# ---- block 1 ----
### Cells coloured by class, block 1

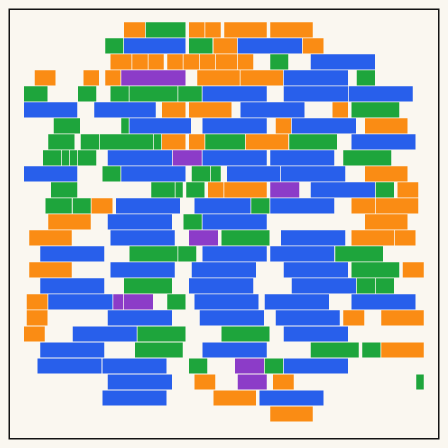

### config.mk
export PLATFORM = sky130hd
export DESIGN_NAME = rot_cmd_fifo
export DESIGN_NICKNAME = d
export VERILOG_FILES = /design/src/rtl/rot_cmd_fifo.sv
export SDC_FILE = /design/constraint.sdc
export NUM_CORES = 1
export LEC_CHECK = 0
export ABC_CLOCK_PERIOD_IN_PS = 1900
export CORE_MARGIN = 2
export CORE_UTILIZATION = 48
export CTS_CLUSTER_SIZE = 28
export DETAILED_ROUTE_END_ITERATION = 8
export PLACE_DENSITY = 0.81
export SYNTH_ARGS = -nofsm -noshare
export SYNTH_HDL_FRONTEND = slang
export SYNTH_SLANG_ARGS = --single-unit
### constraint.sdc
create_clock -name i_clk -period 1.9 [get_ports i_clk]
set_input_delay 0.285 -clock i_clk [delete_from_list [all_inputs] [get_ports i_clk]]
set_output_delay 0.285 -clock i_clk [all_outputs]
set_load 0.1 [all_outputs]
### src/rtl/rot_cmd_fifo.sv
// rot_cmd_fifo
// Command buffer feeding the 8-bit barrel rotator. Queues rotate commands
// {left, shift[2:0], data[7:0]} in a circular buffer with first-word-fall-
// through read, so the head command drives the rotator inputs directly.
//
// Optional feature macro: ROT_CMD_FIFO_ERR_EN
//   defined   -> o_err is a sticky flag set by a rejected push or pop
//   undefined -> o_err is tied to 0
//
// Ports:
//   i_clk       clock, all state updates on rising edge
//   i_rst_n     asynchronous active-low reset
//   i_wr_en     push request
//   i_wr_data   data word to rotate
//   i_wr_shift  rotate amount 0..7
//   i_wr_left   1 = rotate left, 0 = rotate right
//   o_full      buffer holds DEPTH entries
//   i_rd_en     pop request (consumer took the head command)
//   o_rd_valid  head command present
//   o_rot_in    head data word (0 when empty)
//   o_rot_sel   head rotate amount (0 when empty)
//   o_rot_left  head direction (0 when empty)
//   o_count     occupancy 0..DEPTH
//   o_err       sticky protocol-error flag
module rot_cmd_fifo #(
  parameter int DEPTH  = 4,
  parameter int ADDR_W = 2
) (
  input  logic              i_clk,
  input  logic              i_rst_n,
  input  logic              i_wr_en,
  input  logic [7:0]        i_wr_data,
  input  logic [2:0]        i_wr_shift,
  input  logic              i_wr_left,
  output logic              o_full,
  input  logic              i_rd_en,
  output logic              o_rd_valid,
  output logic [7:0]        o_rot_in,
  output logic [2:0]        o_rot_sel,
  output logic              o_rot_left,
  output logic [ADDR_W:0]   o_count,
  output logic              o_err
);

  localparam logic [ADDR_W:0] FULL_COUNT = (ADDR_W + 1)'(DEPTH);

  logic [11:0]       r_mem [DEPTH];
  logic [ADDR_W-1:0] r_wr_ptr;
  logic [ADDR_W-1:0] r_rd_ptr;
  logic [ADDR_W:0]   r_count;

  logic        w_empty;
  logic        w_full;
  logic        w_push;
  logic        w_pop;
  logic [11:0] w_head;

  assign w_empty = (r_count == '0);
  assign w_full  = (r_count == FULL_COUNT);

  // A full buffer can still take a push when a pop frees the head slot in
  // the same cycle; an empty buffer never pops, so there is no bypass.
  assign w_pop  = i_rd_en && !w_empty;
  assign w_push = i_wr_en && (!w_full || w_pop);

  // Pointers and occupancy
  always_ff @(posedge i_clk or negedge i_rst_n) begin
    if (!i_rst_n) begin
      r_wr_ptr <= '0;
      r_rd_ptr <= '0;
      r_count  <= '0;
    end else begin
      if (w_push) r_wr_ptr <= r_wr_ptr + 1'b1;
      if (w_pop)  r_rd_ptr <= r_rd_ptr + 1'b1;
      if (w_push && !w_pop)      r_count <= r_count + 1'b1;
      else if (w_pop && !w_push) r_count <= r_count - 1'b1;
    end
  end

  // Storage is not reset; its contents are hidden while empty.
  always_ff @(posedge i_clk) begin
    if (w_push) r_mem[r_wr_ptr] <= {i_wr_left, i_wr_shift, i_wr_data};
  end

`ifdef ROT_CMD_FIFO_ERR_EN
  logic r_err;

  // Sticky: a push dropped while full or a pop ignored while empty.
  always_ff @(posedge i_clk or negedge i_rst_n) begin
    if (!i_rst_n) begin
      r_err <= 1'b0;
    end else if ((i_wr_en && !w_push) || (i_rd_en && !w_pop)) begin
      r_err <= 1'b1;
    end
  end

  assign o_err = r_err;
`else
  assign o_err = 1'b0;
`endif

  // Head outputs are gated to zero while empty.
  assign w_head     = w_empty ? 12'd0 : r_mem[r_rd_ptr];
  assign o_rot_in   = w_head[7:0];
  assign o_rot_sel  = w_head[10:8];
  assign o_rot_left = w_head[11];

  assign o_full     = w_full;
  assign o_rd_valid = !w_empty;
  assign o_count    = r_count;

endmodule

# ---- block 2 ----
<file path="src/rtl/multicycle_controller.sv">
// Multicycle RV32I control FSM: fetch/decode/execute/mem/writeback sequencing
// with memory handshake, wait timeout, illegal-op trap and retired counter.
module multicycle_controller #(
  parameter int WIDTH_OP  = 7,
  parameter int WIDTH_2   = 2,
  parameter int WIDTH_3   = 3,
  parameter int TIMEOUT   = 16,
  parameter int CNT_WIDTH = 32
) (
  input  logic                 clk,
  input  logic                 rst_n,
  input  logic [WIDTH_OP-1:0]  op,
  input  logic                 mem_ready,
  output logic                 mem_req,
  output logic                 adr_src,
  output logic                 mem_write,
  output logic                 ir_write,
  output logic                 pc_write,
  output logic                 branch,
  output logic                 reg_write,
  output logic [WIDTH_2-1:0]   result_src,
  output logic [WIDTH_2-1:0]   alu_src_a,
  output logic [WIDTH_2-1:0]   alu_src_b,
  output logic [WIDTH_3-1:0]   imm_src,
  output logic [WIDTH_3-1:0]   alu_op,
  output logic                 illegal,
  output logic                 bus_err,
  output logic [CNT_WIDTH-1:0] retired
);

  localparam int TW  = (TIMEOUT > 0) ? $clog2(TIMEOUT + 1) : 1;
  localparam int LIM = (TIMEOUT > 0) ? TIMEOUT - 1 : 0;

  localparam logic [WIDTH_OP-1:0] OP_R     = WIDTH_OP'(7'b0110011);
  localparam logic [WIDTH_OP-1:0] OP_LOAD  = WIDTH_OP'(7'b0000011);
  localparam logic [WIDTH_OP-1:0] OP_IALU  = WIDTH_OP'(7'b0010011);
  localparam logic [WIDTH_OP-1:0] OP_S     = WIDTH_OP'(7'b0100011);
  localparam logic [WIDTH_OP-1:0] OP_B     = WIDTH_OP'(7'b1100011);
  localparam logic [WIDTH_OP-1:0] OP_AUIPC = WIDTH_OP'(7'b0010111);
  localparam logic [WIDTH_OP-1:0] OP_LUI   = WIDTH_OP'(7'b0110111);
  localparam logic [WIDTH_OP-1:0] OP_JALR  = WIDTH_OP'(7'b1100111);
  localparam logic [WIDTH_OP-1:0] OP_JAL   = WIDTH_OP'(7'b1101111);

  typedef enum logic [4:0] {
    S_FETCH, S_DECODE, S_MEMADR, S_MEMREAD, S_MEMWB,
    S_MEMWRITE, S_EXEC_R, S_EXEC_I, S_ALUWB, S_BRANCH,
    S_JAL, S_JALR, S_JALR_PC, S_LUI, S_AUIPC,
    S_ILLEGAL, S_BUS_ERR
  } state_t;

  state_t          state;
  state_t          nxt;
  logic [TW-1:0]   wait_cnt;
  logic            req_st;
  logic            waiting;
  logic            time_up;
  logic            retire;
  logic [WIDTH_3-1:0] imm_dec;

  assign req_st  = (state == S_FETCH) || (state == S_MEMREAD) ||
                   (state == S_MEMWRITE);
  assign waiting = req_st && !mem_ready;
  assign time_up = (TIMEOUT > 0) && waiting && (wait_cnt == TW'(LIM));
  assign retire  = (nxt == S_FETCH) &&
                   ((state == S_MEMWB) || (state == S_MEMWRITE) ||
                    (state == S_ALUWB) || (state == S_BRANCH));

  always_comb begin
    imm_dec = '0;
    unique case (op)
      OP_LOAD, OP_IALU, OP_JALR: imm_dec = WIDTH_3'(3'b001);
      OP_LUI, OP_AUIPC:          imm_dec = WIDTH_3'(3'b010);
      OP_S:                      imm_dec = WIDTH_3'(3'b011);
      OP_B:                      imm_dec = WIDTH_3'(3'b100);
      OP_JAL:                    imm_dec = WIDTH_3'(3'b101);
      default:                   imm_dec = '0;
    endcase
  end

  always_comb begin
    nxt = state;
    unique case (state)
      S_FETCH: begin
        if (mem_ready)    nxt = S_DECODE;
        else if (time_up) nxt = S_BUS_ERR;
      end
      S_DECODE: begin
        unique case (op)
          OP_LOAD, OP_S: nxt = S_MEMADR;
          OP_R:          nxt = S_EXEC_R;
          OP_IALU:       nxt = S_EXEC_I;
          OP_B:          nxt = S_BRANCH;
          OP_JAL:        nxt = S_JAL;
          OP_JALR:       nxt = S_JALR;
          OP_LUI:        nxt = S_LUI;
          OP_AUIPC:      nxt = S_AUIPC;
          default:       nxt = S_ILLEGAL;
        endcase
      end
      S_MEMADR:   nxt = (op == OP_S) ? S_MEMWRITE : S_MEMREAD;
      S_MEMREAD: begin
        if (mem_ready)    nxt = S_MEMWB;
        else if (time_up) nxt = S_BUS_ERR;
      end
      S_MEMWRITE: begin
        if (mem_ready)    nxt = S_FETCH;
        else if (time_up) nxt = S_BUS_ERR;
      end
      S_MEMWB, S_ALUWB, S_BRANCH:    nxt = S_FETCH;
      S_EXEC_R, S_EXEC_I:            nxt = S_ALUWB;
      S_JAL, S_JALR_PC:              nxt = S_ALUWB;
      S_LUI, S_AUIPC:                nxt = S_ALUWB;
      S_JALR:                        nxt = S_JALR_PC;
      S_ILLEGAL, S_BUS_ERR:          nxt = state;
      default:                       nxt = S_FETCH;
    endcase
  end

  always_ff @(posedge clk or negedge rst_n) begin
    if (!rst_n) begin
      state    <= S_FETCH;
      wait_cnt <= '0;
      retired  <= '0;
    end else begin
      state <= nxt;
      if (nxt != state)  wait_cnt <= '0;
      else if (waiting)  wait_cnt <= wait_cnt + 1'b1;
      if (retire)        retired  <= retired + 1'b1;
    end
  end

  // Reset forces every control low even though the state sits in FETCH.
  always_comb begin
    mem_req    = 1'b0;
    adr_src    = 1'b0;
    mem_write  = 1'b0;
    ir_write   = 1'b0;
    pc_write   = 1'b0;
    branch     = 1'b0;
    reg_write  = 1'b0;
    result_src = '0;
    alu_src_a  = '0;
    alu_src_b  = '0;
    imm_src    = '0;
    alu_op     = '0;
    illegal    = 1'b0;
    bus_err    = 1'b0;
    if (rst_n) begin
      if ((state != S_FETCH) && (state != S_ILLEGAL) &&
          (state != S_BUS_ERR))
        imm_src = imm_dec;
      unique case (state)
        S_FETCH: begin
          mem_req = 1'b1;
          if (mem_ready) begin
            ir_write   = 1'b1;
            pc_write   = 1'b1;
            alu_src_b  = WIDTH_2'(2'b10);
            alu_op     = WIDTH_3'(3'b001);
            result_src = WIDTH_2'(2'b10);
          end
        end
        S_DECODE: begin
          alu_src_a = WIDTH_2'(2'b01);
          alu_src_b = WIDTH_2'(2'b01);
          alu_op    = WIDTH_3'(3'b001);
        end
        S_MEMADR: begin
          alu_src_a = WIDTH_2'(2'b10);
          alu_src_b = WIDTH_2'(2'b01);
          alu_op    = (op == OP_S) ? WIDTH_3'(3'b010) : WIDTH_3'(3'b001);
        end
        S_MEMREAD: begin
          mem_req = 1'b1;
          adr_src = 1'b1;
        end
        S_MEMWB: begin
          result_src = WIDTH_2'(2'b01);
          reg_write  = 1'b1;
        end
        S_MEMWRITE: begin
          mem_req   = 1'b1;
          adr_src   = 1'b1;
          mem_write = 1'b1;
        end
        S_EXEC_R: begin
          alu_src_a = WIDTH_2'(2'b10);
        end
        S_EXEC_I: begin
          alu_src_a = WIDTH_2'(2'b10);
          alu_src_b = WIDTH_2'(2'b01);
        end
        S_ALUWB: reg_write = 1'b1;
        S_BRANCH: begin
          alu_src_a = WIDTH_2'(2'b10);
          alu_op    = WIDTH_3'(3'b011);
          branch    = 1'b1;
        end
        S_JAL, S_JALR_PC: begin
          pc_write  = 1'b1;
          alu_src_a = WIDTH_2'(2'b01);
          alu_src_b = WIDTH_2'(2'b10);
          alu_op    = WIDTH_3'(3'b001);
        end
        S_JALR: begin
          alu_src_a = WIDTH_2'(2'b10);
          alu_src_b = WIDTH_2'(2'b01);
          alu_op    = WIDTH_3'(3'b110);
        end
        S_LUI: begin
          alu_src_b = WIDTH_2'(2'b01);
          alu_op    = WIDTH_3'(3'b101);
        end
        S_AUIPC: begin
          alu_src_a = WIDTH_2'(2'b01);
          alu_src_b = WIDTH_2'(2'b01);
          alu_op    = WIDTH_3'(3'b100);
        end
        S_ILLEGAL: illegal = 1'b1;
        S_BUS_ERR: bus_err = 1'b1;
        default: ;
      endcase
    end
  end

endmodule

</file>
<file path="config.mk">
export PLATFORM = sky130hd
export DESIGN_NAME = multicycle_controller
export DESIGN_NICKNAME = d
export VERILOG_FILES = /design/src/rtl/multicycle_controller.sv
export SDC_FILE = /design/constraint.sdc
export NUM_CORES = 1
export LEC_CHECK = 0
export ABC_AREA = 1
export CAP_MARGIN = 20
export CORE_ASPECT_RATIO = 0.5
export CORE_MARGIN = 1
export CORE_UTILIZATION = 45
export DETAILED_ROUTE_END_ITERATION = 12
export PLACE_DENSITY = 0.7
export SYNTH_ARGS = -nofsm -noshare
export SYNTH_HDL_FRONTEND = slang
export SYNTH_SLANG_ARGS = --single-unit
</file>
<file path="constraint.sdc">
create_clock -name clk -period 2.8 [get_ports clk]
set_clock_uncertainty 0.15 [all_clocks]
set_input_delay 0.56 -clock clk [delete_from_list [all_inputs] [get_ports clk]]
set_output_delay 0.56 -clock clk [all_outputs]
set_load 0.02 [all_outputs]
</file>
# ---- block 3 ----
### config.mk
export PLATFORM = sky130hd
export DESIGN_NAME = io_trap_ctrl
export DESIGN_NICKNAME = d
export VERILOG_FILES = /design/src/rtl/io_trap_ctrl.sv
export SDC_FILE = /design/constraint.sdc
export NUM_CORES = 1
export LEC_CHECK = 0
export ABC_AREA = 1
export CAP_MARGIN = 25
export CORE_MARGIN = 2
export CORE_UTILIZATION = 30
export DETAILED_ROUTE_END_ITERATION = 10
export PLACE_DENSITY = 0.58
export SLEW_MARGIN = 20
export SYNTH_ARGS = -nofsm -noshare
export SYNTH_HDL_FRONTEND = slang
export SYNTH_SLANG_ARGS = --single-unit
### constraint.sdc
create_clock -name clk -period 3.6 [get_ports clk]
set_clock_uncertainty 0.2 [all_clocks]
set_input_delay 0.36 -clock clk [delete_from_list [all_inputs] [get_ports clk]]
set_output_delay 0.36 -clock clk [all_outputs]
set_load 0.01 [all_outputs]
### src/rtl/io_trap_ctrl.sv
//------------------------------------------------------------------------------
// io_trap_ctrl : Z80 I/O trap logger with NMI; optional macro TRAP_READ_EN.
// Rev 1.0
//------------------------------------------------------------------------------
`default_nettype none

module io_trap_ctrl #(
  parameter logic [7:0]  CTRL_PORT  = 8'h30,
  parameter logic [7:0]  TRAP_BASE  = 8'hA0,
  parameter logic [7:0]  TRAP_MASK  = 8'hF0,
  parameter int unsigned FIFO_DEPTH = 4
) (
  input  logic       clk,
  input  logic       reset,
  input  logic [7:0] addr,
  input  logic [7:0] data_in,
  output logic [7:0] data_out,
  output logic       data_oe,
  input  logic       iorq_n,
  input  logic       rd_n,
  input  logic       wr_n,
  input  logic       m1_n,
  output logic       trap_hit,
  output logic       nmi_n
);

  localparam int unsigned PW = $clog2(FIFO_DEPTH);
  localparam logic [PW:0] DEPTH = (PW+1)'(FIFO_DEPTH);

  localparam logic [1:0] S_IDLE  = 2'd0;
  localparam logic [1:0] S_START = 2'd1;
  localparam logic [1:0] S_HOLD  = 2'd2;

`ifdef TRAP_READ_EN
  localparam logic READ_TRAP = 1'b1;
`else
  localparam logic READ_TRAP = 1'b0;
`endif

  logic [1:0]  state_q, state_d;
  logic        enable_q, enable_d;
  logic        overflow_q, overflow_d;
  logic        nmi_pend_q, nmi_pend_d;
  logic [7:0]  shadow_q, shadow_d;
  logic [PW:0] wr_ptr_q, wr_ptr_d;
  logic [PW:0] rd_ptr_q, rd_ptr_d;

  logic [7:0]  log_addr_q [FIFO_DEPTH];
  logic [7:0]  log_data_q [FIFO_DEPTH];
  logic        log_dir_q  [FIFO_DEPTH];

  logic        io_cyc, ctrl_hit, trp, trp_rd;
  logic        start_evt, ctrl_wr, push_req, push_ok, pop, clr;
  logic [PW:0] count;
  logic [3:0]  count4;
  logic [2:0]  count_sat;
  logic        empty, full;
  logic [7:0]  status, ctrl_rdata, head_addr, head_data;
  logic        head_dir;

  assign io_cyc   = !iorq_n && m1_n && (!rd_n || !wr_n);
  assign ctrl_hit = io_cyc && (addr[7:2] == CTRL_PORT[7:2]);
  assign trp      = io_cyc && enable_q && ((addr & TRAP_MASK) == TRAP_BASE) && !ctrl_hit;
  assign trp_rd   = READ_TRAP && trp && !rd_n;

  assign trap_hit = ctrl_hit || (trp && !wr_n) || trp_rd;
  assign data_oe  = (ctrl_hit && !rd_n) || trp_rd;

  assign count     = wr_ptr_q - rd_ptr_q;
  assign count4    = 4'(count);
  assign count_sat = count4[3] ? 3'd7 : count4[2:0];
  assign empty     = (count == '0);
  assign full      = (count == DEPTH);
  assign status    = {1'b0, count_sat, overflow_q, full, empty, enable_q};

  assign head_addr = log_addr_q[rd_ptr_q[PW-1:0]];
  assign head_data = log_data_q[rd_ptr_q[PW-1:0]];
  assign head_dir  = log_dir_q[rd_ptr_q[PW-1:0]];

  always_comb begin
    ctrl_rdata = 8'h00;
    case (addr[1:0])
      2'd0:    ctrl_rdata = status;
      2'd1:    ctrl_rdata = empty ? 8'h00 : head_addr;
      2'd2:    ctrl_rdata = empty ? 8'h00 : head_data;
      default: ctrl_rdata = {7'b0, !empty && head_dir};
    endcase
  end

  always_comb begin
    data_out = 8'h00;
    if (ctrl_hit && !rd_n)
      data_out = ctrl_rdata;
    else if (trp_rd)
      data_out = shadow_q;
  end

  // Cycle FSM: one action per I/O cycle on the IDLE->START edge.
  always_ff @(posedge clk or posedge reset) begin
    if (reset) state_q <= S_IDLE;
    else       state_q <= state_d;
  end

  always_comb begin
    state_d = state_q;
    case (state_q)
      S_IDLE:  if (io_cyc) state_d = S_START;
      S_START: state_d = iorq_n ? S_IDLE : S_HOLD;
      S_HOLD:  if (iorq_n) state_d = S_IDLE;
      default: state_d = S_IDLE;
    endcase
  end

  always_comb begin
    start_evt = (state_q == S_IDLE) && io_cyc;
    ctrl_wr   = start_evt && ctrl_hit && !wr_n;
    push_req  = start_evt && trp && (!wr_n || trp_rd);
    pop       = start_evt && ctrl_hit && !rd_n && (addr[1:0] == 2'd3) && !empty;
    clr       = ctrl_wr && (addr[1:0] == 2'd0) && data_in[1];
    push_ok   = push_req && !full && !clr;
  end

  always_comb begin
    enable_d   = enable_q;
    overflow_d = overflow_q;
    nmi_pend_d = nmi_pend_q;
    shadow_d   = shadow_q;
    wr_ptr_d   = wr_ptr_q;
    rd_ptr_d   = rd_ptr_q;
    if (ctrl_wr && addr[1:0] == 2'd0) begin
      enable_d = data_in[0];
      if (data_in[2]) nmi_pend_d = 1'b0;
    end
    if (ctrl_wr && addr[1:0] == 2'd2) shadow_d = data_in;
    // A dropped push still requests service so the handler sees the overflow.
    if (push_req) begin
      nmi_pend_d = 1'b1;
      if (full) overflow_d = 1'b1;
    end
    if (push_ok) wr_ptr_d = wr_ptr_q + 1'b1;
    if (pop)     rd_ptr_d = rd_ptr_q + 1'b1;
    if (clr) begin
      wr_ptr_d   = '0;
      rd_ptr_d   = '0;
      overflow_d = 1'b0;
    end
  end

  always_ff @(posedge clk or posedge reset) begin
    if (reset) begin
      enable_q   <= 1'b0;
      overflow_q <= 1'b0;
      nmi_pend_q <= 1'b0;
      shadow_q   <= 8'hFF;
      wr_ptr_q   <= '0;
      rd_ptr_q   <= '0;
      nmi_n      <= 1'b1;
    end else begin
      enable_q   <= enable_d;
      overflow_q <= overflow_d;
      nmi_pend_q <= nmi_pend_d;
      shadow_q   <= shadow_d;
      wr_ptr_q   <= wr_ptr_d;
      rd_ptr_q   <= rd_ptr_d;
      nmi_n      <= ~nmi_pend_d;
    end
  end

  always_ff @(posedge clk) begin
    if (push_ok) begin
      log_addr_q[wr_ptr_q[PW-1:0]] <= addr;
      log_data_q[wr_ptr_q[PW-1:0]] <= wr_n ? 8'h00 : data_in;
      log_dir_q[wr_ptr_q[PW-1:0]]  <= !wr_n;
    end
  end

endmodule

`default_nettype wire

# ---- block 4 ----
### src/rtl/lsu_mem_ctrl.sv
// lsu_mem_ctrl: load/store sequencer between the core memory stage and a
// word-wide data memory using a req/gnt/rvalid handshake. One access is in
// flight at a time. Loads are lane-shifted and sign/zero extended using the
// 3-bit size code (0=B, 1=H, 2=W, 3=BU, 4=HU, 5-7=W).
//
// Build option: define LSU_MISALIGN_SPLIT_EN to split accesses that straddle a
// word boundary into two aligned transactions. Without it such accesses are
// rejected straight from IDLE with rsp_err and never touch memory.
module lsu_mem_ctrl #(
  parameter int ADDR_W = 32,
  parameter int DATA_W = 32
) (
  input  logic              clk,
  input  logic              rst,
  input  logic              req_valid,
  output logic              req_ready,
  input  logic              req_we,
  input  logic [2:0]        req_sel,
  input  logic [ADDR_W-1:0] req_addr,
  input  logic [DATA_W-1:0] req_wdata,
  output logic              rsp_valid,
  output logic [DATA_W-1:0] rsp_rdata,
  output logic              rsp_err,
  output logic              mem_req,
  input  logic              mem_gnt,
  output logic [ADDR_W-1:0] mem_addr,
  output logic              mem_we,
  output logic [3:0]        mem_be,
  output logic [DATA_W-1:0] mem_wdata,
  input  logic              mem_rvalid,
  input  logic [DATA_W-1:0] mem_rdata
);

  typedef enum logic [2:0] {
    IDLE   = 3'd0,
    ISSUE0 = 3'd1,
    WAIT0  = 3'd2,
    ISSUE1 = 3'd3,
    WAIT1  = 3'd4,
    RESP   = 3'd5
  } state_t;

  // access size in bytes for a size/sign code
  function automatic logic [2:0] sel_size(input logic [2:0] sel);
    case (sel)
      3'd0, 3'd3: sel_size = 3'd1;
      3'd1, 3'd4: sel_size = 3'd2;
      default:    sel_size = 3'd4;
    endcase
  endfunction

  // true when the access spills past the end of its word
  function automatic logic is_mis(input logic [2:0] sel, input logic [1:0] off);
    is_mis = ({1'b0, off} + sel_size(sel)) > 3'd4;
  endfunction

  state_t              state_q, state_d;
  logic                we_q;
  logic [2:0]          sel_q;
  logic [ADDR_W-1:0]   addr_q;
  logic [DATA_W-1:0]   wdata_q;
  logic [DATA_W-1:0]   lo_q;
`ifdef LSU_MISALIGN_SPLIT_EN
  logic [DATA_W-1:0]   hi_q;
`else
  logic                err_q;
`endif

  logic [1:0]          off;
  logic [2:0]          size;
  logic [ADDR_W-1:0]   word_addr;
  logic [3:0]          be0;
  logic [DATA_W-1:0]   wd0;
  logic [DATA_W-1:0]   ld_word;
  logic [DATA_W-1:0]   ld_ext;

  assign off       = addr_q[1:0];
  assign size      = sel_size(sel_q);
  assign word_addr = {addr_q[ADDR_W-1:2], 2'b00};

`ifdef LSU_MISALIGN_SPLIT_EN
  // 8-lane window across the two words; phase 0 uses the low half, phase 1 the high
  logic [7:0]          mask;
  logic [2*DATA_W-1:0] wide_wdata;
  logic [3:0]          be1;
  logic [DATA_W-1:0]   wd1;
  logic                split;

  assign mask       = ((8'd1 << size) - 8'd1) << off;
  assign wide_wdata = {{DATA_W{1'b0}}, wdata_q} << {off, 3'b000};
  assign be0        = mask[3:0];
  assign be1        = mask[7:4];
  assign wd0        = wide_wdata[DATA_W-1:0];
  assign wd1        = wide_wdata[2*DATA_W-1:DATA_W];
  assign split      = is_mis(sel_q, off);
  assign ld_word    = DATA_W'({hi_q, lo_q} >> {off, 3'b000});
`else
  // only word-contained accesses reach memory, so one word covers every lane
  assign be0        = 4'(((8'd1 << size) - 8'd1) << off);
  assign wd0        = wdata_q << {off, 3'b000};
  assign ld_word    = lo_q >> {off, 3'b000};
`endif

  // sign or zero extend the right-justified load data
  always_comb begin
    ld_ext = ld_word;
    case (sel_q)
      3'd0:    ld_ext = {{24{ld_word[7]}}, ld_word[7:0]};
      3'd1:    ld_ext = {{16{ld_word[15]}}, ld_word[15:0]};
      3'd3:    ld_ext = {24'd0, ld_word[7:0]};
      3'd4:    ld_ext = {16'd0, ld_word[15:0]};
      default: ld_ext = ld_word;
    endcase
  end

  // state register plus request latch and read-data buffers
  always_ff @(posedge clk) begin
    if (rst) begin
      state_q <= IDLE;
      we_q    <= 1'b0;
      sel_q   <= 3'd0;
      addr_q  <= '0;
      wdata_q <= '0;
      lo_q    <= '0;
`ifdef LSU_MISALIGN_SPLIT_EN
      hi_q    <= '0;
`else
      err_q   <= 1'b0;
`endif
    end else begin
      state_q <= state_d;
      if (state_q == IDLE && req_valid) begin
        we_q    <= req_we;
        sel_q   <= req_sel;
        addr_q  <= req_addr;
        wdata_q <= req_wdata;
        lo_q    <= '0;
`ifdef LSU_MISALIGN_SPLIT_EN
        // non-split loads merge against a zero high word
        hi_q    <= '0;
`else
        err_q   <= is_mis(req_sel, req_addr[1:0]);
`endif
      end
      if (state_q == WAIT0 && mem_rvalid) lo_q <= mem_rdata;
`ifdef LSU_MISALIGN_SPLIT_EN
      if (state_q == WAIT1 && mem_rvalid) hi_q <= mem_rdata;
`endif
    end
  end

  // next state and all outputs; request fields come from latched state so they
  // cannot move while mem_req waits for mem_gnt
  always_comb begin
    state_d   = state_q;
    req_ready = 1'b0;
    rsp_valid = 1'b0;
    rsp_rdata = '0;
    rsp_err   = 1'b0;
    mem_req   = 1'b0;
    mem_addr  = '0;
    mem_we    = 1'b0;
    mem_be    = 4'd0;
    mem_wdata = '0;
    case (state_q)
      IDLE: begin
        req_ready = 1'b1;
        if (req_valid) begin
`ifdef LSU_MISALIGN_SPLIT_EN
          state_d = ISSUE0;
`else
          state_d = is_mis(req_sel, req_addr[1:0]) ? RESP : ISSUE0;
`endif
        end
      end
      ISSUE0: begin
        mem_req   = 1'b1;
        mem_addr  = word_addr;
        mem_we    = we_q;
        mem_be    = be0;
        mem_wdata = wd0;
        if (mem_gnt) state_d = WAIT0;
      end
      WAIT0: begin
        if (mem_rvalid) begin
`ifdef LSU_MISALIGN_SPLIT_EN
          state_d = split ? ISSUE1 : RESP;
`else
          state_d = RESP;
`endif
        end
      end
`ifdef LSU_MISALIGN_SPLIT_EN
      ISSUE1: begin
        mem_req   = 1'b1;
        mem_addr  = word_addr + ADDR_W'(4);
        mem_we    = we_q;
        mem_be    = be1;
        mem_wdata = wd1;
        if (mem_gnt) state_d = WAIT1;
      end
      WAIT1: begin
        if (mem_rvalid) state_d = RESP;
      end
`endif
      RESP: begin
        rsp_valid = 1'b1;
        state_d   = IDLE;
`ifdef LSU_MISALIGN_SPLIT_EN
        if (!we_q) rsp_rdata = ld_ext;
`else
        rsp_err   = err_q;
        if (!we_q && !err_q) rsp_rdata = ld_ext;
`endif
      end
      default: state_d = IDLE;
    endcase
  end

endmodule
### config.mk
export PLATFORM = sky130hd
export DESIGN_NAME = lsu_mem_ctrl
export DESIGN_NICKNAME = d
export VERILOG_FILES = /design/src/rtl/lsu_mem_ctrl.sv
export SDC_FILE = /design/constraint.sdc
export NUM_CORES = 1
export LEC_CHECK = 0
export ABC_AREA = 0
export CAP_MARGIN = 5
export CORE_ASPECT_RATIO = 1.2
export CORE_MARGIN = 10
export CORE_UTILIZATION = 45
export CTS_BUF_LIST = sky130_fd_sc_hd__clkbuf_4
export CTS_CLUSTER_SIZE = 16
export DETAILED_ROUTE_END_ITERATION = 6
export PLACE_DENSITY = 0.89
export SLEW_MARGIN = 20
export SYNTH_ARGS = -nofsm -noshare
export SYNTH_HDL_FRONTEND = slang
export SYNTH_SLANG_ARGS = --single-unit
### constraint.sdc
create_clock -name clk -period 2.5 [get_ports clk]
set_input_delay 0.5 -clock clk [delete_from_list [all_inputs] [get_ports clk]]
set_output_delay 0.5 -clock clk [all_outputs]
set_load 0.005 [all_outputs]
### Local utilization, block 3

The die is cut into 12 by 12 equal tiles; white is low, dark blue is high, 0 to 100% covered.
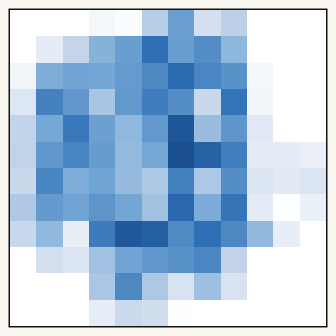
nearly empty tiles	26%
tiles over 75% full	4.9%
mean over tiles	33%
emptiest ninth of the die	bottom right
fullest tile	87%
core outline area: 12,500 sq um
fp_density: 30.6%
Finished Core Util: 37.2%

==> out/qor.csv, block 3 <==
stage;metric;value;unit
timing;Fmax achieved;294;MHz
yosys;top-count cell post-synth;edfxtp_1;
outcome;status;finished, final reports clean;
final_layout;FF/Latch Area;2340;sq um
critical_path;FF-to-FF End;log_addr_q[0][3];
flow_run;Max-cap violations;0;
global_route;number of antenna violations at the first check in global routing;0;
critical_path;crit path from;wr_ptr_q[0];
yosys;Area leader share;53.4;%
yosys;list of most frequent post-synthesis cells;edfxtp_1, nor2_1, nand2_1, inv_1, o21ai_0;
detailed_routing;Total Wirelength;9050;um
critical_path;CP top delay family;buffers and inverters;
final_layout;post-route cell area;4660;sq um
yosys;MUX share of area;0;%
placed_design;Buffers on Ports;32;
==> block 3: registers in the layout, indices dropped and copies added (netlist names) <==
signal      flops
state_q         2
nmi_pend_q      1
log_data_q     32
enable_q        1
log_dir_q       4
nmi_n           1
overflow_q      1
log_addr_q     32
rd_ptr_q        3
wr_ptr_q        3
==> block 3: per-layer routing <==
layer / wire length [um] / part of all wire [%]
met5: 0 / 0
met4: 125 / 1.4
met3: 519 / 5.7
met2: 4460 / 49
met1: 3940 / 44
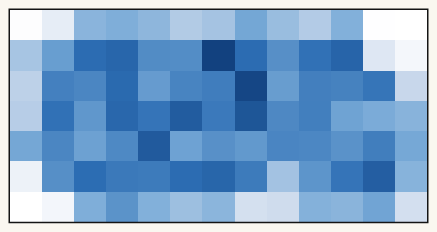
*Local utilization, block 2*
The die is cut into 13 by 7 equal tiles; white is low, dark blue is high, 0 to 100% covered.
fullest tile	93%
emptiest ninth of the die	top right
densest ninth of the die	middle
mean over tiles	53%
tiles over 75% full	17%
core outline area: 7620 sq um
fp_density: 48.5%
Finished Core Util: 61.8%

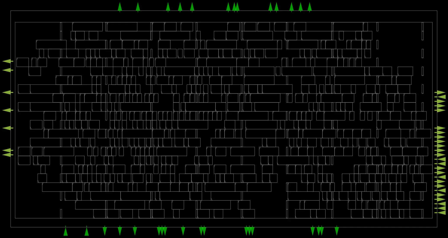
*Placement view, block 2*
fillers: 715
final std cells w/o fill: 702
Cell Rows: 22
FFs & Latches: 42

==> out/qor.csv, block 2 <==
stage;metric;value;unit
outcome;status;finished, final reports clean;
timing;TNS Setup;0;ns
yosys;number of enable flip-flop cells;0;
critical_path;FF-to-FF setup slack;0.60;ns
yosys;Syn Std Cell Area;3700;sq um
yosys;distinct lib cells;39;
timing;count of pins over their slew limit;0;
min_path;Hold Crit Class;in -> async;
yosys;cells in synth_stat.txt;510;
final_layout;Comb/total area;46.9;%
timing;RSZ-0062 raised after global routing;no;
yosys;Synth Instances;510;
clock_tree;post-CTS setup buffers;0;
detailed_routing;DRT iter0 DRCs;265;
clock_tree;Clock Path Buffers;2;
yosys;Yosys reg bits;42;
-- block 2: state kept, by name, indices dropped and copies added (netlist names) --
register / count
retired: 32
state: 5
wait_cnt: 5
-- block 2: worst max-delay path, delay by kind of cell --
kind                   cells  cell delay, ns
buffers and inverters      5            1.01
and+or+nand+nor            3            0.30
AOI/OAI and AO/OA          1            0.12
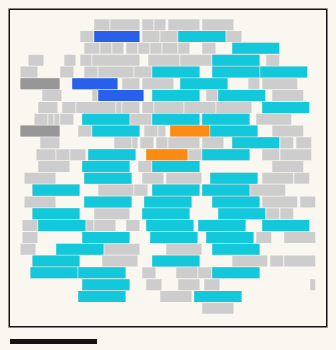
*Sequential cells coloured by netlist name, block 1*
Scale bar: 20 um. Other sequential cells in the stronger grey, the rest of the logic in the fainter grey.
colour	signal	placed flops
blue	o_count	3
orange	r_rd_ptr	2
cyan	r_mem	48
not coloured	2

Notes on 'Cells coloured by class' of block 1 above:
colour	class	cells
green	remaining logic cells	53
purple	clock drivers and dummy loads	8
orange	remaining buffers and delay cells	52
blue	sequential cells	55
core outline area: 4630 sq um
post-route cell area: 3170 sq um

==> out/qor.csv, block 1 <==
stage;metric;value;unit
floorplan;Die Span X;72.7;um
clock_tree;Insertion Delay late pin;0.30;ns
final_layout;diodes inserted;0;
timing;setup slack after layout;-0.122;ns
timing;endpoints failing setup;15;
final_layout;FFs & Latches;55;
critical_path;slowest cell delay on critical path;0.49;ns
final_layout;Comb/total area;20.7;%
floorplan;Die Ht;72.7;um
yosys;number of enable flip-flop cells;48;
critical_path;Register-to-Register Path Depth;7;
timing;fin crit share;106;%
outcome;failing checks;setup timing;
outcome;status;complete, but fails checks;
global_route;Global Route met2 Usage;30.2;%
final_layout;Finished Core Util;68.4;%
block 1: sequential cells by signal, summed over array words and instances (netlist names):
register / count
o_count: 3
r_wr_ptr: 2
r_mem: 48
r_rd_ptr: 2
block 1: cells by family (layout without fill, tap and decap cells):
group | after synthesis | after routing
compound gates | 1 | 1
xor+xnor | 6 | 6
fa+ha+maj | 6 | 6
buf+inv | 9 | 64
flops | 55 | 55
mux | 14 | 14
other cells | 1 | 1
simple gates | 21 | 21
block 1: metal layers:
layer,part of all wire (%),vias to the layer above
met5,0,-
met4,1.4,0
met3,5.7,7
met2,54,44
met1,38,619
li1,-,533
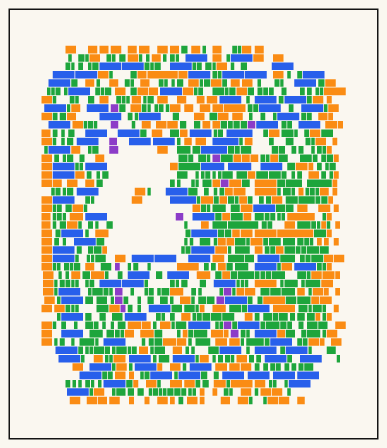
*Cells coloured by class, block 4*
colour	class	cells
purple	clock drivers and dummy loads	16
green	remaining logic cells	569
orange	remaining buffers and delay cells	270
blue	sequential cells	104
core outline area: 11,600 sq um
post-route cell area: 8250 sq um
Finished Core Util: 71.0%

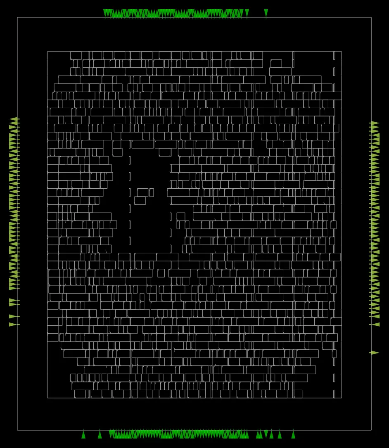
*Placement view, block 4*
fillers: 917
# Taps: 157
Seq area share: 25.5%
FFs & Latches: 104

==> out/qor.csv, block 4 <==
stage;metric;value;unit
outcome;status;complete, but fails checks;
outcome;failing checks;setup timing;
critical_path;Register-to-Register Path Depth;6;
critical_path;worst path bufs/invs;3;
yosys;Area leader share;39.0;%
timing;endpoints failing setup;21;
yosys;fraction of registers with async set/reset;0;%
timing;setup slack after layout;-0.196;ns
final_layout;most numerous logic cells after layout;nand2_1, a21oi_1, clkdlybuf4s50_1;
global_route;first-pass GRT wire length;30900;um
placed_design;placed cells;1073;
timing;TNS Setup;-1.51;ns
placed_design;pre-CTS setup slack;0.0502;ns
block 4: how the worst min path moves through the flow:
stage / endpoint / slack [ns] / depth (start not counted)
2_1_floorplan: addr_q[10] / 0.43 / 2
3_3_place_gp: addr_q[3] / 0.44 / 2
3_5_place_dp: addr_q[18] / 0.44 / 2
4_1_cts: addr_q[1] / 0.39 / 2
5_1_grt: lo_q[8] / 0.38 / 2
6_report: lo_q[8] / 0.41 / 2
block 4: registers in the layout (all words and copies together), names as in the netlist:
register	count
we_q	1
lo_q	32
sel_q	3
wdata_q	32
addr_q	32
state_q	3
err_q	1

# ---- block 5 ----
$ cat config.mk
export PLATFORM = sky130hd
export DESIGN_NAME = des_key_sched_ctrl_flat
export DESIGN_NICKNAME = d
export VERILOG_FILES = /design/src/rtl/des_key_sched_ctrl_if.sv /design/src/rtl/des_key_sched_ctrl.sv /design/src/flat_wrapper.sv
export SDC_FILE = /design/constraint.sdc
export NUM_CORES = 1
export LEC_CHECK = 0
export CELL_PAD_IN_SITES_DETAIL_PLACEMENT = 1
export CELL_PAD_IN_SITES_GLOBAL_PLACEMENT = 1
export CORE_UTILIZATION = 40
export DETAILED_ROUTE_END_ITERATION = 16
export PLACE_DENSITY_LB_ADDON = 0.1
export SETUP_SLACK_MARGIN = 0.4
export SLEW_MARGIN = 20
export SYNTH_ARGS = -nofsm -noshare
export SYNTH_HDL_FRONTEND = slang
export SYNTH_SLANG_ARGS = --single-unit
$ cat constraint.sdc
create_clock -name clk -period 3.25 [get_ports clk]
set_clock_uncertainty 0.1 [all_clocks]
set_input_delay 0.325 -clock clk [delete_from_list [all_inputs] [get_ports clk]]
set_output_delay 0.325 -clock clk [all_outputs]
set_load 0.02 [all_outputs]
$ cat src/rtl/des_key_sched_ctrl_if.sv
// Key-schedule controller bus.
// master: key-input stage / round datapath side (drives start, decrypt, key_in, next).
// slave : des_key_sched_ctrl (drives mux_sel, round_key, round_idx, key_valid, busy, done).
interface des_key_sched_ctrl_if;
    localparam int unsigned KEY_W = 56;
    localparam int unsigned IDX_W = 4;

    logic             start;
    logic             decrypt;
    logic [KEY_W-1:0] key_in;
    logic             next;
    logic             mux_sel;
    logic [KEY_W-1:0] round_key;
    logic [IDX_W-1:0] round_idx;
    logic             key_valid;
    logic             busy;
    logic             done;

    modport master (
        output start, decrypt, key_in, next,
        input  mux_sel, round_key, round_idx, key_valid, busy, done
    );

    modport slave (
        input  start, decrypt, key_in, next,
        output mux_sel, round_key, round_idx, key_valid, busy, done
    );
endinterface

$ cat src/rtl/des_key_sched_ctrl.sv
// DES key-schedule controller: owns the post-PC-1 C/D register and steps it
// through 16 rounds (rotate left for encrypt, right for decrypt), presenting
// one pre-PC-2 round key per round and advancing when the datapath asserts next.
// Ports:
//   clk  - rising-edge clock
//   rst  - synchronous active-high reset
//   bus  - slave side of des_key_sched_ctrl_if:
//          start/decrypt/key_in/next in; mux_sel (combinational), round_key,
//          round_idx, key_valid, busy, done out (registered).
module des_key_sched_ctrl #(
    parameter int unsigned KEY_W  = 56,
    parameter int unsigned ROUNDS = 16
) (
    input  logic                 clk,
    input  logic                 rst,
    des_key_sched_ctrl_if.slave  bus
);
    localparam int unsigned HALF_W = KEY_W / 2;
    localparam int unsigned IDX_W  = 4;
    localparam logic [IDX_W-1:0] LAST_IDX = IDX_W'(ROUNDS - 1);

    typedef enum logic [1:0] {
        IDLE = 2'd0,
        RUN  = 2'd1,
        DONE = 2'd2
    } state_t;

    state_t             state;
    logic [KEY_W-1:0]   cd_reg;
    logic [IDX_W-1:0]   idx_q;
    logic               dec_q;
    logic               key_valid_q;
    logic               busy_q;
    logic               done_q;

    logic               load;
    logic [IDX_W-1:0]   idx_nxt;
    logic [KEY_W-1:0]   mux_out;
    logic               rot_dec;
    logic [1:0]         rot_amt;
    logic [KEY_W-1:0]   cd_nxt;

    // Per-round shift amount; decrypt round 0 uses the key unshifted.
    function automatic logic [1:0] shift_amt(input logic [IDX_W-1:0] r, input logic dec);
        if (r == IDX_W'(0))
            return dec ? 2'd0 : 2'd1;
        if (r == IDX_W'(1) || r == IDX_W'(8) || r == IDX_W'(15))
            return 2'd1;
        return 2'd2;
    endfunction

    // Rotate one half by 0..2 positions; left for encrypt, right for decrypt.
    function automatic logic [HALF_W-1:0] rot_half(input logic [HALF_W-1:0] h,
                                                   input logic dec, input logic [1:0] amt);
        logic [HALF_W-1:0] r;
        r = h;
        case (amt)
            2'd1: r = dec ? {h[0], h[HALF_W-1:1]} : {h[HALF_W-2:0], h[HALF_W-1]};
            2'd2: r = dec ? {h[1:0], h[HALF_W-1:2]} : {h[HALF_W-3:0], h[HALF_W-1:HALF_W-2]};
            default: r = h;
        endcase
        return r;
    endfunction

    // Load/feedback mux select: key_in only on an accepted start.
    assign load        = (state == IDLE) && bus.start;
    assign bus.mux_sel = load;

    // 2:1 load/feedback mux followed by the independent C/D rotation.
    always_comb begin
        idx_nxt = IDX_W'(idx_q + IDX_W'(1));
        mux_out = cd_reg;
        rot_dec = dec_q;
        rot_amt = shift_amt(idx_nxt, dec_q);
        if (load) begin
            mux_out = bus.key_in;
            rot_dec = bus.decrypt;
            rot_amt = shift_amt(IDX_W'(0), bus.decrypt);
        end
        cd_nxt = {rot_half(mux_out[KEY_W-1:HALF_W], rot_dec, rot_amt),
                  rot_half(mux_out[HALF_W-1:0],     rot_dec, rot_amt)};
    end

    // Schedule FSM with registered outputs.
    always_ff @(posedge clk) begin
        if (rst) begin
            state       <= IDLE;
            cd_reg      <= '0;
            idx_q       <= '0;
            dec_q       <= 1'b0;
            key_valid_q <= 1'b0;
            busy_q      <= 1'b0;
            done_q      <= 1'b0;
        end else begin
            case (state)
                IDLE: begin
                    done_q <= 1'b0;
                    if (load) begin
                        cd_reg      <= cd_nxt;
                        dec_q       <= bus.decrypt;
                        idx_q       <= '0;
                        key_valid_q <= 1'b1;
                        busy_q      <= 1'b1;
                        state       <= RUN;
                    end
                end
                RUN: begin
                    if (bus.next) begin
                        if (idx_q == LAST_IDX) begin
                            key_valid_q <= 1'b0;
                            done_q      <= 1'b1;
                            state       <= DONE;
                        end else begin
                            idx_q  <= idx_nxt;
                            cd_reg <= cd_nxt;
                        end
                    end
                end
                DONE: begin
                    done_q <= 1'b0;
                    busy_q <= 1'b0;
                    state  <= IDLE;
                end
                default: begin
                    key_valid_q <= 1'b0;
                    busy_q      <= 1'b0;
                    done_q      <= 1'b0;
                    state       <= IDLE;
                end
            endcase
        end
    end

    assign bus.round_key = cd_reg;
    assign bus.round_idx = idx_q;
    assign bus.key_valid = key_valid_q;
    assign bus.busy      = busy_q;
    assign bus.done      = done_q;
endmodule
$ cat src/flat_wrapper.sv
// flat-port wrapper written by rule: the top's interface ports become plain ports
module des_key_sched_ctrl_flat 
#(
    parameter int unsigned KEY_W  = 56,
    parameter int unsigned ROUNDS = 16
)
  (clk, rst, bus_start, bus_decrypt, bus_key_in, bus_next, bus_mux_sel, bus_round_key, bus_round_idx, bus_key_valid, bus_busy, bus_done);
  des_key_sched_ctrl_if bus_i ();
  input  logic clk;
  input  logic rst;
  input wire logic [$bits(bus_i.start)-1:0] bus_start;
  input wire logic [$bits(bus_i.decrypt)-1:0] bus_decrypt;
  input wire logic [$bits(bus_i.key_in)-1:0] bus_key_in;
  input wire logic [$bits(bus_i.next)-1:0] bus_next;
  output wire logic [$bits(bus_i.mux_sel)-1:0] bus_mux_sel;
  output wire logic [$bits(bus_i.round_key)-1:0] bus_round_key;
  output wire logic [$bits(bus_i.round_idx)-1:0] bus_round_idx;
  output wire logic [$bits(bus_i.key_valid)-1:0] bus_key_valid;
  output wire logic [$bits(bus_i.busy)-1:0] bus_busy;
  output wire logic [$bits(bus_i.done)-1:0] bus_done;
  assign bus_i.start = bus_start;
  assign bus_i.decrypt = bus_decrypt;
  assign bus_i.key_in = bus_key_in;
  assign bus_i.next = bus_next;
  assign bus_mux_sel = bus_i.mux_sel;
  assign bus_round_key = bus_i.round_key;
  assign bus_round_idx = bus_i.round_idx;
  assign bus_key_valid = bus_i.key_valid;
  assign bus_busy = bus_i.busy;
  assign bus_done = bus_i.done;
  des_key_sched_ctrl #(.KEY_W(KEY_W), .ROUNDS(ROUNDS)) u_core (.clk(clk), .rst(rst), .bus(bus_i));
endmodule
# ---- block 6 ----
--- config.mk ---
export PLATFORM = sky130hd
export DESIGN_NAME = cpu_controller
export DESIGN_NICKNAME = d
export VERILOG_FILES = /design/src/rtl/cpu_controller.sv
export SDC_FILE = /design/constraint.sdc
export NUM_CORES = 1
export LEC_CHECK = 0
export CAP_MARGIN = 20
export CORE_AREA = 2 2 39 41
export DETAILED_ROUTE_END_ITERATION = 8
export DIE_AREA = 0 0 41 43
export HOLD_SLACK_MARGIN = 0.05
export MAX_ROUTING_LAYER = met4
export PLACE_DENSITY = 0.59
export RECOVER_POWER = 25
export SLEW_MARGIN = 0
export SYNTH_ARGS = -nofsm -noshare
export SYNTH_HDL_FRONTEND = slang
export SYNTH_SLANG_ARGS = --single-unit
--- constraint.sdc ---
create_clock -name clk -period 2.1 [get_ports clk]
set_clock_uncertainty 0.15 [all_clocks]
set_input_delay 0.63 -clock clk [delete_from_list [all_inputs] [get_ports clk]]
set_output_delay 0.63 -clock clk [all_outputs]
set_load 0.02 [all_outputs]
--- src/rtl/cpu_controller.sv ---
// -----------------------------------------------------------------------------
// cpu_controller
//
// Eight-phase instruction sequencer for the accumulator CPU. A 3-bit phase
// counter steps through fetch (phases 0-3) and execute (phases 4-7). The
// datapath strobes are a combinational decode of phase, opcode, zero flag and
// the sticky halted flag.
//
// Ports:
//   clk     in   rising-edge clock
//   rst_n   in   asynchronous active-low reset
//   opcode  in   instruction-register opcode field (OPC_WIDTH bits)
//   zero    in   accumulator-is-zero flag
//   sel     out  address mux select (1 = PC, 0 = IR operand address)
//   rd      out  memory read enable
//   wr      out  memory write enable
//   ld_ir   out  instruction-register load
//   ld_ac   out  accumulator load
//   ld_pc   out  PC load (jump)
//   inc_pc  out  PC increment
//   data_e  out  accumulator-to-bus driver enable
//   halt    out  sticky halted status
//
// Configuration macro: CTRL_SKZ_EN
//   defined   : SKZ adds an inc_pc in ALU_OP when zero=1 (skip next instr)
//   undefined : SKZ is decoded as a NOP
// -----------------------------------------------------------------------------
module cpu_controller #(
    parameter int OPC_WIDTH = 3
) (
    input  logic                 clk,
    input  logic                 rst_n,
    input  logic [OPC_WIDTH-1:0] opcode,
    input  logic                 zero,
    output logic                 sel,
    output logic                 rd,
    output logic                 wr,
    output logic                 ld_ir,
    output logic                 ld_ac,
    output logic                 ld_pc,
    output logic                 inc_pc,
    output logic                 data_e,
    output logic                 halt
);

    typedef enum logic [2:0] {
        INST_ADDR  = 3'd0,
        INST_FETCH = 3'd1,
        INST_LOAD  = 3'd2,
        IDLE       = 3'd3,
        OP_ADDR    = 3'd4,
        OP_FETCH   = 3'd5,
        ALU_OP     = 3'd6,
        STORE      = 3'd7
    } phase_t;

    localparam logic [OPC_WIDTH-1:0] OPC_HLT = 3'd0;
    localparam logic [OPC_WIDTH-1:0] OPC_SKZ = 3'd1;
    localparam logic [OPC_WIDTH-1:0] OPC_ADD = 3'd2;
    localparam logic [OPC_WIDTH-1:0] OPC_AND = 3'd3;
    localparam logic [OPC_WIDTH-1:0] OPC_XOR = 3'd4;
    localparam logic [OPC_WIDTH-1:0] OPC_LDA = 3'd5;
    localparam logic [OPC_WIDTH-1:0] OPC_STO = 3'd6;
    localparam logic [OPC_WIDTH-1:0] OPC_JMP = 3'd7;

    // The skip feature is folded in as a constant so zero stays a live input
    // in both builds.
`ifdef CTRL_SKZ_EN
    localparam logic SKZ_EN = 1'b1;
`else
    localparam logic SKZ_EN = 1'b0;
`endif

    phase_t r_phase;
    logic   r_halted;

    logic w_is_hlt;
    logic w_is_alu;
    logic w_is_sto;
    logic w_is_jmp;
    logic w_skip;

    assign w_is_hlt = (opcode == OPC_HLT);
    assign w_is_alu = (opcode == OPC_ADD) || (opcode == OPC_AND) ||
                      (opcode == OPC_XOR) || (opcode == OPC_LDA);
    assign w_is_sto = (opcode == OPC_STO);
    assign w_is_jmp = (opcode == OPC_JMP);
    assign w_skip   = SKZ_EN && (opcode == OPC_SKZ) && zero;

    assign halt = r_halted;

    // Phase counter and sticky halt flag; a halting instruction parks at OP_ADDR.
    always_ff @(posedge clk or negedge rst_n) begin
        if (!rst_n) begin
            r_phase  <= INST_ADDR;
            r_halted <= 1'b0;
        end else if (r_halted) begin
            r_phase  <= r_phase;
            r_halted <= 1'b1;
        end else if ((r_phase == OP_ADDR) && w_is_hlt) begin
            r_phase  <= r_phase;
            r_halted <= 1'b1;
        end else begin
            r_phase  <= phase_t'(r_phase + 3'd1);
            r_halted <= 1'b0;
        end
    end

    // Strobe decode from phase and opcode; everything is forced low when halted.
    always_comb begin
        sel    = 1'b0;
        rd     = 1'b0;
        wr     = 1'b0;
        ld_ir  = 1'b0;
        ld_ac  = 1'b0;
        ld_pc  = 1'b0;
        inc_pc = 1'b0;
        data_e = 1'b0;
        if (r_halted) begin
            sel = 1'b0;
        end else begin
            case (r_phase)
                INST_ADDR: begin
                    sel = 1'b1;
                end
                INST_FETCH: begin
                    sel = 1'b1;
                    rd  = 1'b1;
                end
                INST_LOAD, IDLE: begin
                    sel   = 1'b1;
                    rd    = 1'b1;
                    ld_ir = 1'b1;
                end
                OP_ADDR: begin
                    // HLT does not advance the PC; halt rises on this edge.
                    inc_pc = !w_is_hlt;
                end
                OP_FETCH: begin
                    rd = w_is_alu;
                end
                ALU_OP: begin
                    rd     = w_is_alu;
                    inc_pc = w_skip;
                    ld_pc  = w_is_jmp;
                    data_e = w_is_sto;
                end
                STORE: begin
                    rd     = w_is_alu;
                    ld_ac  = w_is_alu;
                    ld_pc  = w_is_jmp;
                    data_e = w_is_sto;
                    wr     = w_is_sto;
                end
                default: begin
                    sel = 1'b0;
                end
            endcase
        end
    end

endmodule

# ---- block 7 ----
--- config.mk ---
export PLATFORM = sky130hd
export DESIGN_NAME = fetch_sequencer_flat
export DESIGN_NICKNAME = d
export VERILOG_FILES = /design/src/rtl/proc_pkg.sv /design/src/rtl/fetch_sequencer_if.sv /design/src/rtl/fetch_sequencer_pc_unit.sv /design/src/rtl/fetch_sequencer.sv /design/src/flat_wrapper.sv
export SDC_FILE = /design/constraint.sdc
export NUM_CORES = 1
export LEC_CHECK = 0
export CAP_MARGIN = 20
export CORE_AREA = 4 4 69 71
export DETAILED_ROUTE_END_ITERATION = 6
export DIE_AREA = 0 0 73 75
export GPL_ROUTABILITY_DRIVEN = 0
export PLACE_DENSITY = 0.82
export REMOVE_ABC_BUFFERS = 1
export SETUP_SLACK_MARGIN = 0.05
export SYNTH_ARGS = -nofsm -noshare
export SYNTH_HDL_FRONTEND = slang
export SYNTH_SLANG_ARGS = --single-unit
--- constraint.sdc ---
create_clock -name clk -period 4.32 [get_ports clk]
set_input_delay 0.432 -clock clk [delete_from_list [all_inputs] [get_ports clk]]
set_output_delay 0.432 -clock clk [all_outputs]
set_load 0.1 [all_outputs]
--- src/rtl/proc_pkg.sv ---
// Shared processor definitions: opcodes, instruction field positions and
// the fetch sequencer state encoding.
package proc_pkg;

    localparam int unsigned PROC_ADDR_W = 4;
    localparam int unsigned PROC_INST_W = 16;
    localparam int unsigned PROC_CNT_W  = 16;
    localparam int unsigned OPC_W       = 4;

    // Instruction field positions
    localparam int unsigned OP_HI  = 15;
    localparam int unsigned OP_LO  = 12;
    localparam int unsigned TGT_HI = 11;
    localparam int unsigned TGT_LO = 8;

    localparam logic [OPC_W-1:0] OPC_NOP  = 4'b0000;
    localparam logic [OPC_W-1:0] OPC_LOAD = 4'b0001;
    localparam logic [OPC_W-1:0] OPC_ADD  = 4'b0010;
    localparam logic [OPC_W-1:0] OPC_SUB  = 4'b0011;
    localparam logic [OPC_W-1:0] OPC_JMP  = 4'b1000;
    localparam logic [OPC_W-1:0] OPC_SUBI = 4'b1011;
    localparam logic [OPC_W-1:0] OPC_BR   = 4'b1100;
    localparam logic [OPC_W-1:0] OPC_MOV  = 4'b1110;
    localparam logic [OPC_W-1:0] OPC_OUT  = 4'b1111;

    typedef enum logic [2:0] {
        IDLE   = 3'd0,
        FETCH  = 3'd1,
        DECODE = 3'd2,
        EXEC   = 3'd3,
        HALT   = 3'd4
    } state_t;

endpackage

--- src/rtl/fetch_sequencer_if.sv ---
// ROM read port plus the instruction-issue handshake towards the datapath.
// master = sequencer side, slave = ROM/datapath side.
interface fetch_sequencer_if
    import proc_pkg::*;
#(
    parameter int unsigned ADDR_W = PROC_ADDR_W,
    parameter int unsigned INST_W = PROC_INST_W
) ();

    logic [ADDR_W-1:0] rom_addr;
    logic [INST_W-1:0] rom_inst;
    logic [INST_W-1:0] ir;
    logic              exec_valid;
    logic              exec_ready;
    logic              zero_flag;

    modport master (
        output rom_addr,
        output ir,
        output exec_valid,
        input  rom_inst,
        input  exec_ready,
        input  zero_flag
    );

    modport slave (
        input  rom_addr,
        input  ir,
        input  exec_valid,
        output rom_inst,
        output exec_ready,
        output zero_flag
    );

endinterface

--- src/rtl/fetch_sequencer_pc_unit.sv ---
// Program counter register: load has priority over increment, increment
// wraps naturally at 2^ADDR_W.
module pc_unit
    import proc_pkg::*;
#(
    parameter int unsigned ADDR_W = PROC_ADDR_W
) (
    input  logic              clk,
    input  logic              rst,
    input  logic              load,
    input  logic              inc,
    input  logic [ADDR_W-1:0] target,
    output logic [ADDR_W-1:0] pc
);

    always_ff @(posedge clk) begin
        if (rst) begin
            pc <= '0;
        end else if (load) begin
            pc <= target;
        end else if (inc) begin
            pc <= pc + ADDR_W'(1);
        end
    end

endmodule

--- src/rtl/fetch_sequencer.sv ---
// Fetch/decode control: owns the PC, latches instructions, resolves jmp/br/nop
// locally and hands everything else to the datapath over valid/ready.
module fetch_sequencer
    import proc_pkg::*;
#(
    parameter int unsigned ADDR_W = PROC_ADDR_W,
    parameter int unsigned INST_W = PROC_INST_W,
    parameter int unsigned CNT_W  = PROC_CNT_W
) (
    input  logic                clk,
    input  logic                rst,
    input  logic                run,
    fetch_sequencer_if.master   bus,
    output logic [ADDR_W-1:0]   pc,
    output logic                halted,
    output logic [CNT_W-1:0]    retired
);

    state_t            state;
    state_t            state_nxt;

    logic [INST_W-1:0] ir_q;
    logic              exec_valid_q;

    logic              ir_load;
    logic              pc_load;
    logic              pc_inc;
    logic              retire;
    logic              set_valid;
    logic              clr_valid;
    logic              set_halt;

    logic [OPC_W-1:0]  opcode;
    logic [ADDR_W-1:0] target;

    assign opcode = ir_q[OP_HI:OP_LO];
    assign target = ADDR_W'(ir_q[TGT_HI:TGT_LO]);

    assign bus.rom_addr   = pc;
    assign bus.ir         = ir_q;
    assign bus.exec_valid = exec_valid_q;

    pc_unit #(
        .ADDR_W (ADDR_W)
    ) u_pc_unit (
        .clk    (clk),
        .rst    (rst),
        .load   (pc_load),
        .inc    (pc_inc),
        .target (target),
        .pc     (pc)
    );

    always_ff @(posedge clk) begin
        if (rst) begin
            state <= IDLE;
        end else begin
            state <= state_nxt;
        end
    end

    // Next state and per-cycle control strobes
    always_comb begin
        state_nxt = state;
        ir_load   = 1'b0;
        pc_load   = 1'b0;
        pc_inc    = 1'b0;
        retire    = 1'b0;
        set_valid = 1'b0;
        clr_valid = 1'b0;
        set_halt  = 1'b0;

        case (state)
            IDLE: begin
                if (run) begin
                    state_nxt = FETCH;
                end
            end

            FETCH: begin
                if (!run) begin
                    state_nxt = IDLE;
                end else begin
                    ir_load   = 1'b1;
                    state_nxt = DECODE;
                end
            end

            DECODE: begin
                case (opcode)
                    OPC_JMP: begin
                        retire = 1'b1;
                        if (target == pc) begin
                            // Jump to own address is the halt idiom
                            set_halt  = 1'b1;
                            state_nxt = HALT;
                        end else begin
                            pc_load   = 1'b1;
                            state_nxt = FETCH;
                        end
                    end
                    OPC_BR: begin
                        retire    = 1'b1;
                        pc_load   = bus.zero_flag;
                        pc_inc    = !bus.zero_flag;
                        state_nxt = FETCH;
                    end
                    OPC_NOP: begin
                        retire    = 1'b1;
                        pc_inc    = 1'b1;
                        state_nxt = FETCH;
                    end
                    default: begin
                        set_valid = 1'b1;
                        state_nxt = EXEC;
                    end
                endcase
            end

            EXEC: begin
                if (bus.exec_ready) begin
                    retire    = 1'b1;
                    pc_inc    = 1'b1;
                    clr_valid = 1'b1;
                    state_nxt = FETCH;
                end
            end

            HALT: begin
                state_nxt = HALT;
            end

            default: begin
                state_nxt = IDLE;
            end
        endcase
    end

    // Instruction register, handshake valid, halt flag and saturating retire count
    always_ff @(posedge clk) begin
        if (rst) begin
            ir_q         <= '0;
            exec_valid_q <= 1'b0;
            halted       <= 1'b0;
            retired      <= '0;
        end else begin
            if (ir_load) begin
                ir_q <= bus.rom_inst;
            end
            if (set_valid) begin
                exec_valid_q <= 1'b1;
            end else if (clr_valid) begin
                exec_valid_q <= 1'b0;
            end
            if (set_halt) begin
                halted <= 1'b1;
            end
            if (retire && (retired != {CNT_W{1'b1}})) begin
                retired <= retired + CNT_W'(1);
            end
        end
    end

endmodule

--- src/flat_wrapper.sv ---
// flat-port wrapper written by rule: the top's interface ports become plain ports
module fetch_sequencer_flat import proc_pkg::*;
#(
    parameter int unsigned ADDR_W = PROC_ADDR_W,
    parameter int unsigned INST_W = PROC_INST_W,
    parameter int unsigned CNT_W  = PROC_CNT_W
)
  (clk, rst, run, pc, halted, retired, bus_rom_addr, bus_ir, bus_exec_valid, bus_rom_inst, bus_exec_ready, bus_zero_flag);
  fetch_sequencer_if #(.ADDR_W(ADDR_W), .INST_W(INST_W)) bus_i ();
  input  logic clk;
  input  logic rst;
  input  logic run;
  output logic [ADDR_W-1:0] pc;
  output logic halted;
  output logic [CNT_W-1:0] retired;
  output wire logic [$bits(bus_i.rom_addr)-1:0] bus_rom_addr;
  output wire logic [$bits(bus_i.ir)-1:0] bus_ir;
  output wire logic [$bits(bus_i.exec_valid)-1:0] bus_exec_valid;
  input wire logic [$bits(bus_i.rom_inst)-1:0] bus_rom_inst;
  input wire logic [$bits(bus_i.exec_ready)-1:0] bus_exec_ready;
  input wire logic [$bits(bus_i.zero_flag)-1:0] bus_zero_flag;
  assign bus_rom_addr = bus_i.rom_addr;
  assign bus_ir = bus_i.ir;
  assign bus_exec_valid = bus_i.exec_valid;
  assign bus_i.rom_inst = bus_rom_inst;
  assign bus_i.exec_ready = bus_exec_ready;
  assign bus_i.zero_flag = bus_zero_flag;
  fetch_sequencer #(.ADDR_W(ADDR_W), .INST_W(INST_W), .CNT_W(CNT_W)) u_core (.clk(clk), .rst(rst), .run(run), .bus(bus_i), .pc(pc), .halted(halted), .retired(retired));
endmodule
### M3 wires, block 6

Scale bar: 10 um.
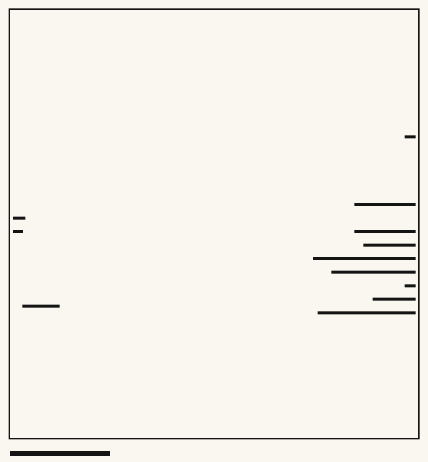
wire length on this layer	55.1 um
nets with wire on the layer	11

==> out/qor.csv, block 6 <==
stage;metric;value;unit
critical_path;worst path bufs/invs;2;
timing;endpoints failing setup;8;
global_route;met3 Use GR;3.14;%
power;Int Power;0.655;mW
clock_tree;H-tree Lvls;1;
final_layout;post-route cell area;757;sq um
critical_path;Startpoint Class;primary input;
final_layout;inverters;4;
timing;setup slack after layout;-0.194;ns
clock_tree;CTS tree;yes;
outcome;status;complete, but fails checks;
timing;count of pins over their slew limit;0;
power;switching power;0.493;mW
global_route;global routing's busiest layer;met2;
critical_path;CP top delay family;simple AND/OR/NAND/NOR gates;
timing;Final Hold Slack;0.514;ns
floorplan;core outline area;1380;sq um
clock_tree;clock-pin slew on the worst setup and hold paths;0.04;ns
outcome;failing checks;setup timing;
final_layout;Comb/total area;47.9;%
yosys;synthesized area per cell;9.06;sq um
critical_path;kind of critical path;in -> out;
detailed_routing;Avg Vias per Cell;4.62;
final_layout;Commonest Layout Cell;buf_4;
yosys;yosys stat chip area;380;sq um
## block 6: per-stage QoR
step / util (%) / setup TNS [ns] / setup slack, ns / cells
3_3_place_gp: 46.0 / -6.02 / -1.01 / 82
4_1_cts: 53.8 / -0.947 / -0.194 / 89
3_5_place_dp: 46.0 / -6.05 / -1.02 / 82
6_report: 54.7 / -0.881 / -0.194 / 90
5_1_grt: 54.7 / -1.74 / -0.283 / 90
2_1_floorplan: - / -0.0376 / -0.0205 / 42
## block 6: state kept, by name, indices dropped and copies added, names as in the netlist
register  count
r_phase       3
halt          1
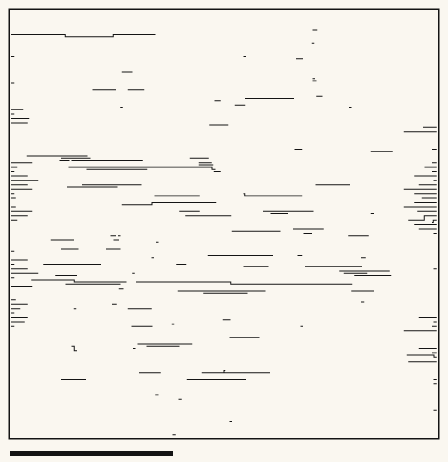
*M3 wires, block 5*
Scale bar: 50 um.
nets with wire on the layer	115
share of all routed wire	4.2%
main direction	horizontal
longest straight run	43.9 um
wire length on this layer	1,060 um
met3 Use GR: 3.36%
Total Wirelength: 25,200 um
vias: 7,060

==> out/qor.csv, block 5 <==
stage;metric;value;unit
detailed_routing;Post-Route M1 WL;11800;um
detailed_routing;DRC;2;
critical_path;Register-to-Register Path Depth;9;
placed_design;global placement routability congestion;0.839;
critical_path;FF-to-FF End;u_core.bus.round_key[4];
floorplan;Die Span X;132;um
yosys;cells in synth_stat.txt;799;
placed_design;pre-CTS setup slack;-0.0839;ns
clock_tree;post-CTS setup buffers;4;
outcome;status;complete, but fails checks;
global_route;Global Route met2 Usage;46.7;%
final_layout;combinational gate area;4940;sq um
timing;fin crit period;2.78;ns
power;clock network power share;26.3;%
final_layout;Seq area share;15.8;%
final_layout;max FFs per register;56;
outcome;failing checks;DRC;
==> block 5: kinds of logic after synthesis <==
logic type | count (synthesis) | share of synthesized area [%]
xor gates and xnor gates | 1 | 0.130
buffers and inverters | 90 | 7.48
and+or+nand+nor | 193 | 13.5
adders and majority gates | 5 | 0.931
DFF | 66 | 19.7
AOI/OAI and AO/OA | 193 | 20.9
muxes | 251 | 37.4
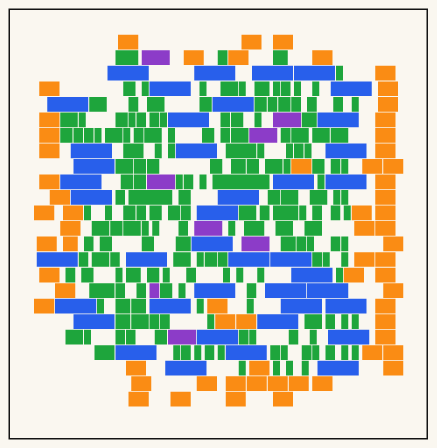
*Cells coloured by class, block 7*
colour	class	cells
purple	clock drivers and dummy loads	8
green	remaining logic cells	186
orange	remaining buffers and delay cells	63
blue	sequential cells	41
Cell Rows: 24
Finished Core Util: 63.7%

==> out/qor.csv, block 7 <==
stage;metric;value;unit
critical_path;worst path bufs/invs;1;
floorplan;IO Count;63;
detailed_routing;drt first pass iters;4;
placed_design;Buffers on Ports;62;
min_path;hold worst-path end;u_core.bus.ir[1];
timing;Fin. Hold Viols;0;
yosys;list of most frequent post-synthesis cells;dfxtp_1, nand2_1, a21oi_1, nor2_1, nand4_1;
yosys;fraction of registers with async set/reset;0;%
yosys;Top logic family;simple AND/OR/NAND/NOR gates;
detailed_routing;met2 wire len;2280;um
outcome;status;finished, final reports clean;
placed_design;placed inst area;2600;sq um
floorplan;total die size;5480;sq um
timing;worst clock skew;0.00516;ns
floorplan;fp_density;46.7;%
final_layout;most numerous logic cells after layout;clkdlybuf4s50_1, nand2_1, dfxtp_1;
clock_tree;clk sink count;41;
min_path;Hold Path Depth;2;
timing;Fmax achieved;419;MHz
critical_path;critical path's slowest cell;clkdlybuf4s50_1;
clock_tree;post-CTS setup buffers;0;
final_layout;diodes inserted;0;
==> block 7: final cells by class <==
class / count / area (sq um)
clock buffer: 7 / 96.3
clock inverter: 1 / 5.00
fill: 382 / 1540
inverter: 8 / 30.0
multi-input combinational: 178 / 1050
sequential: 41 / 821
tap: 52 / 65.1
timing repair buffer: 63 / 628
==> block 7: stage by stage <==
step | instances | power, mW
2_1_floorplan | 227 | 0.483
3_3_place_gp | 342 | 0.529
3_5_place_dp | 342 | 0.531
4_1_cts | 350 | 0.804
5_1_grt | 350 | 0.828
6_report | 350 | 0.798

# ---- block 8 ----
### Cells coloured by class, block 8

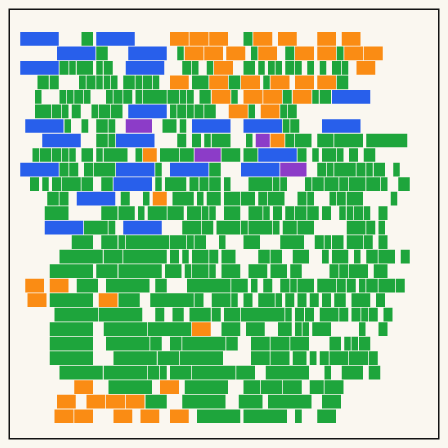

File: src/rtl/mpc_pkt_rr_arb_if.sv
// Handshake bundle between the packet round-robin arbiter and the port
// buffers / read-data mux it controls.
interface mpc_pkt_rr_arb_if #(
  parameter int unsigned IN_PORT_NUM = 16
) ();
  localparam int unsigned SEL_W = $clog2(IN_PORT_NUM);

  logic [IN_PORT_NUM-1:0] i_req;
  logic                   i_ready;
  logic                   i_rd_vld;
  logic                   i_rd_sop;
  logic                   i_rd_eop;
  logic                   o_en;
  logic [SEL_W-1:0]       o_sel;
  logic [IN_PORT_NUM-1:0] o_rd_en;
  logic                   o_busy;
  logic                   o_sop_err;
  logic                   o_timeout;

  // Arbiter side
  modport master (
    input  i_req, i_ready, i_rd_vld, i_rd_sop, i_rd_eop,
    output o_en, o_sel, o_rd_en, o_busy, o_sop_err, o_timeout
  );

  // Port-buffer / mux / downstream side
  modport slave (
    output i_req, i_ready, i_rd_vld, i_rd_sop, i_rd_eop,
    input  o_en, o_sel, o_rd_en, o_busy, o_sop_err, o_timeout
  );
endinterface

File: src/rtl/mpc_pkt_rr_arb.sv
// Packet-level round-robin arbiter: holds a grant from SOP to EOP, drives the
// 16:1 read-data mux, checks SOP framing and aborts stalled sources.
module mpc_pkt_rr_arb #(
  parameter int unsigned IN_PORT_NUM = 16,
  parameter int unsigned TIMEOUT_CYC = 1024
) (
  input  logic                  i_clk,
  input  logic                  i_rst_n,
  mpc_pkt_rr_arb_if.master      bus
);
  localparam int unsigned SEL_W = $clog2(IN_PORT_NUM);
  localparam int unsigned WD_W  = $clog2(TIMEOUT_CYC + 1);

  typedef enum logic {IDLE, BUSY} state_t;

  state_t           state;
  logic [SEL_W-1:0] sel;
  logic [SEL_W-1:0] ptr;
  logic [WD_W-1:0]  wd;
  logic             first;
  logic             sop_err_q;
  logic             timeout_q;

  logic             en;
  logic             xfer;
  logic             starve;
  logic             win_vld;
  logic [SEL_W-1:0] win;

  assign en     = (state == BUSY) & bus.i_ready;
  assign xfer   = en & bus.i_rd_vld;
  assign starve = en & ~bus.i_rd_vld;

  // Scan upward from ptr+1; offset IN_PORT_NUM lands on ptr itself last.
  always_comb begin
    int unsigned      idx;
    logic [SEL_W-1:0] idx_s;
    idx     = 0;
    idx_s   = '0;
    win     = '0;
    win_vld = 1'b0;
    for (int unsigned k = 1; k <= IN_PORT_NUM; k++) begin
      idx   = (32'(ptr) + k) % IN_PORT_NUM;
      idx_s = SEL_W'(idx);
      if (!win_vld && bus.i_req[idx_s]) begin
        win_vld = 1'b1;
        win     = idx_s;
      end
    end
  end

  always_ff @(posedge i_clk) begin
    if (!i_rst_n) begin
      state     <= IDLE;
      sel       <= '0;
      ptr       <= SEL_W'(IN_PORT_NUM - 1);
      wd        <= '0;
      first     <= 1'b0;
      sop_err_q <= 1'b0;
      timeout_q <= 1'b0;
    end else begin
      sop_err_q <= 1'b0;
      timeout_q <= 1'b0;
      case (state)
        IDLE: begin
          if (win_vld) begin
            sel   <= win;
            wd    <= '0;
            first <= 1'b1;
            state <= BUSY;
          end
        end
        BUSY: begin
          if (xfer) begin
            wd        <= '0;
            first     <= 1'b0;
            // SOP must appear exactly on the first beat of the grant
            sop_err_q <= first ^ bus.i_rd_sop;
            if (bus.i_rd_eop) begin
              state <= IDLE;
              ptr   <= sel;
            end
          end else if (starve) begin
            if (wd == WD_W'(TIMEOUT_CYC - 1)) begin
              state     <= IDLE;
              ptr       <= sel;
              timeout_q <= 1'b1;
              wd        <= '0;
            end else begin
              wd <= wd + 1'b1;
            end
          end
        end
        default: state <= IDLE;
      endcase
    end
  end

  assign bus.o_en      = en;
  assign bus.o_sel     = sel;
  assign bus.o_rd_en   = en ? (IN_PORT_NUM'(1) << sel) : '0;
  assign bus.o_busy    = (state == BUSY);
  assign bus.o_sop_err = sop_err_q;
  assign bus.o_timeout = timeout_q;
endmodule

File: src/flat_wrapper.sv
// flat-port wrapper written by rule: the top's interface ports become plain ports
module mpc_pkt_rr_arb_flat 
#(
  parameter int unsigned IN_PORT_NUM = 16,
  parameter int unsigned TIMEOUT_CYC = 1024
)
  (i_clk, i_rst_n, bus_i_req, bus_i_ready, bus_i_rd_vld, bus_i_rd_sop, bus_i_rd_eop, bus_o_en, bus_o_sel, bus_o_rd_en, bus_o_busy, bus_o_sop_err, bus_o_timeout);
  mpc_pkt_rr_arb_if #(.IN_PORT_NUM(IN_PORT_NUM)) bus_i ();
  input  logic i_clk;
  input  logic i_rst_n;
  input wire logic [$bits(bus_i.i_req)-1:0] bus_i_req;
  input wire logic [$bits(bus_i.i_ready)-1:0] bus_i_ready;
  input wire logic [$bits(bus_i.i_rd_vld)-1:0] bus_i_rd_vld;
  input wire logic [$bits(bus_i.i_rd_sop)-1:0] bus_i_rd_sop;
  input wire logic [$bits(bus_i.i_rd_eop)-1:0] bus_i_rd_eop;
  output wire logic [$bits(bus_i.o_en)-1:0] bus_o_en;
  output wire logic [$bits(bus_i.o_sel)-1:0] bus_o_sel;
  output wire logic [$bits(bus_i.o_rd_en)-1:0] bus_o_rd_en;
  output wire logic [$bits(bus_i.o_busy)-1:0] bus_o_busy;
  output wire logic [$bits(bus_i.o_sop_err)-1:0] bus_o_sop_err;
  output wire logic [$bits(bus_i.o_timeout)-1:0] bus_o_timeout;
  assign bus_i.i_req = bus_i_req;
  assign bus_i.i_ready = bus_i_ready;
  assign bus_i.i_rd_vld = bus_i_rd_vld;
  assign bus_i.i_rd_sop = bus_i_rd_sop;
  assign bus_i.i_rd_eop = bus_i_rd_eop;
  assign bus_o_en = bus_i.o_en;
  assign bus_o_sel = bus_i.o_sel;
  assign bus_o_rd_en = bus_i.o_rd_en;
  assign bus_o_busy = bus_i.o_busy;
  assign bus_o_sop_err = bus_i.o_sop_err;
  assign bus_o_timeout = bus_i.o_timeout;
  mpc_pkt_rr_arb #(.IN_PORT_NUM(IN_PORT_NUM), .TIMEOUT_CYC(TIMEOUT_CYC)) u_core (.i_clk(i_clk), .i_rst_n(i_rst_n), .bus(bus_i));
endmodule
File: config.mk
export PLATFORM = sky130hd
export DESIGN_NAME = mpc_pkt_rr_arb_flat
export DESIGN_NICKNAME = d
export VERILOG_FILES = /design/src/rtl/mpc_pkt_rr_arb_if.sv /design/src/rtl/mpc_pkt_rr_arb.sv /design/src/flat_wrapper.sv
export SDC_FILE = /design/constraint.sdc
export NUM_CORES = 1
export LEC_CHECK = 0
export ABC_CLOCK_PERIOD_IN_PS = 10600
export CAP_MARGIN = 20
export CORE_MARGIN = 1.5
export CORE_UTILIZATION = 56
export DETAILED_ROUTE_END_ITERATION = 7
export HOLD_SLACK_MARGIN = 0.03
export PLACE_DENSITY = 0.86
export SETUP_SLACK_MARGIN = 0.5
export SYNTH_ARGS = -nofsm -noshare
export SYNTH_HDL_FRONTEND = slang
export SYNTH_SLANG_ARGS = --single-unit
File: constraint.sdc
create_clock -name i_clk -period 10.6 [get_ports i_clk]
set_input_delay 2.12 -clock i_clk [delete_from_list [all_inputs] [get_ports i_clk]]
set_output_delay 2.12 -clock i_clk [all_outputs]
set_load 0.05 [all_outputs]
# ---- block 9 ----
`config.mk`:
```
export PLATFORM = sky130hd
export DESIGN_NAME = bin2bcd_seq_disp
export DESIGN_NICKNAME = d
export VERILOG_FILES = /design/src/rtl/bin2bcd_pkg.sv /design/src/rtl/bin2bcd_seq_disp_seg7_decode.sv /design/src/rtl/bin2bcd_seq_disp.sv
export SDC_FILE = /design/constraint.sdc
export NUM_CORES = 1
export LEC_CHECK = 0
export CAP_MARGIN = 25
export CORE_MARGIN = 10
export CORE_UTILIZATION = 47
export DETAILED_ROUTE_END_ITERATION = 7
export GPL_ROUTABILITY_DRIVEN = 1
export GPL_TIMING_DRIVEN = 0
export PLACE_DENSITY_LB_ADDON = 0.1
export SLEW_MARGIN = 20
export SYNTH_ARGS = -nofsm -noshare
export SYNTH_HDL_FRONTEND = slang
export SYNTH_SLANG_ARGS = --single-unit
```
`constraint.sdc`:
```
create_clock -name clk -period 1.4 [get_ports clk]
set_clock_uncertainty 0.05 [all_clocks]
set_input_delay 0.14 -clock clk [delete_from_list [all_inputs] [get_ports clk]]
set_output_delay 0.14 -clock clk [all_outputs]
set_load 0.05 [all_outputs]
```
`src/rtl/bin2bcd_pkg.sv`:
```
// Shared types and constants for the sequential binary-to-BCD converter with 7-segment output.
// The optional BIN2BCD_LZ_BLANK_EN build blanks leading zero digits; see bin2bcd_seq_disp.
package bin2bcd_pkg;

    localparam int SEG_W = 7;

    typedef enum logic [1:0] {
        IDLE  = 2'd0,
        SHIFT = 2'd1,
        DONE  = 2'd2
    } state_t;

    // Active-high segments, bit0 = a ... bit6 = g
    localparam logic [SEG_W-1:0] SEG_0     = 7'b0111111;
    localparam logic [SEG_W-1:0] SEG_1     = 7'b0000110;
    localparam logic [SEG_W-1:0] SEG_2     = 7'b1011011;
    localparam logic [SEG_W-1:0] SEG_3     = 7'b1001111;
    localparam logic [SEG_W-1:0] SEG_4     = 7'b1100110;
    localparam logic [SEG_W-1:0] SEG_5     = 7'b1101101;
    localparam logic [SEG_W-1:0] SEG_6     = 7'b1111101;
    localparam logic [SEG_W-1:0] SEG_7     = 7'b0000111;
    localparam logic [SEG_W-1:0] SEG_8     = 7'b1111111;
    localparam logic [SEG_W-1:0] SEG_9     = 7'b1100111;
    localparam logic [SEG_W-1:0] SEG_BLANK = 7'b0000000;

endpackage

```
`src/rtl/bin2bcd_seq_disp_seg7_decode.sv`:
```
// One BCD nibble to active-high 7-segment pattern; blank forces all segments off.
// Non-decimal codes (10..15) render as zero so a corrupted digit never lights garbage.
module seg7_decode
    import bin2bcd_pkg::*;
(
    input  logic [3:0]       nibble,
    input  logic             blank,
    output logic [SEG_W-1:0] seg
);

    always_comb begin
        seg = SEG_0;
        if (blank) begin
            seg = SEG_BLANK;
        end else begin
            case (nibble)
                4'd0:    seg = SEG_0;
                4'd1:    seg = SEG_1;
                4'd2:    seg = SEG_2;
                4'd3:    seg = SEG_3;
                4'd4:    seg = SEG_4;
                4'd5:    seg = SEG_5;
                4'd6:    seg = SEG_6;
                4'd7:    seg = SEG_7;
                4'd8:    seg = SEG_8;
                4'd9:    seg = SEG_9;
                default: seg = SEG_0;
            endcase
        end
    end

endmodule

```
`src/rtl/bin2bcd_seq_disp.sv`:
```
// Sequential double-dabble converter (one bit per clock) with registered BCD and per-digit 7-seg decode.
// Define BIN2BCD_LZ_BLANK_EN to blank leading zero digits on the display (digit 0 always shown).
module bin2bcd_seq_disp
    import bin2bcd_pkg::*;
#(
    parameter int BIN_W  = 10,
    parameter int DIGITS = 4
) (
    input  logic                      clk,
    input  logic                      rst_n,
    input  logic                      start,
    input  logic [BIN_W-1:0]          bin,
    output logic                      busy,
    output logic                      valid,
    output logic [4*DIGITS-1:0]       bcd,
    output logic [SEG_W*DIGITS-1:0]   display,
    output logic                      overflow
);

    localparam int CNT_W = $clog2(BIN_W + 1);
    localparam int BCD_W = 4 * DIGITS;

    state_t             state_reg, state_next;
    logic [CNT_W-1:0]   cnt_reg,   cnt_next;
    logic [BIN_W-1:0]   shift_reg, shift_next;
    logic [BCD_W-1:0]   work_reg,  work_next;
    logic               acc_reg,   acc_next;
    logic [BCD_W-1:0]   bcd_reg,   bcd_next;
    logic               ovf_reg,   ovf_next;
    logic               valid_reg, valid_next;

    logic [BCD_W-1:0]   adj;
    logic [DIGITS-1:0]  blank;

    // Add-3 correction so each digit carries correctly on the following left shift
    generate
        for (genvar gi = 0; gi < DIGITS; gi++) begin : g_adj
            assign adj[4*gi +: 4] = (work_reg[4*gi +: 4] > 4'd4) ?
                                    (work_reg[4*gi +: 4] + 4'd3) : work_reg[4*gi +: 4];
        end
    endgenerate

    always_ff @(posedge clk or negedge rst_n) begin
        if (!rst_n) begin
            state_reg <= IDLE;
            cnt_reg   <= '0;
            shift_reg <= '0;
            work_reg  <= '0;
            acc_reg   <= 1'b0;
            bcd_reg   <= '0;
            ovf_reg   <= 1'b0;
            valid_reg <= 1'b0;
        end else begin
            state_reg <= state_next;
            cnt_reg   <= cnt_next;
            shift_reg <= shift_next;
            work_reg  <= work_next;
            acc_reg   <= acc_next;
            bcd_reg   <= bcd_next;
            ovf_reg   <= ovf_next;
            valid_reg <= valid_next;
        end
    end

    always_comb begin
        state_next = state_reg;
        cnt_next   = cnt_reg;
        shift_next = shift_reg;
        work_next  = work_reg;
        acc_next   = acc_reg;
        bcd_next   = bcd_reg;
        ovf_next   = ovf_reg;
        valid_next = 1'b0;
        case (state_reg)
            IDLE: begin
                if (start) begin
                    shift_next = bin;
                    work_next  = '0;
                    acc_next   = 1'b0;
                    cnt_next   = CNT_W'(BIN_W);
                    state_next = SHIFT;
                end
            end
            SHIFT: begin
                // Bit leaving the top digit means the value no longer fits in DIGITS digits
                acc_next   = acc_reg | adj[BCD_W-1];
                work_next  = {adj[BCD_W-2:0], shift_reg[BIN_W-1]};
                shift_next = {shift_reg[BIN_W-2:0], 1'b0};
                cnt_next   = cnt_reg - 1'b1;
                if (cnt_reg == CNT_W'(1)) begin
                    state_next = DONE;
                end
            end
            DONE: begin
                bcd_next   = work_reg;
                ovf_next   = acc_reg;
                valid_next = 1'b1;
                state_next = IDLE;
            end
            default: begin
                state_next = IDLE;
            end
        endcase
    end

    assign busy     = (state_reg != IDLE);
    assign valid    = valid_reg;
    assign bcd      = bcd_reg;
    assign overflow = ovf_reg;

`ifdef BIN2BCD_LZ_BLANK_EN
    // A digit is blanked when it and every digit above it are zero
    generate
        for (genvar gi = 0; gi < DIGITS; gi++) begin : g_blank
            if (gi == 0) begin : g_first
                assign blank[gi] = 1'b0;
            end else begin : g_upper
                assign blank[gi] = ~|bcd_reg[BCD_W-1:4*gi];
            end
        end
    endgenerate
`else
    assign blank = '0;
`endif

    generate
        for (genvar gi = 0; gi < DIGITS; gi++) begin : g_seg
            seg7_decode u_dec (
                .nibble (bcd_reg[4*gi +: 4]),
                .blank  (blank[gi]),
                .seg    (display[SEG_W*gi +: SEG_W])
            );
        end
    endgenerate

endmodule

```
# ---- block 10 ----
==> src/rtl/button_pkg.sv <==
// rtl/button_pkg.sv - shared constants and helpers for the button popcount block
package button_pkg;

  // 10 ms of stable input at 25 MHz
  localparam int DEBOUNCE_DEFAULT = 250000;

  function automatic int cnt_w(int n);
    return $clog2(n + 1);
  endfunction

endpackage

==> src/rtl/button_debounce.sv <==
// rtl/button_debounce.sv - one button channel: invert, 2-FF sync, optional debounce
// Debouncer present only when BUTTON_POPCOUNT_DEBOUNCE_EN is defined.
module button_debounce
  import button_pkg::*;
#(
  parameter int DEBOUNCE_CYCLES = DEBOUNCE_DEFAULT
) (
  input  logic CLK,
  input  logic RST_N,
  input  logic BTN_N,
  output logic STATE
);

  logic s1_q;
  logic s2_q;

  always_ff @(posedge CLK or negedge RST_N) begin
    if (!RST_N) begin
      s1_q <= 1'b0;
      s2_q <= 1'b0;
    end else begin
      s1_q <= ~BTN_N;
      s2_q <= s1_q;
    end
  end

`ifdef BUTTON_POPCOUNT_DEBOUNCE_EN
  localparam int DC_W = $clog2(DEBOUNCE_CYCLES + 1);
  localparam logic [DC_W-1:0] DC_LAST = DC_W'(DEBOUNCE_CYCLES - 1);

  logic            st_q, st_d;
  logic [DC_W-1:0] dc_q, dc_d;

  always_ff @(posedge CLK or negedge RST_N) begin
    if (!RST_N) begin
      st_q <= 1'b0;
      dc_q <= '0;
    end else begin
      st_q <= st_d;
      dc_q <= dc_d;
    end
  end

  // Any sample agreeing with the stable state restarts the run.
  always_comb begin
    st_d = st_q;
    dc_d = '0;
    if (s2_q != st_q) begin
      if (dc_q == DC_LAST) begin
        st_d = s2_q;
      end else begin
        dc_d = dc_q + 1'b1;
      end
    end
  end

  assign STATE = st_q;
`else
  localparam int unused_debounce_cycles = DEBOUNCE_CYCLES;

  assign STATE = s2_q;
`endif

endmodule

==> src/rtl/button_popcount.sv <==
// rtl/button_popcount.sv - held-button popcount, change strobe and saturating press counter
// Optional per-channel debounce selected by BUTTON_POPCOUNT_DEBOUNCE_EN.
module button_popcount
  import button_pkg::*;
#(
  parameter int  N_BTN           = 3,
  parameter int  DEBOUNCE_CYCLES = DEBOUNCE_DEFAULT,
  parameter int  EVENT_W         = 8,
  localparam int CNT_W           = cnt_w(N_BTN)
) (
  input  logic               CLK,
  input  logic               RST_N,
  input  logic [N_BTN-1:0]   PMOD,
  input  logic               CLEAR,
  output logic [CNT_W-1:0]   COUNT,
  output logic               CHANGED,
  output logic [EVENT_W-1:0] EVENTS
);

  localparam int SUM_W = ((EVENT_W > CNT_W) ? EVENT_W : CNT_W) + 1;
  localparam logic [EVENT_W-1:0] EV_MAX = '1;

  logic [N_BTN-1:0]   st;
  logic [N_BTN-1:0]   st_prev_q;
  logic [CNT_W-1:0]   count_q, count_d;
  logic               changed_q, changed_d;
  logic [EVENT_W-1:0] events_q, events_d;
  logic [CNT_W-1:0]   presses;
  logic [SUM_W-1:0]   sum;

  for (genvar g = 0; g < N_BTN; g++) begin : g_chan
    button_debounce #(
      .DEBOUNCE_CYCLES(DEBOUNCE_CYCLES)
    ) u_chan (
      .CLK  (CLK),
      .RST_N(RST_N),
      .BTN_N(PMOD[g]),
      .STATE(st[g])
    );
  end

  always_comb begin
    count_d = '0;
    presses = '0;
    for (int i = 0; i < N_BTN; i++) begin
      count_d = count_d + CNT_W'(st[i]);
      presses = presses + CNT_W'(st[i] & ~st_prev_q[i]);
    end
    changed_d = (count_d != count_q);
    sum       = SUM_W'(events_q) + SUM_W'(presses);
    // Clear wins over any presses landing in the same cycle.
    if (CLEAR) begin
      events_d = '0;
    end else if (sum > SUM_W'(EV_MAX)) begin
      events_d = EV_MAX;
    end else begin
      events_d = sum[EVENT_W-1:0];
    end
  end

  always_ff @(posedge CLK or negedge RST_N) begin
    if (!RST_N) begin
      st_prev_q <= '0;
      count_q   <= '0;
      changed_q <= 1'b0;
      events_q  <= '0;
    end else begin
      st_prev_q <= st;
      count_q   <= count_d;
      changed_q <= changed_d;
      events_q  <= events_d;
    end
  end

  assign COUNT   = count_q;
  assign CHANGED = changed_q;
  assign EVENTS  = events_q;

endmodule

==> config.mk <==
export PLATFORM = sky130hd
export DESIGN_NAME = button_popcount
export DESIGN_NICKNAME = d
export VERILOG_FILES = /design/src/rtl/button_pkg.sv /design/src/rtl/button_debounce.sv /design/src/rtl/button_popcount.sv
export SDC_FILE = /design/constraint.sdc
export NUM_CORES = 1
export LEC_CHECK = 0
export CORE_UTILIZATION = 30
export CTS_BUF_LIST = sky130_fd_sc_hd__clkbuf_4 sky130_fd_sc_hd__clkbuf_8
export DETAILED_ROUTE_END_ITERATION = 6
export GPL_TIMING_DRIVEN = 1
export PLACE_DENSITY_LB_ADDON = 0.3
export RECOVER_POWER = 100
export SYNTH_ARGS = -nofsm -noshare
export SYNTH_HDL_FRONTEND = slang
export SYNTH_SLANG_ARGS = --single-unit
==> constraint.sdc <==
create_clock -name CLK -period 2.2 [get_ports CLK]
set_input_delay 0.44 -clock CLK [delete_from_list [all_inputs] [get_ports CLK]]
set_output_delay 0.44 -clock CLK [all_outputs]
set_load 0.01 [all_outputs]
# ---- block 11 ----
$ cat src/rtl/alu_issue_if.sv
// Handshake and payload bundle between register read and the ALU issue stage.
// The out_br_f3 field exists only when BRANCH_CMP_EN is defined.
interface alu_issue_if #(
  parameter int XLEN = 64
);
  logic            in_valid;
  logic            in_ready;
  logic [31:0]     in_inst;
  logic [XLEN-1:0] in_pc;
  logic [XLEN-1:0] in_rs1;
  logic [XLEN-1:0] in_rs2;
  logic            out_valid;
  logic            out_ready;
  logic [XLEN-1:0] out_a;
  logic [XLEN-1:0] out_b;
  logic [3:0]      out_alu_op;
  logic [XLEN-1:0] out_store_data;
  logic            out_illegal;
`ifdef BRANCH_CMP_EN
  logic [2:0]      out_br_f3;
`endif

  // Producer of instructions / consumer of ALU beats.
  modport master (
    output in_valid, in_inst, in_pc, in_rs1, in_rs2, out_ready,
    input  in_ready, out_valid, out_a, out_b, out_alu_op, out_store_data, out_illegal
`ifdef BRANCH_CMP_EN
    , input out_br_f3
`endif
  );

  // The issue-decode stage itself.
  modport slave (
    input  in_valid, in_inst, in_pc, in_rs1, in_rs2, out_ready,
    output in_ready, out_valid, out_a, out_b, out_alu_op, out_store_data, out_illegal
`ifdef BRANCH_CMP_EN
    , output out_br_f3
`endif
  );
endinterface

$ cat src/rtl/alu_issue_decode.sv
// ALU issue decode: turns an RV64I instruction plus register read data into
// registered ALU operands and a 4-bit alu_op, buffered by a 2-entry skid
// (USE_SKID=1) or a single pipeline stage (USE_SKID=0).
// Optional feature macro: BRANCH_CMP_EN (branch compare decode + out_br_f3).
// Only XLEN=64 is meaningful; the immediates assume a 64-bit datapath.
module alu_issue_decode #(
  parameter int XLEN     = 64,
  parameter int USE_SKID = 1
) (
  input  logic        clk,
  input  logic        rst,
  input  logic        flush,
  alu_issue_if.slave  bus
);

  typedef enum logic [3:0] {
    ALU_ADD  = 4'd0,
    ALU_SUB  = 4'd1,
    ALU_AND  = 4'd2,
    ALU_OR   = 4'd3,
    ALU_XOR  = 4'd4,
    ALU_SLT  = 4'd5,
    ALU_SLTU = 4'd6,
    ALU_SLL  = 4'd7,
    ALU_SRL  = 4'd8,
    ALU_SRA  = 4'd9,
    ALU_ADDW = 4'd10,
    ALU_SUBW = 4'd11,
    ALU_SLLW = 4'd12,
    ALU_SRLW = 4'd13,
    ALU_SRAW = 4'd14
  } alu_op_e;

  localparam logic [6:0] OPC_OP        = 7'b0110011;
  localparam logic [6:0] OPC_OP_IMM    = 7'b0010011;
  localparam logic [6:0] OPC_OP_32     = 7'b0111011;
  localparam logic [6:0] OPC_OP_IMM_32 = 7'b0011011;
  localparam logic [6:0] OPC_LUI       = 7'b0110111;
  localparam logic [6:0] OPC_AUIPC     = 7'b0010111;
  localparam logic [6:0] OPC_LOAD      = 7'b0000011;
  localparam logic [6:0] OPC_STORE     = 7'b0100011;
`ifdef BRANCH_CMP_EN
  localparam logic [6:0] OPC_BRANCH    = 7'b1100011;
`endif
  localparam logic [6:0] F7_ZERO       = 7'b0000000;
  localparam logic [6:0] F7_ALT        = 7'b0100000;

  // One buffered ALU beat.
  typedef struct packed {
    logic [XLEN-1:0] a;
    logic [XLEN-1:0] b;
    logic [3:0]      op;
    logic [XLEN-1:0] sd;
    logic            ill;
`ifdef BRANCH_CMP_EN
    logic [2:0]      br_f3;
`endif
  } beat_t;

  // funct3 map shared by OP and OP-IMM (SUB/SRA handled by the caller).
  function automatic logic [3:0] base_op(input logic [2:0] f3);
    case (f3)
      3'b000:  base_op = ALU_ADD;
      3'b001:  base_op = ALU_SLL;
      3'b010:  base_op = ALU_SLT;
      3'b011:  base_op = ALU_SLTU;
      3'b100:  base_op = ALU_XOR;
      3'b101:  base_op = ALU_SRL;
      3'b110:  base_op = ALU_OR;
      default: base_op = ALU_AND;
    endcase
  endfunction

  logic [31:0]     inst;
  logic [6:0]      opc;
  logic [2:0]      f3;
  logic [6:0]      f7;
  logic [XLEN-1:0] imm_i;
  logic [XLEN-1:0] imm_s;
  logic [XLEN-1:0] imm_u;
  logic [XLEN-1:0] shamt6;
  logic [XLEN-1:0] shamt5;

  assign inst   = bus.in_inst;
  assign opc    = inst[6:0];
  assign f3     = inst[14:12];
  assign f7     = inst[31:25];
  assign imm_i  = {{(XLEN-12){inst[31]}}, inst[31:20]};
  assign imm_s  = {{(XLEN-12){inst[31]}}, inst[31:25], inst[11:7]};
  assign imm_u  = {{(XLEN-32){inst[31]}}, inst[31:12], 12'b0};
  assign shamt6 = {{(XLEN-6){1'b0}}, inst[25:20]};
  assign shamt5 = {{(XLEN-5){1'b0}}, inst[24:20]};

  beat_t dec;
  logic  illegal;

  // Combinational decode of the presented instruction into an ALU beat.
  always_comb begin
    dec     = '0;
    illegal = 1'b0;
    case (opc)
      OPC_OP: begin
        dec.a = bus.in_rs1;
        dec.b = bus.in_rs2;
        if (f7 == F7_ZERO)                      dec.op = base_op(f3);
        else if (f7 == F7_ALT && f3 == 3'b000)  dec.op = ALU_SUB;
        else if (f7 == F7_ALT && f3 == 3'b101)  dec.op = ALU_SRA;
        else                                    illegal = 1'b1;
      end
      OPC_OP_IMM: begin
        dec.a = bus.in_rs1;
        dec.b = imm_i;
        case (f3)
          3'b001: begin
            dec.b  = shamt6;
            dec.op = ALU_SLL;
            if (inst[31:26] != 6'b000000) illegal = 1'b1;
          end
          3'b101: begin
            dec.b = shamt6;
            if (inst[31:26] == 6'b000000)      dec.op = ALU_SRL;
            else if (inst[31:26] == 6'b010000) dec.op = ALU_SRA;
            else                               illegal = 1'b1;
          end
          default: dec.op = base_op(f3);
        endcase
      end
      OPC_OP_32: begin
        dec.a = bus.in_rs1;
        dec.b = bus.in_rs2;
        case (f3)
          3'b000: begin
            if (f7 == F7_ZERO)     dec.op = ALU_ADDW;
            else if (f7 == F7_ALT) dec.op = ALU_SUBW;
            else                   illegal = 1'b1;
          end
          3'b001: begin
            if (f7 == F7_ZERO) dec.op = ALU_SLLW;
            else               illegal = 1'b1;
          end
          3'b101: begin
            if (f7 == F7_ZERO)     dec.op = ALU_SRLW;
            else if (f7 == F7_ALT) dec.op = ALU_SRAW;
            else                   illegal = 1'b1;
          end
          default: illegal = 1'b1;
        endcase
      end
      OPC_OP_IMM_32: begin
        dec.a = bus.in_rs1;
        case (f3)
          3'b000: begin
            dec.b  = imm_i;
            dec.op = ALU_ADDW;
          end
          3'b001: begin
            dec.b = shamt5;
            if (f7 == F7_ZERO) dec.op = ALU_SLLW;
            else               illegal = 1'b1;
          end
          3'b101: begin
            dec.b = shamt5;
            if (f7 == F7_ZERO)     dec.op = ALU_SRLW;
            else if (f7 == F7_ALT) dec.op = ALU_SRAW;
            else                   illegal = 1'b1;
          end
          default: illegal = 1'b1;
        endcase
      end
      OPC_LUI: begin
        dec.a  = '0;
        dec.b  = imm_u;
        dec.op = ALU_ADD;
      end
      OPC_AUIPC: begin
        dec.a  = bus.in_pc;
        dec.b  = imm_u;
        dec.op = ALU_ADD;
      end
      OPC_LOAD: begin
        // funct3 111 has no RV64I load.
        dec.a  = bus.in_rs1;
        dec.b  = imm_i;
        dec.op = ALU_ADD;
        if (f3 == 3'b111) illegal = 1'b1;
      end
      OPC_STORE: begin
        // Only SB/SH/SW/SD exist.
        dec.a  = bus.in_rs1;
        dec.b  = imm_s;
        dec.op = ALU_ADD;
        dec.sd = bus.in_rs2;
        if (f3[2]) illegal = 1'b1;
      end
`ifdef BRANCH_CMP_EN
      OPC_BRANCH: begin
        dec.a     = bus.in_rs1;
        dec.b     = bus.in_rs2;
        dec.br_f3 = f3;
        case (f3[2:1])
          2'b00:   dec.op = ALU_SUB;
          2'b10:   dec.op = ALU_SLT;
          2'b11:   dec.op = ALU_SLTU;
          default: illegal = 1'b1;
        endcase
      end
`endif
      default: illegal = 1'b1;
    endcase
    // Illegal beats carry a clean ADD with zero operands.
    if (illegal) begin
      dec     = '0;
      dec.ill = 1'b1;
    end
  end

  logic  e0_valid_q, e0_valid_d;
  logic  e1_valid_q, e1_valid_d;
  beat_t e0_q, e0_d;
  beat_t e1_q, e1_d;
  logic  in_ready_w;
  logic  accept;
  logic  pop;

  assign accept = bus.in_valid & in_ready_w & ~flush;
  assign pop    = e0_valid_q & bus.out_ready;

  // Skid next state: entry0 is the output stage, entry1 catches a beat accepted while entry0 stalls.
  always_comb begin
    e0_valid_d = e0_valid_q;
    e1_valid_d = e1_valid_q;
    e0_d       = e0_q;
    e1_d       = e1_q;
    if (flush) begin
      e0_valid_d = 1'b0;
      e1_valid_d = 1'b0;
    end else if (!e0_valid_q || pop) begin
      if (e1_valid_q) begin
        // in_ready was low, so no new beat can arrive this cycle.
        e0_valid_d = 1'b1;
        e0_d       = e1_q;
        e1_valid_d = 1'b0;
      end else begin
        e0_valid_d = accept;
        if (accept) e0_d = dec;
      end
    end else if (accept) begin
      e1_valid_d = 1'b1;
      e1_d       = dec;
    end
  end

  // Entry state registers, cleared asynchronously.
  always_ff @(posedge clk or posedge rst) begin
    if (rst) begin
      e0_valid_q <= 1'b0;
      e1_valid_q <= 1'b0;
      e0_q       <= '0;
      e1_q       <= '0;
    end else begin
      e0_valid_q <= e0_valid_d;
      e1_valid_q <= e1_valid_d;
      e0_q       <= e0_d;
      e1_q       <= e1_d;
    end
  end

  generate
    if (USE_SKID != 0) begin : g_skid
      logic in_ready_q;
      logic in_ready_d;

      // Registered ready: open whenever entry1 will be empty next cycle.
      always_comb begin
        in_ready_d = ~e1_valid_d;
      end

      // Ready register comes out of reset open.
      always_ff @(posedge clk or posedge rst) begin
        if (rst) in_ready_q <= 1'b1;
        else     in_ready_q <= in_ready_d;
      end

      assign in_ready_w = in_ready_q;
    end else begin : g_single
      // Single stage: entry1 is never filled because ready tracks the output directly.
      assign in_ready_w = ~e0_valid_q | bus.out_ready;
    end
  endgenerate

  assign bus.in_ready       = in_ready_w;
  assign bus.out_valid      = e0_valid_q;
  assign bus.out_a          = e0_q.a;
  assign bus.out_b          = e0_q.b;
  assign bus.out_alu_op     = e0_q.op;
  assign bus.out_store_data = e0_q.sd;
  assign bus.out_illegal    = e0_q.ill;
`ifdef BRANCH_CMP_EN
  assign bus.out_br_f3      = e0_q.br_f3;
`endif

endmodule

$ cat src/flat_wrapper.sv
// flat-port wrapper written by rule: the top's interface ports become plain ports
module alu_issue_decode_flat 
#(
  parameter int XLEN     = 64,
  parameter int USE_SKID = 1
)
  (clk, rst, flush, bus_in_valid, bus_in_inst, bus_in_pc, bus_in_rs1, bus_in_rs2, bus_out_ready, bus_in_ready, bus_out_valid, bus_out_a, bus_out_b, bus_out_alu_op, bus_out_store_data, bus_out_illegal);
  alu_issue_if #(.XLEN(XLEN)) bus_i ();
  input  logic clk;
  input  logic rst;
  input  logic flush;
  input wire logic [$bits(bus_i.in_valid)-1:0] bus_in_valid;
  input wire logic [$bits(bus_i.in_inst)-1:0] bus_in_inst;
  input wire logic [$bits(bus_i.in_pc)-1:0] bus_in_pc;
  input wire logic [$bits(bus_i.in_rs1)-1:0] bus_in_rs1;
  input wire logic [$bits(bus_i.in_rs2)-1:0] bus_in_rs2;
  input wire logic [$bits(bus_i.out_ready)-1:0] bus_out_ready;
  output wire logic [$bits(bus_i.in_ready)-1:0] bus_in_ready;
  output wire logic [$bits(bus_i.out_valid)-1:0] bus_out_valid;
  output wire logic [$bits(bus_i.out_a)-1:0] bus_out_a;
  output wire logic [$bits(bus_i.out_b)-1:0] bus_out_b;
  output wire logic [$bits(bus_i.out_alu_op)-1:0] bus_out_alu_op;
  output wire logic [$bits(bus_i.out_store_data)-1:0] bus_out_store_data;
  output wire logic [$bits(bus_i.out_illegal)-1:0] bus_out_illegal;
  assign bus_i.in_valid = bus_in_valid;
  assign bus_i.in_inst = bus_in_inst;
  assign bus_i.in_pc = bus_in_pc;
  assign bus_i.in_rs1 = bus_in_rs1;
  assign bus_i.in_rs2 = bus_in_rs2;
  assign bus_i.out_ready = bus_out_ready;
  assign bus_in_ready = bus_i.in_ready;
  assign bus_out_valid = bus_i.out_valid;
  assign bus_out_a = bus_i.out_a;
  assign bus_out_b = bus_i.out_b;
  assign bus_out_alu_op = bus_i.out_alu_op;
  assign bus_out_store_data = bus_i.out_store_data;
  assign bus_out_illegal = bus_i.out_illegal;
  alu_issue_decode #(.XLEN(XLEN), .USE_SKID(USE_SKID)) u_core (.clk(clk), .rst(rst), .flush(flush), .bus(bus_i));
endmodule
$ cat config.mk
export PLATFORM = sky130hd
export DESIGN_NAME = alu_issue_decode_flat
export DESIGN_NICKNAME = d
export VERILOG_FILES = /design/src/rtl/alu_issue_if.sv /design/src/rtl/alu_issue_decode.sv /design/src/flat_wrapper.sv
export SDC_FILE = /design/constraint.sdc
export NUM_CORES = 1
export LEC_CHECK = 0
export CAP_MARGIN = 5
export CORE_ASPECT_RATIO = 1.5
export CORE_MARGIN = 5
export CORE_UTILIZATION = 54
export DETAILED_ROUTE_END_ITERATION = 8
export PLACE_DENSITY = 0.86
export SYNTH_ARGS = -nofsm -noshare
export SYNTH_HDL_FRONTEND = slang
export SYNTH_SLANG_ARGS = --single-unit
$ cat constraint.sdc
create_clock -name clk -period 24.1 [get_ports clk]
set_clock_uncertainty 0.1 [all_clocks]
set_input_delay 4.82 -clock clk [delete_from_list [all_inputs] [get_ports clk]]
set_output_delay 4.82 -clock clk [all_outputs]
set_load 0.02 [all_outputs]
### Placement view, block 8

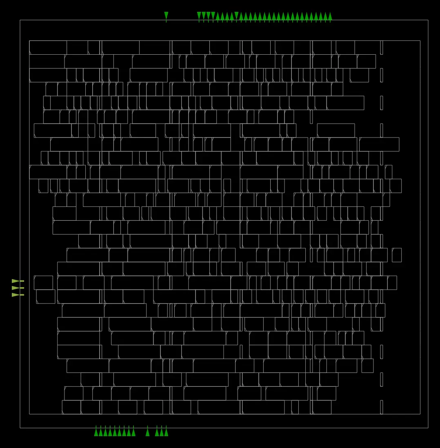
final std cells w/o fill: 508
fillers: 443
Cell Rows: 27

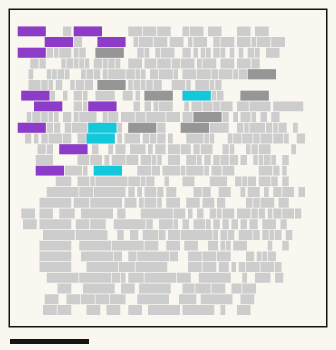
*Sequential cells coloured by netlist name, block 8*
Scale bar: 20 um. Other sequential cells in the stronger grey, the rest of the logic in the fainter grey.
colour	signal	placed flops
cyan	u_core.ptr	4
purple	u_core.wd	11
not coloured	8
Power Sequential: 0.0956 mW
Finished Core Util: 68.0%
Seq area share: 12.0%

About 'Cells coloured by class' of block 8:
colour	class	cells
orange	remaining buffers and delay cells	48
purple	clock drivers and dummy loads	4
green	remaining logic cells	361
blue	sequential cells	23

==> out/qor.csv, block 8 <==
stage;metric;value;unit
critical_path;CP arrival;4.10;ns
timing;relative slew slack;29.9;%
timing;Fin. Hold Viols;0;
outcome;status;finished, final reports clean;
final_layout;CLK BUF;3;
clock_tree;CTS tree;yes;
detailed_routing;drt first pass iters;5;
power;switching power;0.152;mW
placed_design;placed inst area;3790;sq um
power;Lkg Pwr;1.38;nW
floorplan;core outline area;5640;sq um
yosys;Top logic family;multiplexers;
power;Pwr Total;0.346;mW
detailed_routing;DRC;0;
flow_run;Max-cap violations;0;
detailed_routing;DRT iter0 DRCs;326;
global_route;Global Route met2 Usage;50.6;%
power;sequential share of power;27.6;%
min_path;Hold Path Depth;1;
placed_design;global placement routability congestion;0.959;
final_layout;inverters;19;
min_path;hold worst-path end;u_core.wd[9];
floorplan;fp_density;59.2;%
==> block 8: layout by cell type (no fill, tap or decap), types with 9 or more instances in the layout <==
cell type and instances:
inv_1 18, mux2i_1 25, nand2_1 45, nor3_1 15, nand2b_1 10, or3_1 9, a21oi_1 31, nand3_1 11
clkdlybuf4s50_1 45, o21ai_0 20, dfxtp_1 23, mux4_2 30, nor2_1 40, a31oi_1 9, ha_1 9
==> block 8: registers in the layout, summed over array words and instances (netlist names) <==
signal	count
u_core.wd	11
u_core.bus.o_sel	4
u_core.ptr	4
u_core.bus.o_busy	1
u_core.bus.o_sop_err	1
u_core.bus.o_timeout	1
u_core.first	1
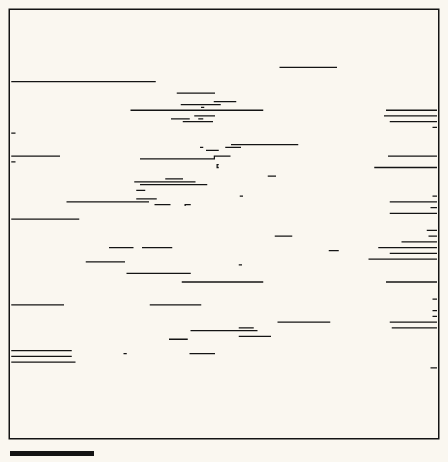
*M3 wires, block 9*
Scale bar: 20 um.
wire length on this layer	610 um
nets with wire on the layer	59
share of all routed wire	6.2%
longest straight run	34.0 um
main direction	horizontal

==> out/qor.csv, block 9 <==
stage;metric;value;unit
outcome;status;complete, but fails checks;
outcome;failing checks;setup timing;
critical_path;FF-to-FF setup slack;-0.13;ns
timing;TNS Setup;-7.91;ns
yosys;list of most frequent post-synthesis cells;dfrtp_1, ha_1, inv_1, nand2_1, o21ai_0;
floorplan;Die Ht;102;um
final_layout;most numerous logic cells after layout;buf_6, buf_4, dfrtp_1;
critical_path;critical path required time;1.21;ns
critical_path;critical path endpoint;display[14];
floorplan;Die Span X;102;um
detailed_routing;Post-Route M1 WL;3920;um
timing;Fmax achieved;584;MHz
detailed_routing;Avg Vias per Cell;5.66;
timing;Final Hold Slack;0.338;ns
final_layout;Finished Core Util;86.3;%
yosys;ys flop type;dfrtp_1;
timing;setup slack after layout;-0.313;ns
yosys;sequential area share after synthesis;40.7;%
detailed_routing;DRC;0;
global_route;met3 Use GR;4.15;%
detailed_routing;met3 WL;609;um
yosys;yosys xor share;1.12;%
global_route;grt met1 use;20.1;%
placed_design;global placement routability congestion;0.862;
global_route;number of antenna violations at the first check in global routing;0;
yosys;Area leader share;40.7;%
global_route;total grt overflow;0;
yosys;synthesized area per cell;9.53;sq um
global_route;Global Route met2 Usage;29.6;%
timing;endpoints failing setup;43;
block 9: power breakdown:
part / leakage (nW) / internal, mW / switching [mW]
clock: 0.0581 / 0.533 / 0.513
sequential: 0.638 / 2.04 / 0.616
combinational: 1.61 / 4.65 / 5.57
total: 2.30 / 7.23 / 6.70
block 9: layout make-up:
type / instances / area, sq um
Buffer: 21 / 216
Tap cell: 77 / 96.3
Timing Repair Buffer: 112 / 1160
Inverter: 28 / 143
Multi-Input combinational cell: 228 / 2510
Fill cell: 297 / 880
Clock inverter: 3 / 43.8
Clock buffer: 5 / 68.8
Sequential cell: 51 / 1300
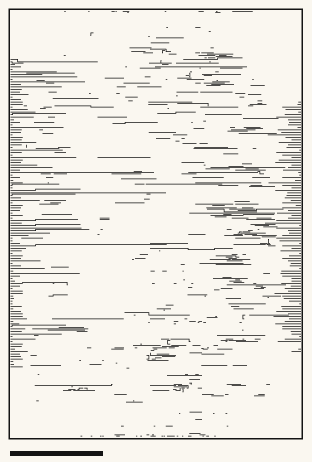
*M3 wires, block 11*
Scale bar: 50 um.
longest straight run	83.5 um
main direction	horizontal
wire length on this layer	5,170 um
nets with wire on the layer	408
vias: 16,084
met3 Use GR: 6.38%
Total Wirelength: 57,600 um

==> out/qor.csv, block 11 <==
stage;metric;value;unit
final_layout;Comb/total area;30.1;%
global_route;Global Route met2 Usage;50.0;%
global_route;first-pass GRT wire length;89000;um
timing;endpoints failing setup;0;
floorplan;IO Count;428;
floorplan;Die Span X;157;um
final_layout;Commonest Layout Cell;clkdlybuf4s50_1;
final_layout;final std cells w/o fill;2507;
outcome;status;finished, final reports clean;
power;Gate power share;17.2;%
critical_path;critical path endpoint;u_core.e1_q[21];
final_layout;FF/Latch Area;9940;sq um
final_layout;Finished Core Util;71.2;%
placed_design;global placement routability congestion;0.879;
yosys;yosys xor share;0.0997;%
clock_tree;Resized Gates After CTS;0;
placed_design;Buffers on Ports;427;
clock_tree;Insertion Delay late pin;0.54;ns
critical_path;FF-to-FF setup slack;19.81;ns
floorplan;# Taps;415;
detailed_routing;DRC;0;
min_path;hold worst-path end;u_core.bus.out_store_data[41];
-- block 11: power by group through the flow --
| stage | clock, mW | combinational, mW | sequential, mW |
|---|---|---|---|
| 6_report | 0.592 | 0.275 | 0.730 |
| 4_1_cts | 0.595 | 0.276 | 0.730 |
| 2_1_floorplan | 0 | 0.0768 | 0.781 |
| 3_5_place_dp | 0 | 0.274 | 0.742 |
| 3_3_place_gp | 0 | 0.269 | 0.741 |
| 5_1_grt | 0.622 | 0.291 | 0.734 |
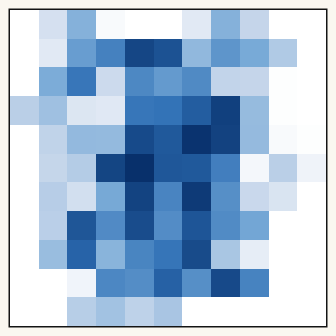
*Local utilization, block 10*
The die is cut into 11 by 11 equal tiles; white is low, dark blue is high, 0 to 100% covered.
nearly empty tiles	28%
emptiest ninth of the die	bottom right
densest ninth of the die	middle
mean over tiles	37%
core outline area: 2520 sq um
Finished Core Util: 45.2%
fp_density: 32.6%

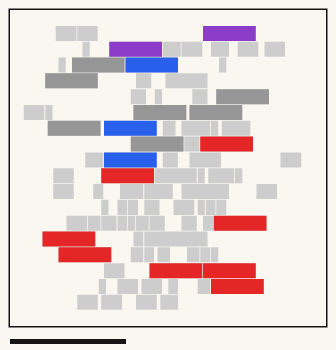
*Sequential cells coloured by netlist name, block 10*
Scale bar: 20 um. Other sequential cells in the stronger grey, the rest of the logic in the fainter grey.
colour	signal	placed flops
purple	COUNT	2
red	EVENTS	8
blue	g_chan.u_chan.STATE	3

==> out/qor.csv, block 10 <==
stage;metric;value;unit
outcome;status;complete, but fails checks;
outcome;failing checks;setup timing;
yosys;Yosys reg bits;20;
final_layout;Comb/total area;27.3;%
timing;RSZ-0062 raised after global routing;yes;
timing;worst clock skew;0.00758;ns
yosys;fraction of registers with async set/reset;100;%
critical_path;crit-path max FO;3;
critical_path;worst r2r src;g_chan[0].u_chan.STATE;
detailed_routing;Avg Vias per Cell;4.54;
timing;setup slack after layout;-0.307;ns
timing;endpoints failing setup;8;
clock_tree;hold_buf cts;0;
global_route;met3 Use GR;1.94;%
global_route;Tot GR Track Use;13.4;%
==> block 10: power by group <==
part	total (mW)	switching, mW	internal, mW
clock	0.294	0.110	0.184
combinational	0.129	0.0603	0.0682
sequential	0.409	0.0159	0.394
total	0.832	0.187	0.646
==> block 10: cell families after synthesis <==
group	after synthesis	share of synthesized area (%)
flops	20	60.9
xor+xnor	3	3.20
fa+ha+maj	5	10.3
buf+inv	9	4.11
compound gates	12	8.37
simple gates	16	13.1


==> gallery <==
Local utilization.
Plate I
The die is cut into 16 by 23 equal tiles; white is low, dark blue is high, 0 to 100% covered.
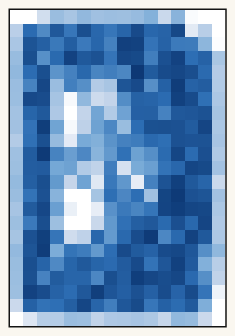
Plate II
The die is cut into 7 by 7 equal tiles; white is low, dark blue is high, 0 to 100% covered.
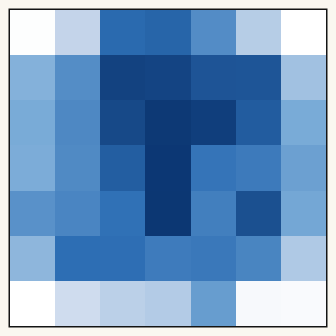
Plate III
The die is cut into 10 by 10 equal tiles; white is low, dark blue is high, 0 to 100% covered.
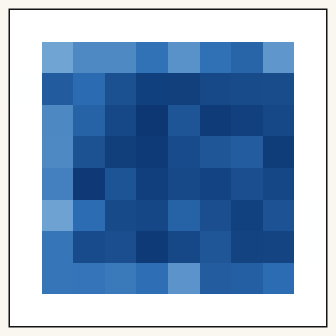
Plate IV
The die is cut into 8 by 9 equal tiles; white is low, dark blue is high, 0 to 100% covered.
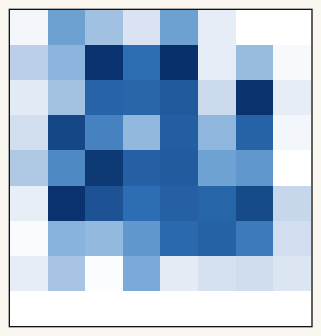
Plate V
The die is cut into 13 by 13 equal tiles; white is low, dark blue is high, 0 to 100% covered.
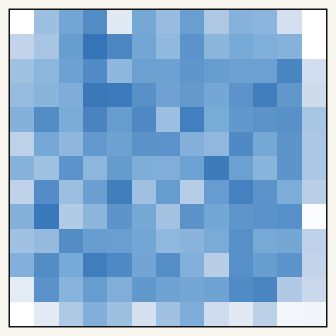
Plate VI
The die is cut into 7 by 8 equal tiles; white is low, dark blue is high, 0 to 100% covered.
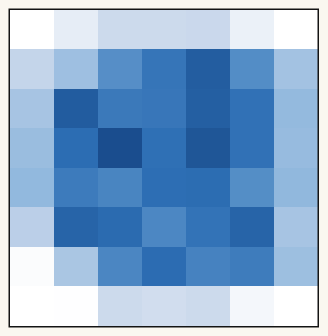
Plate IV: block 6
Plate V: block 5
Plate III: block 9
Plate VI: block 7
Plate I: block 11
Plate II: block 1

Key to Plate IV:
mean over tiles	42%
nearly empty tiles	15%
densest ninth of the die	middle


==> layout pictures side by side <==
Placement view.
picture 1
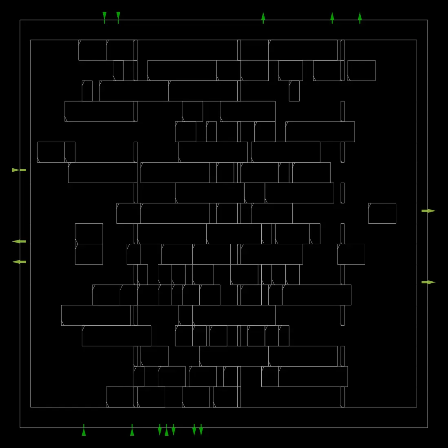
picture 2
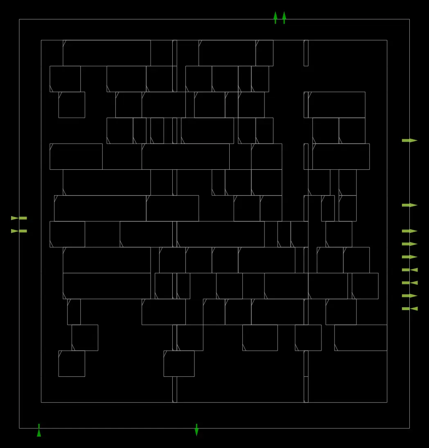
picture 3
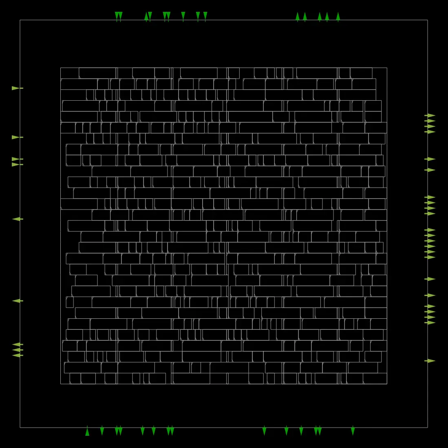
picture 4
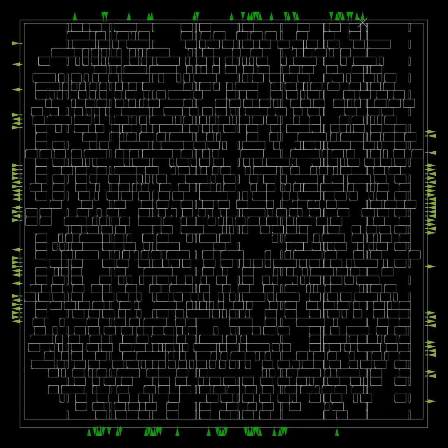
picture 5
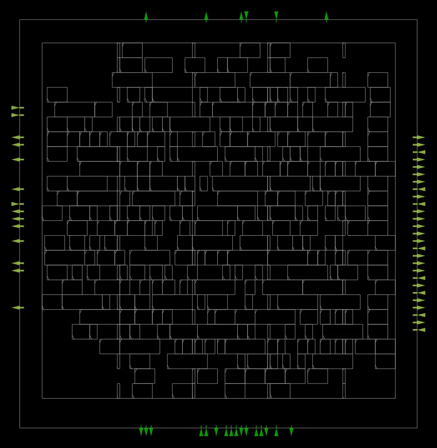
picture 6
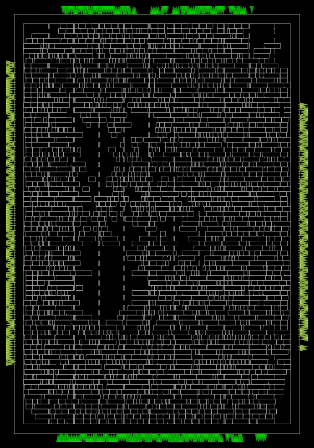
- most sequential cells: picture 6
- fewest cells: picture 2
block 6 -> picture 2
block 11 -> picture 6
block 7 -> picture 5
block 10 -> picture 1
block 9 -> picture 3
block 5 -> picture 4

Power and IR drop assume default switching activity.
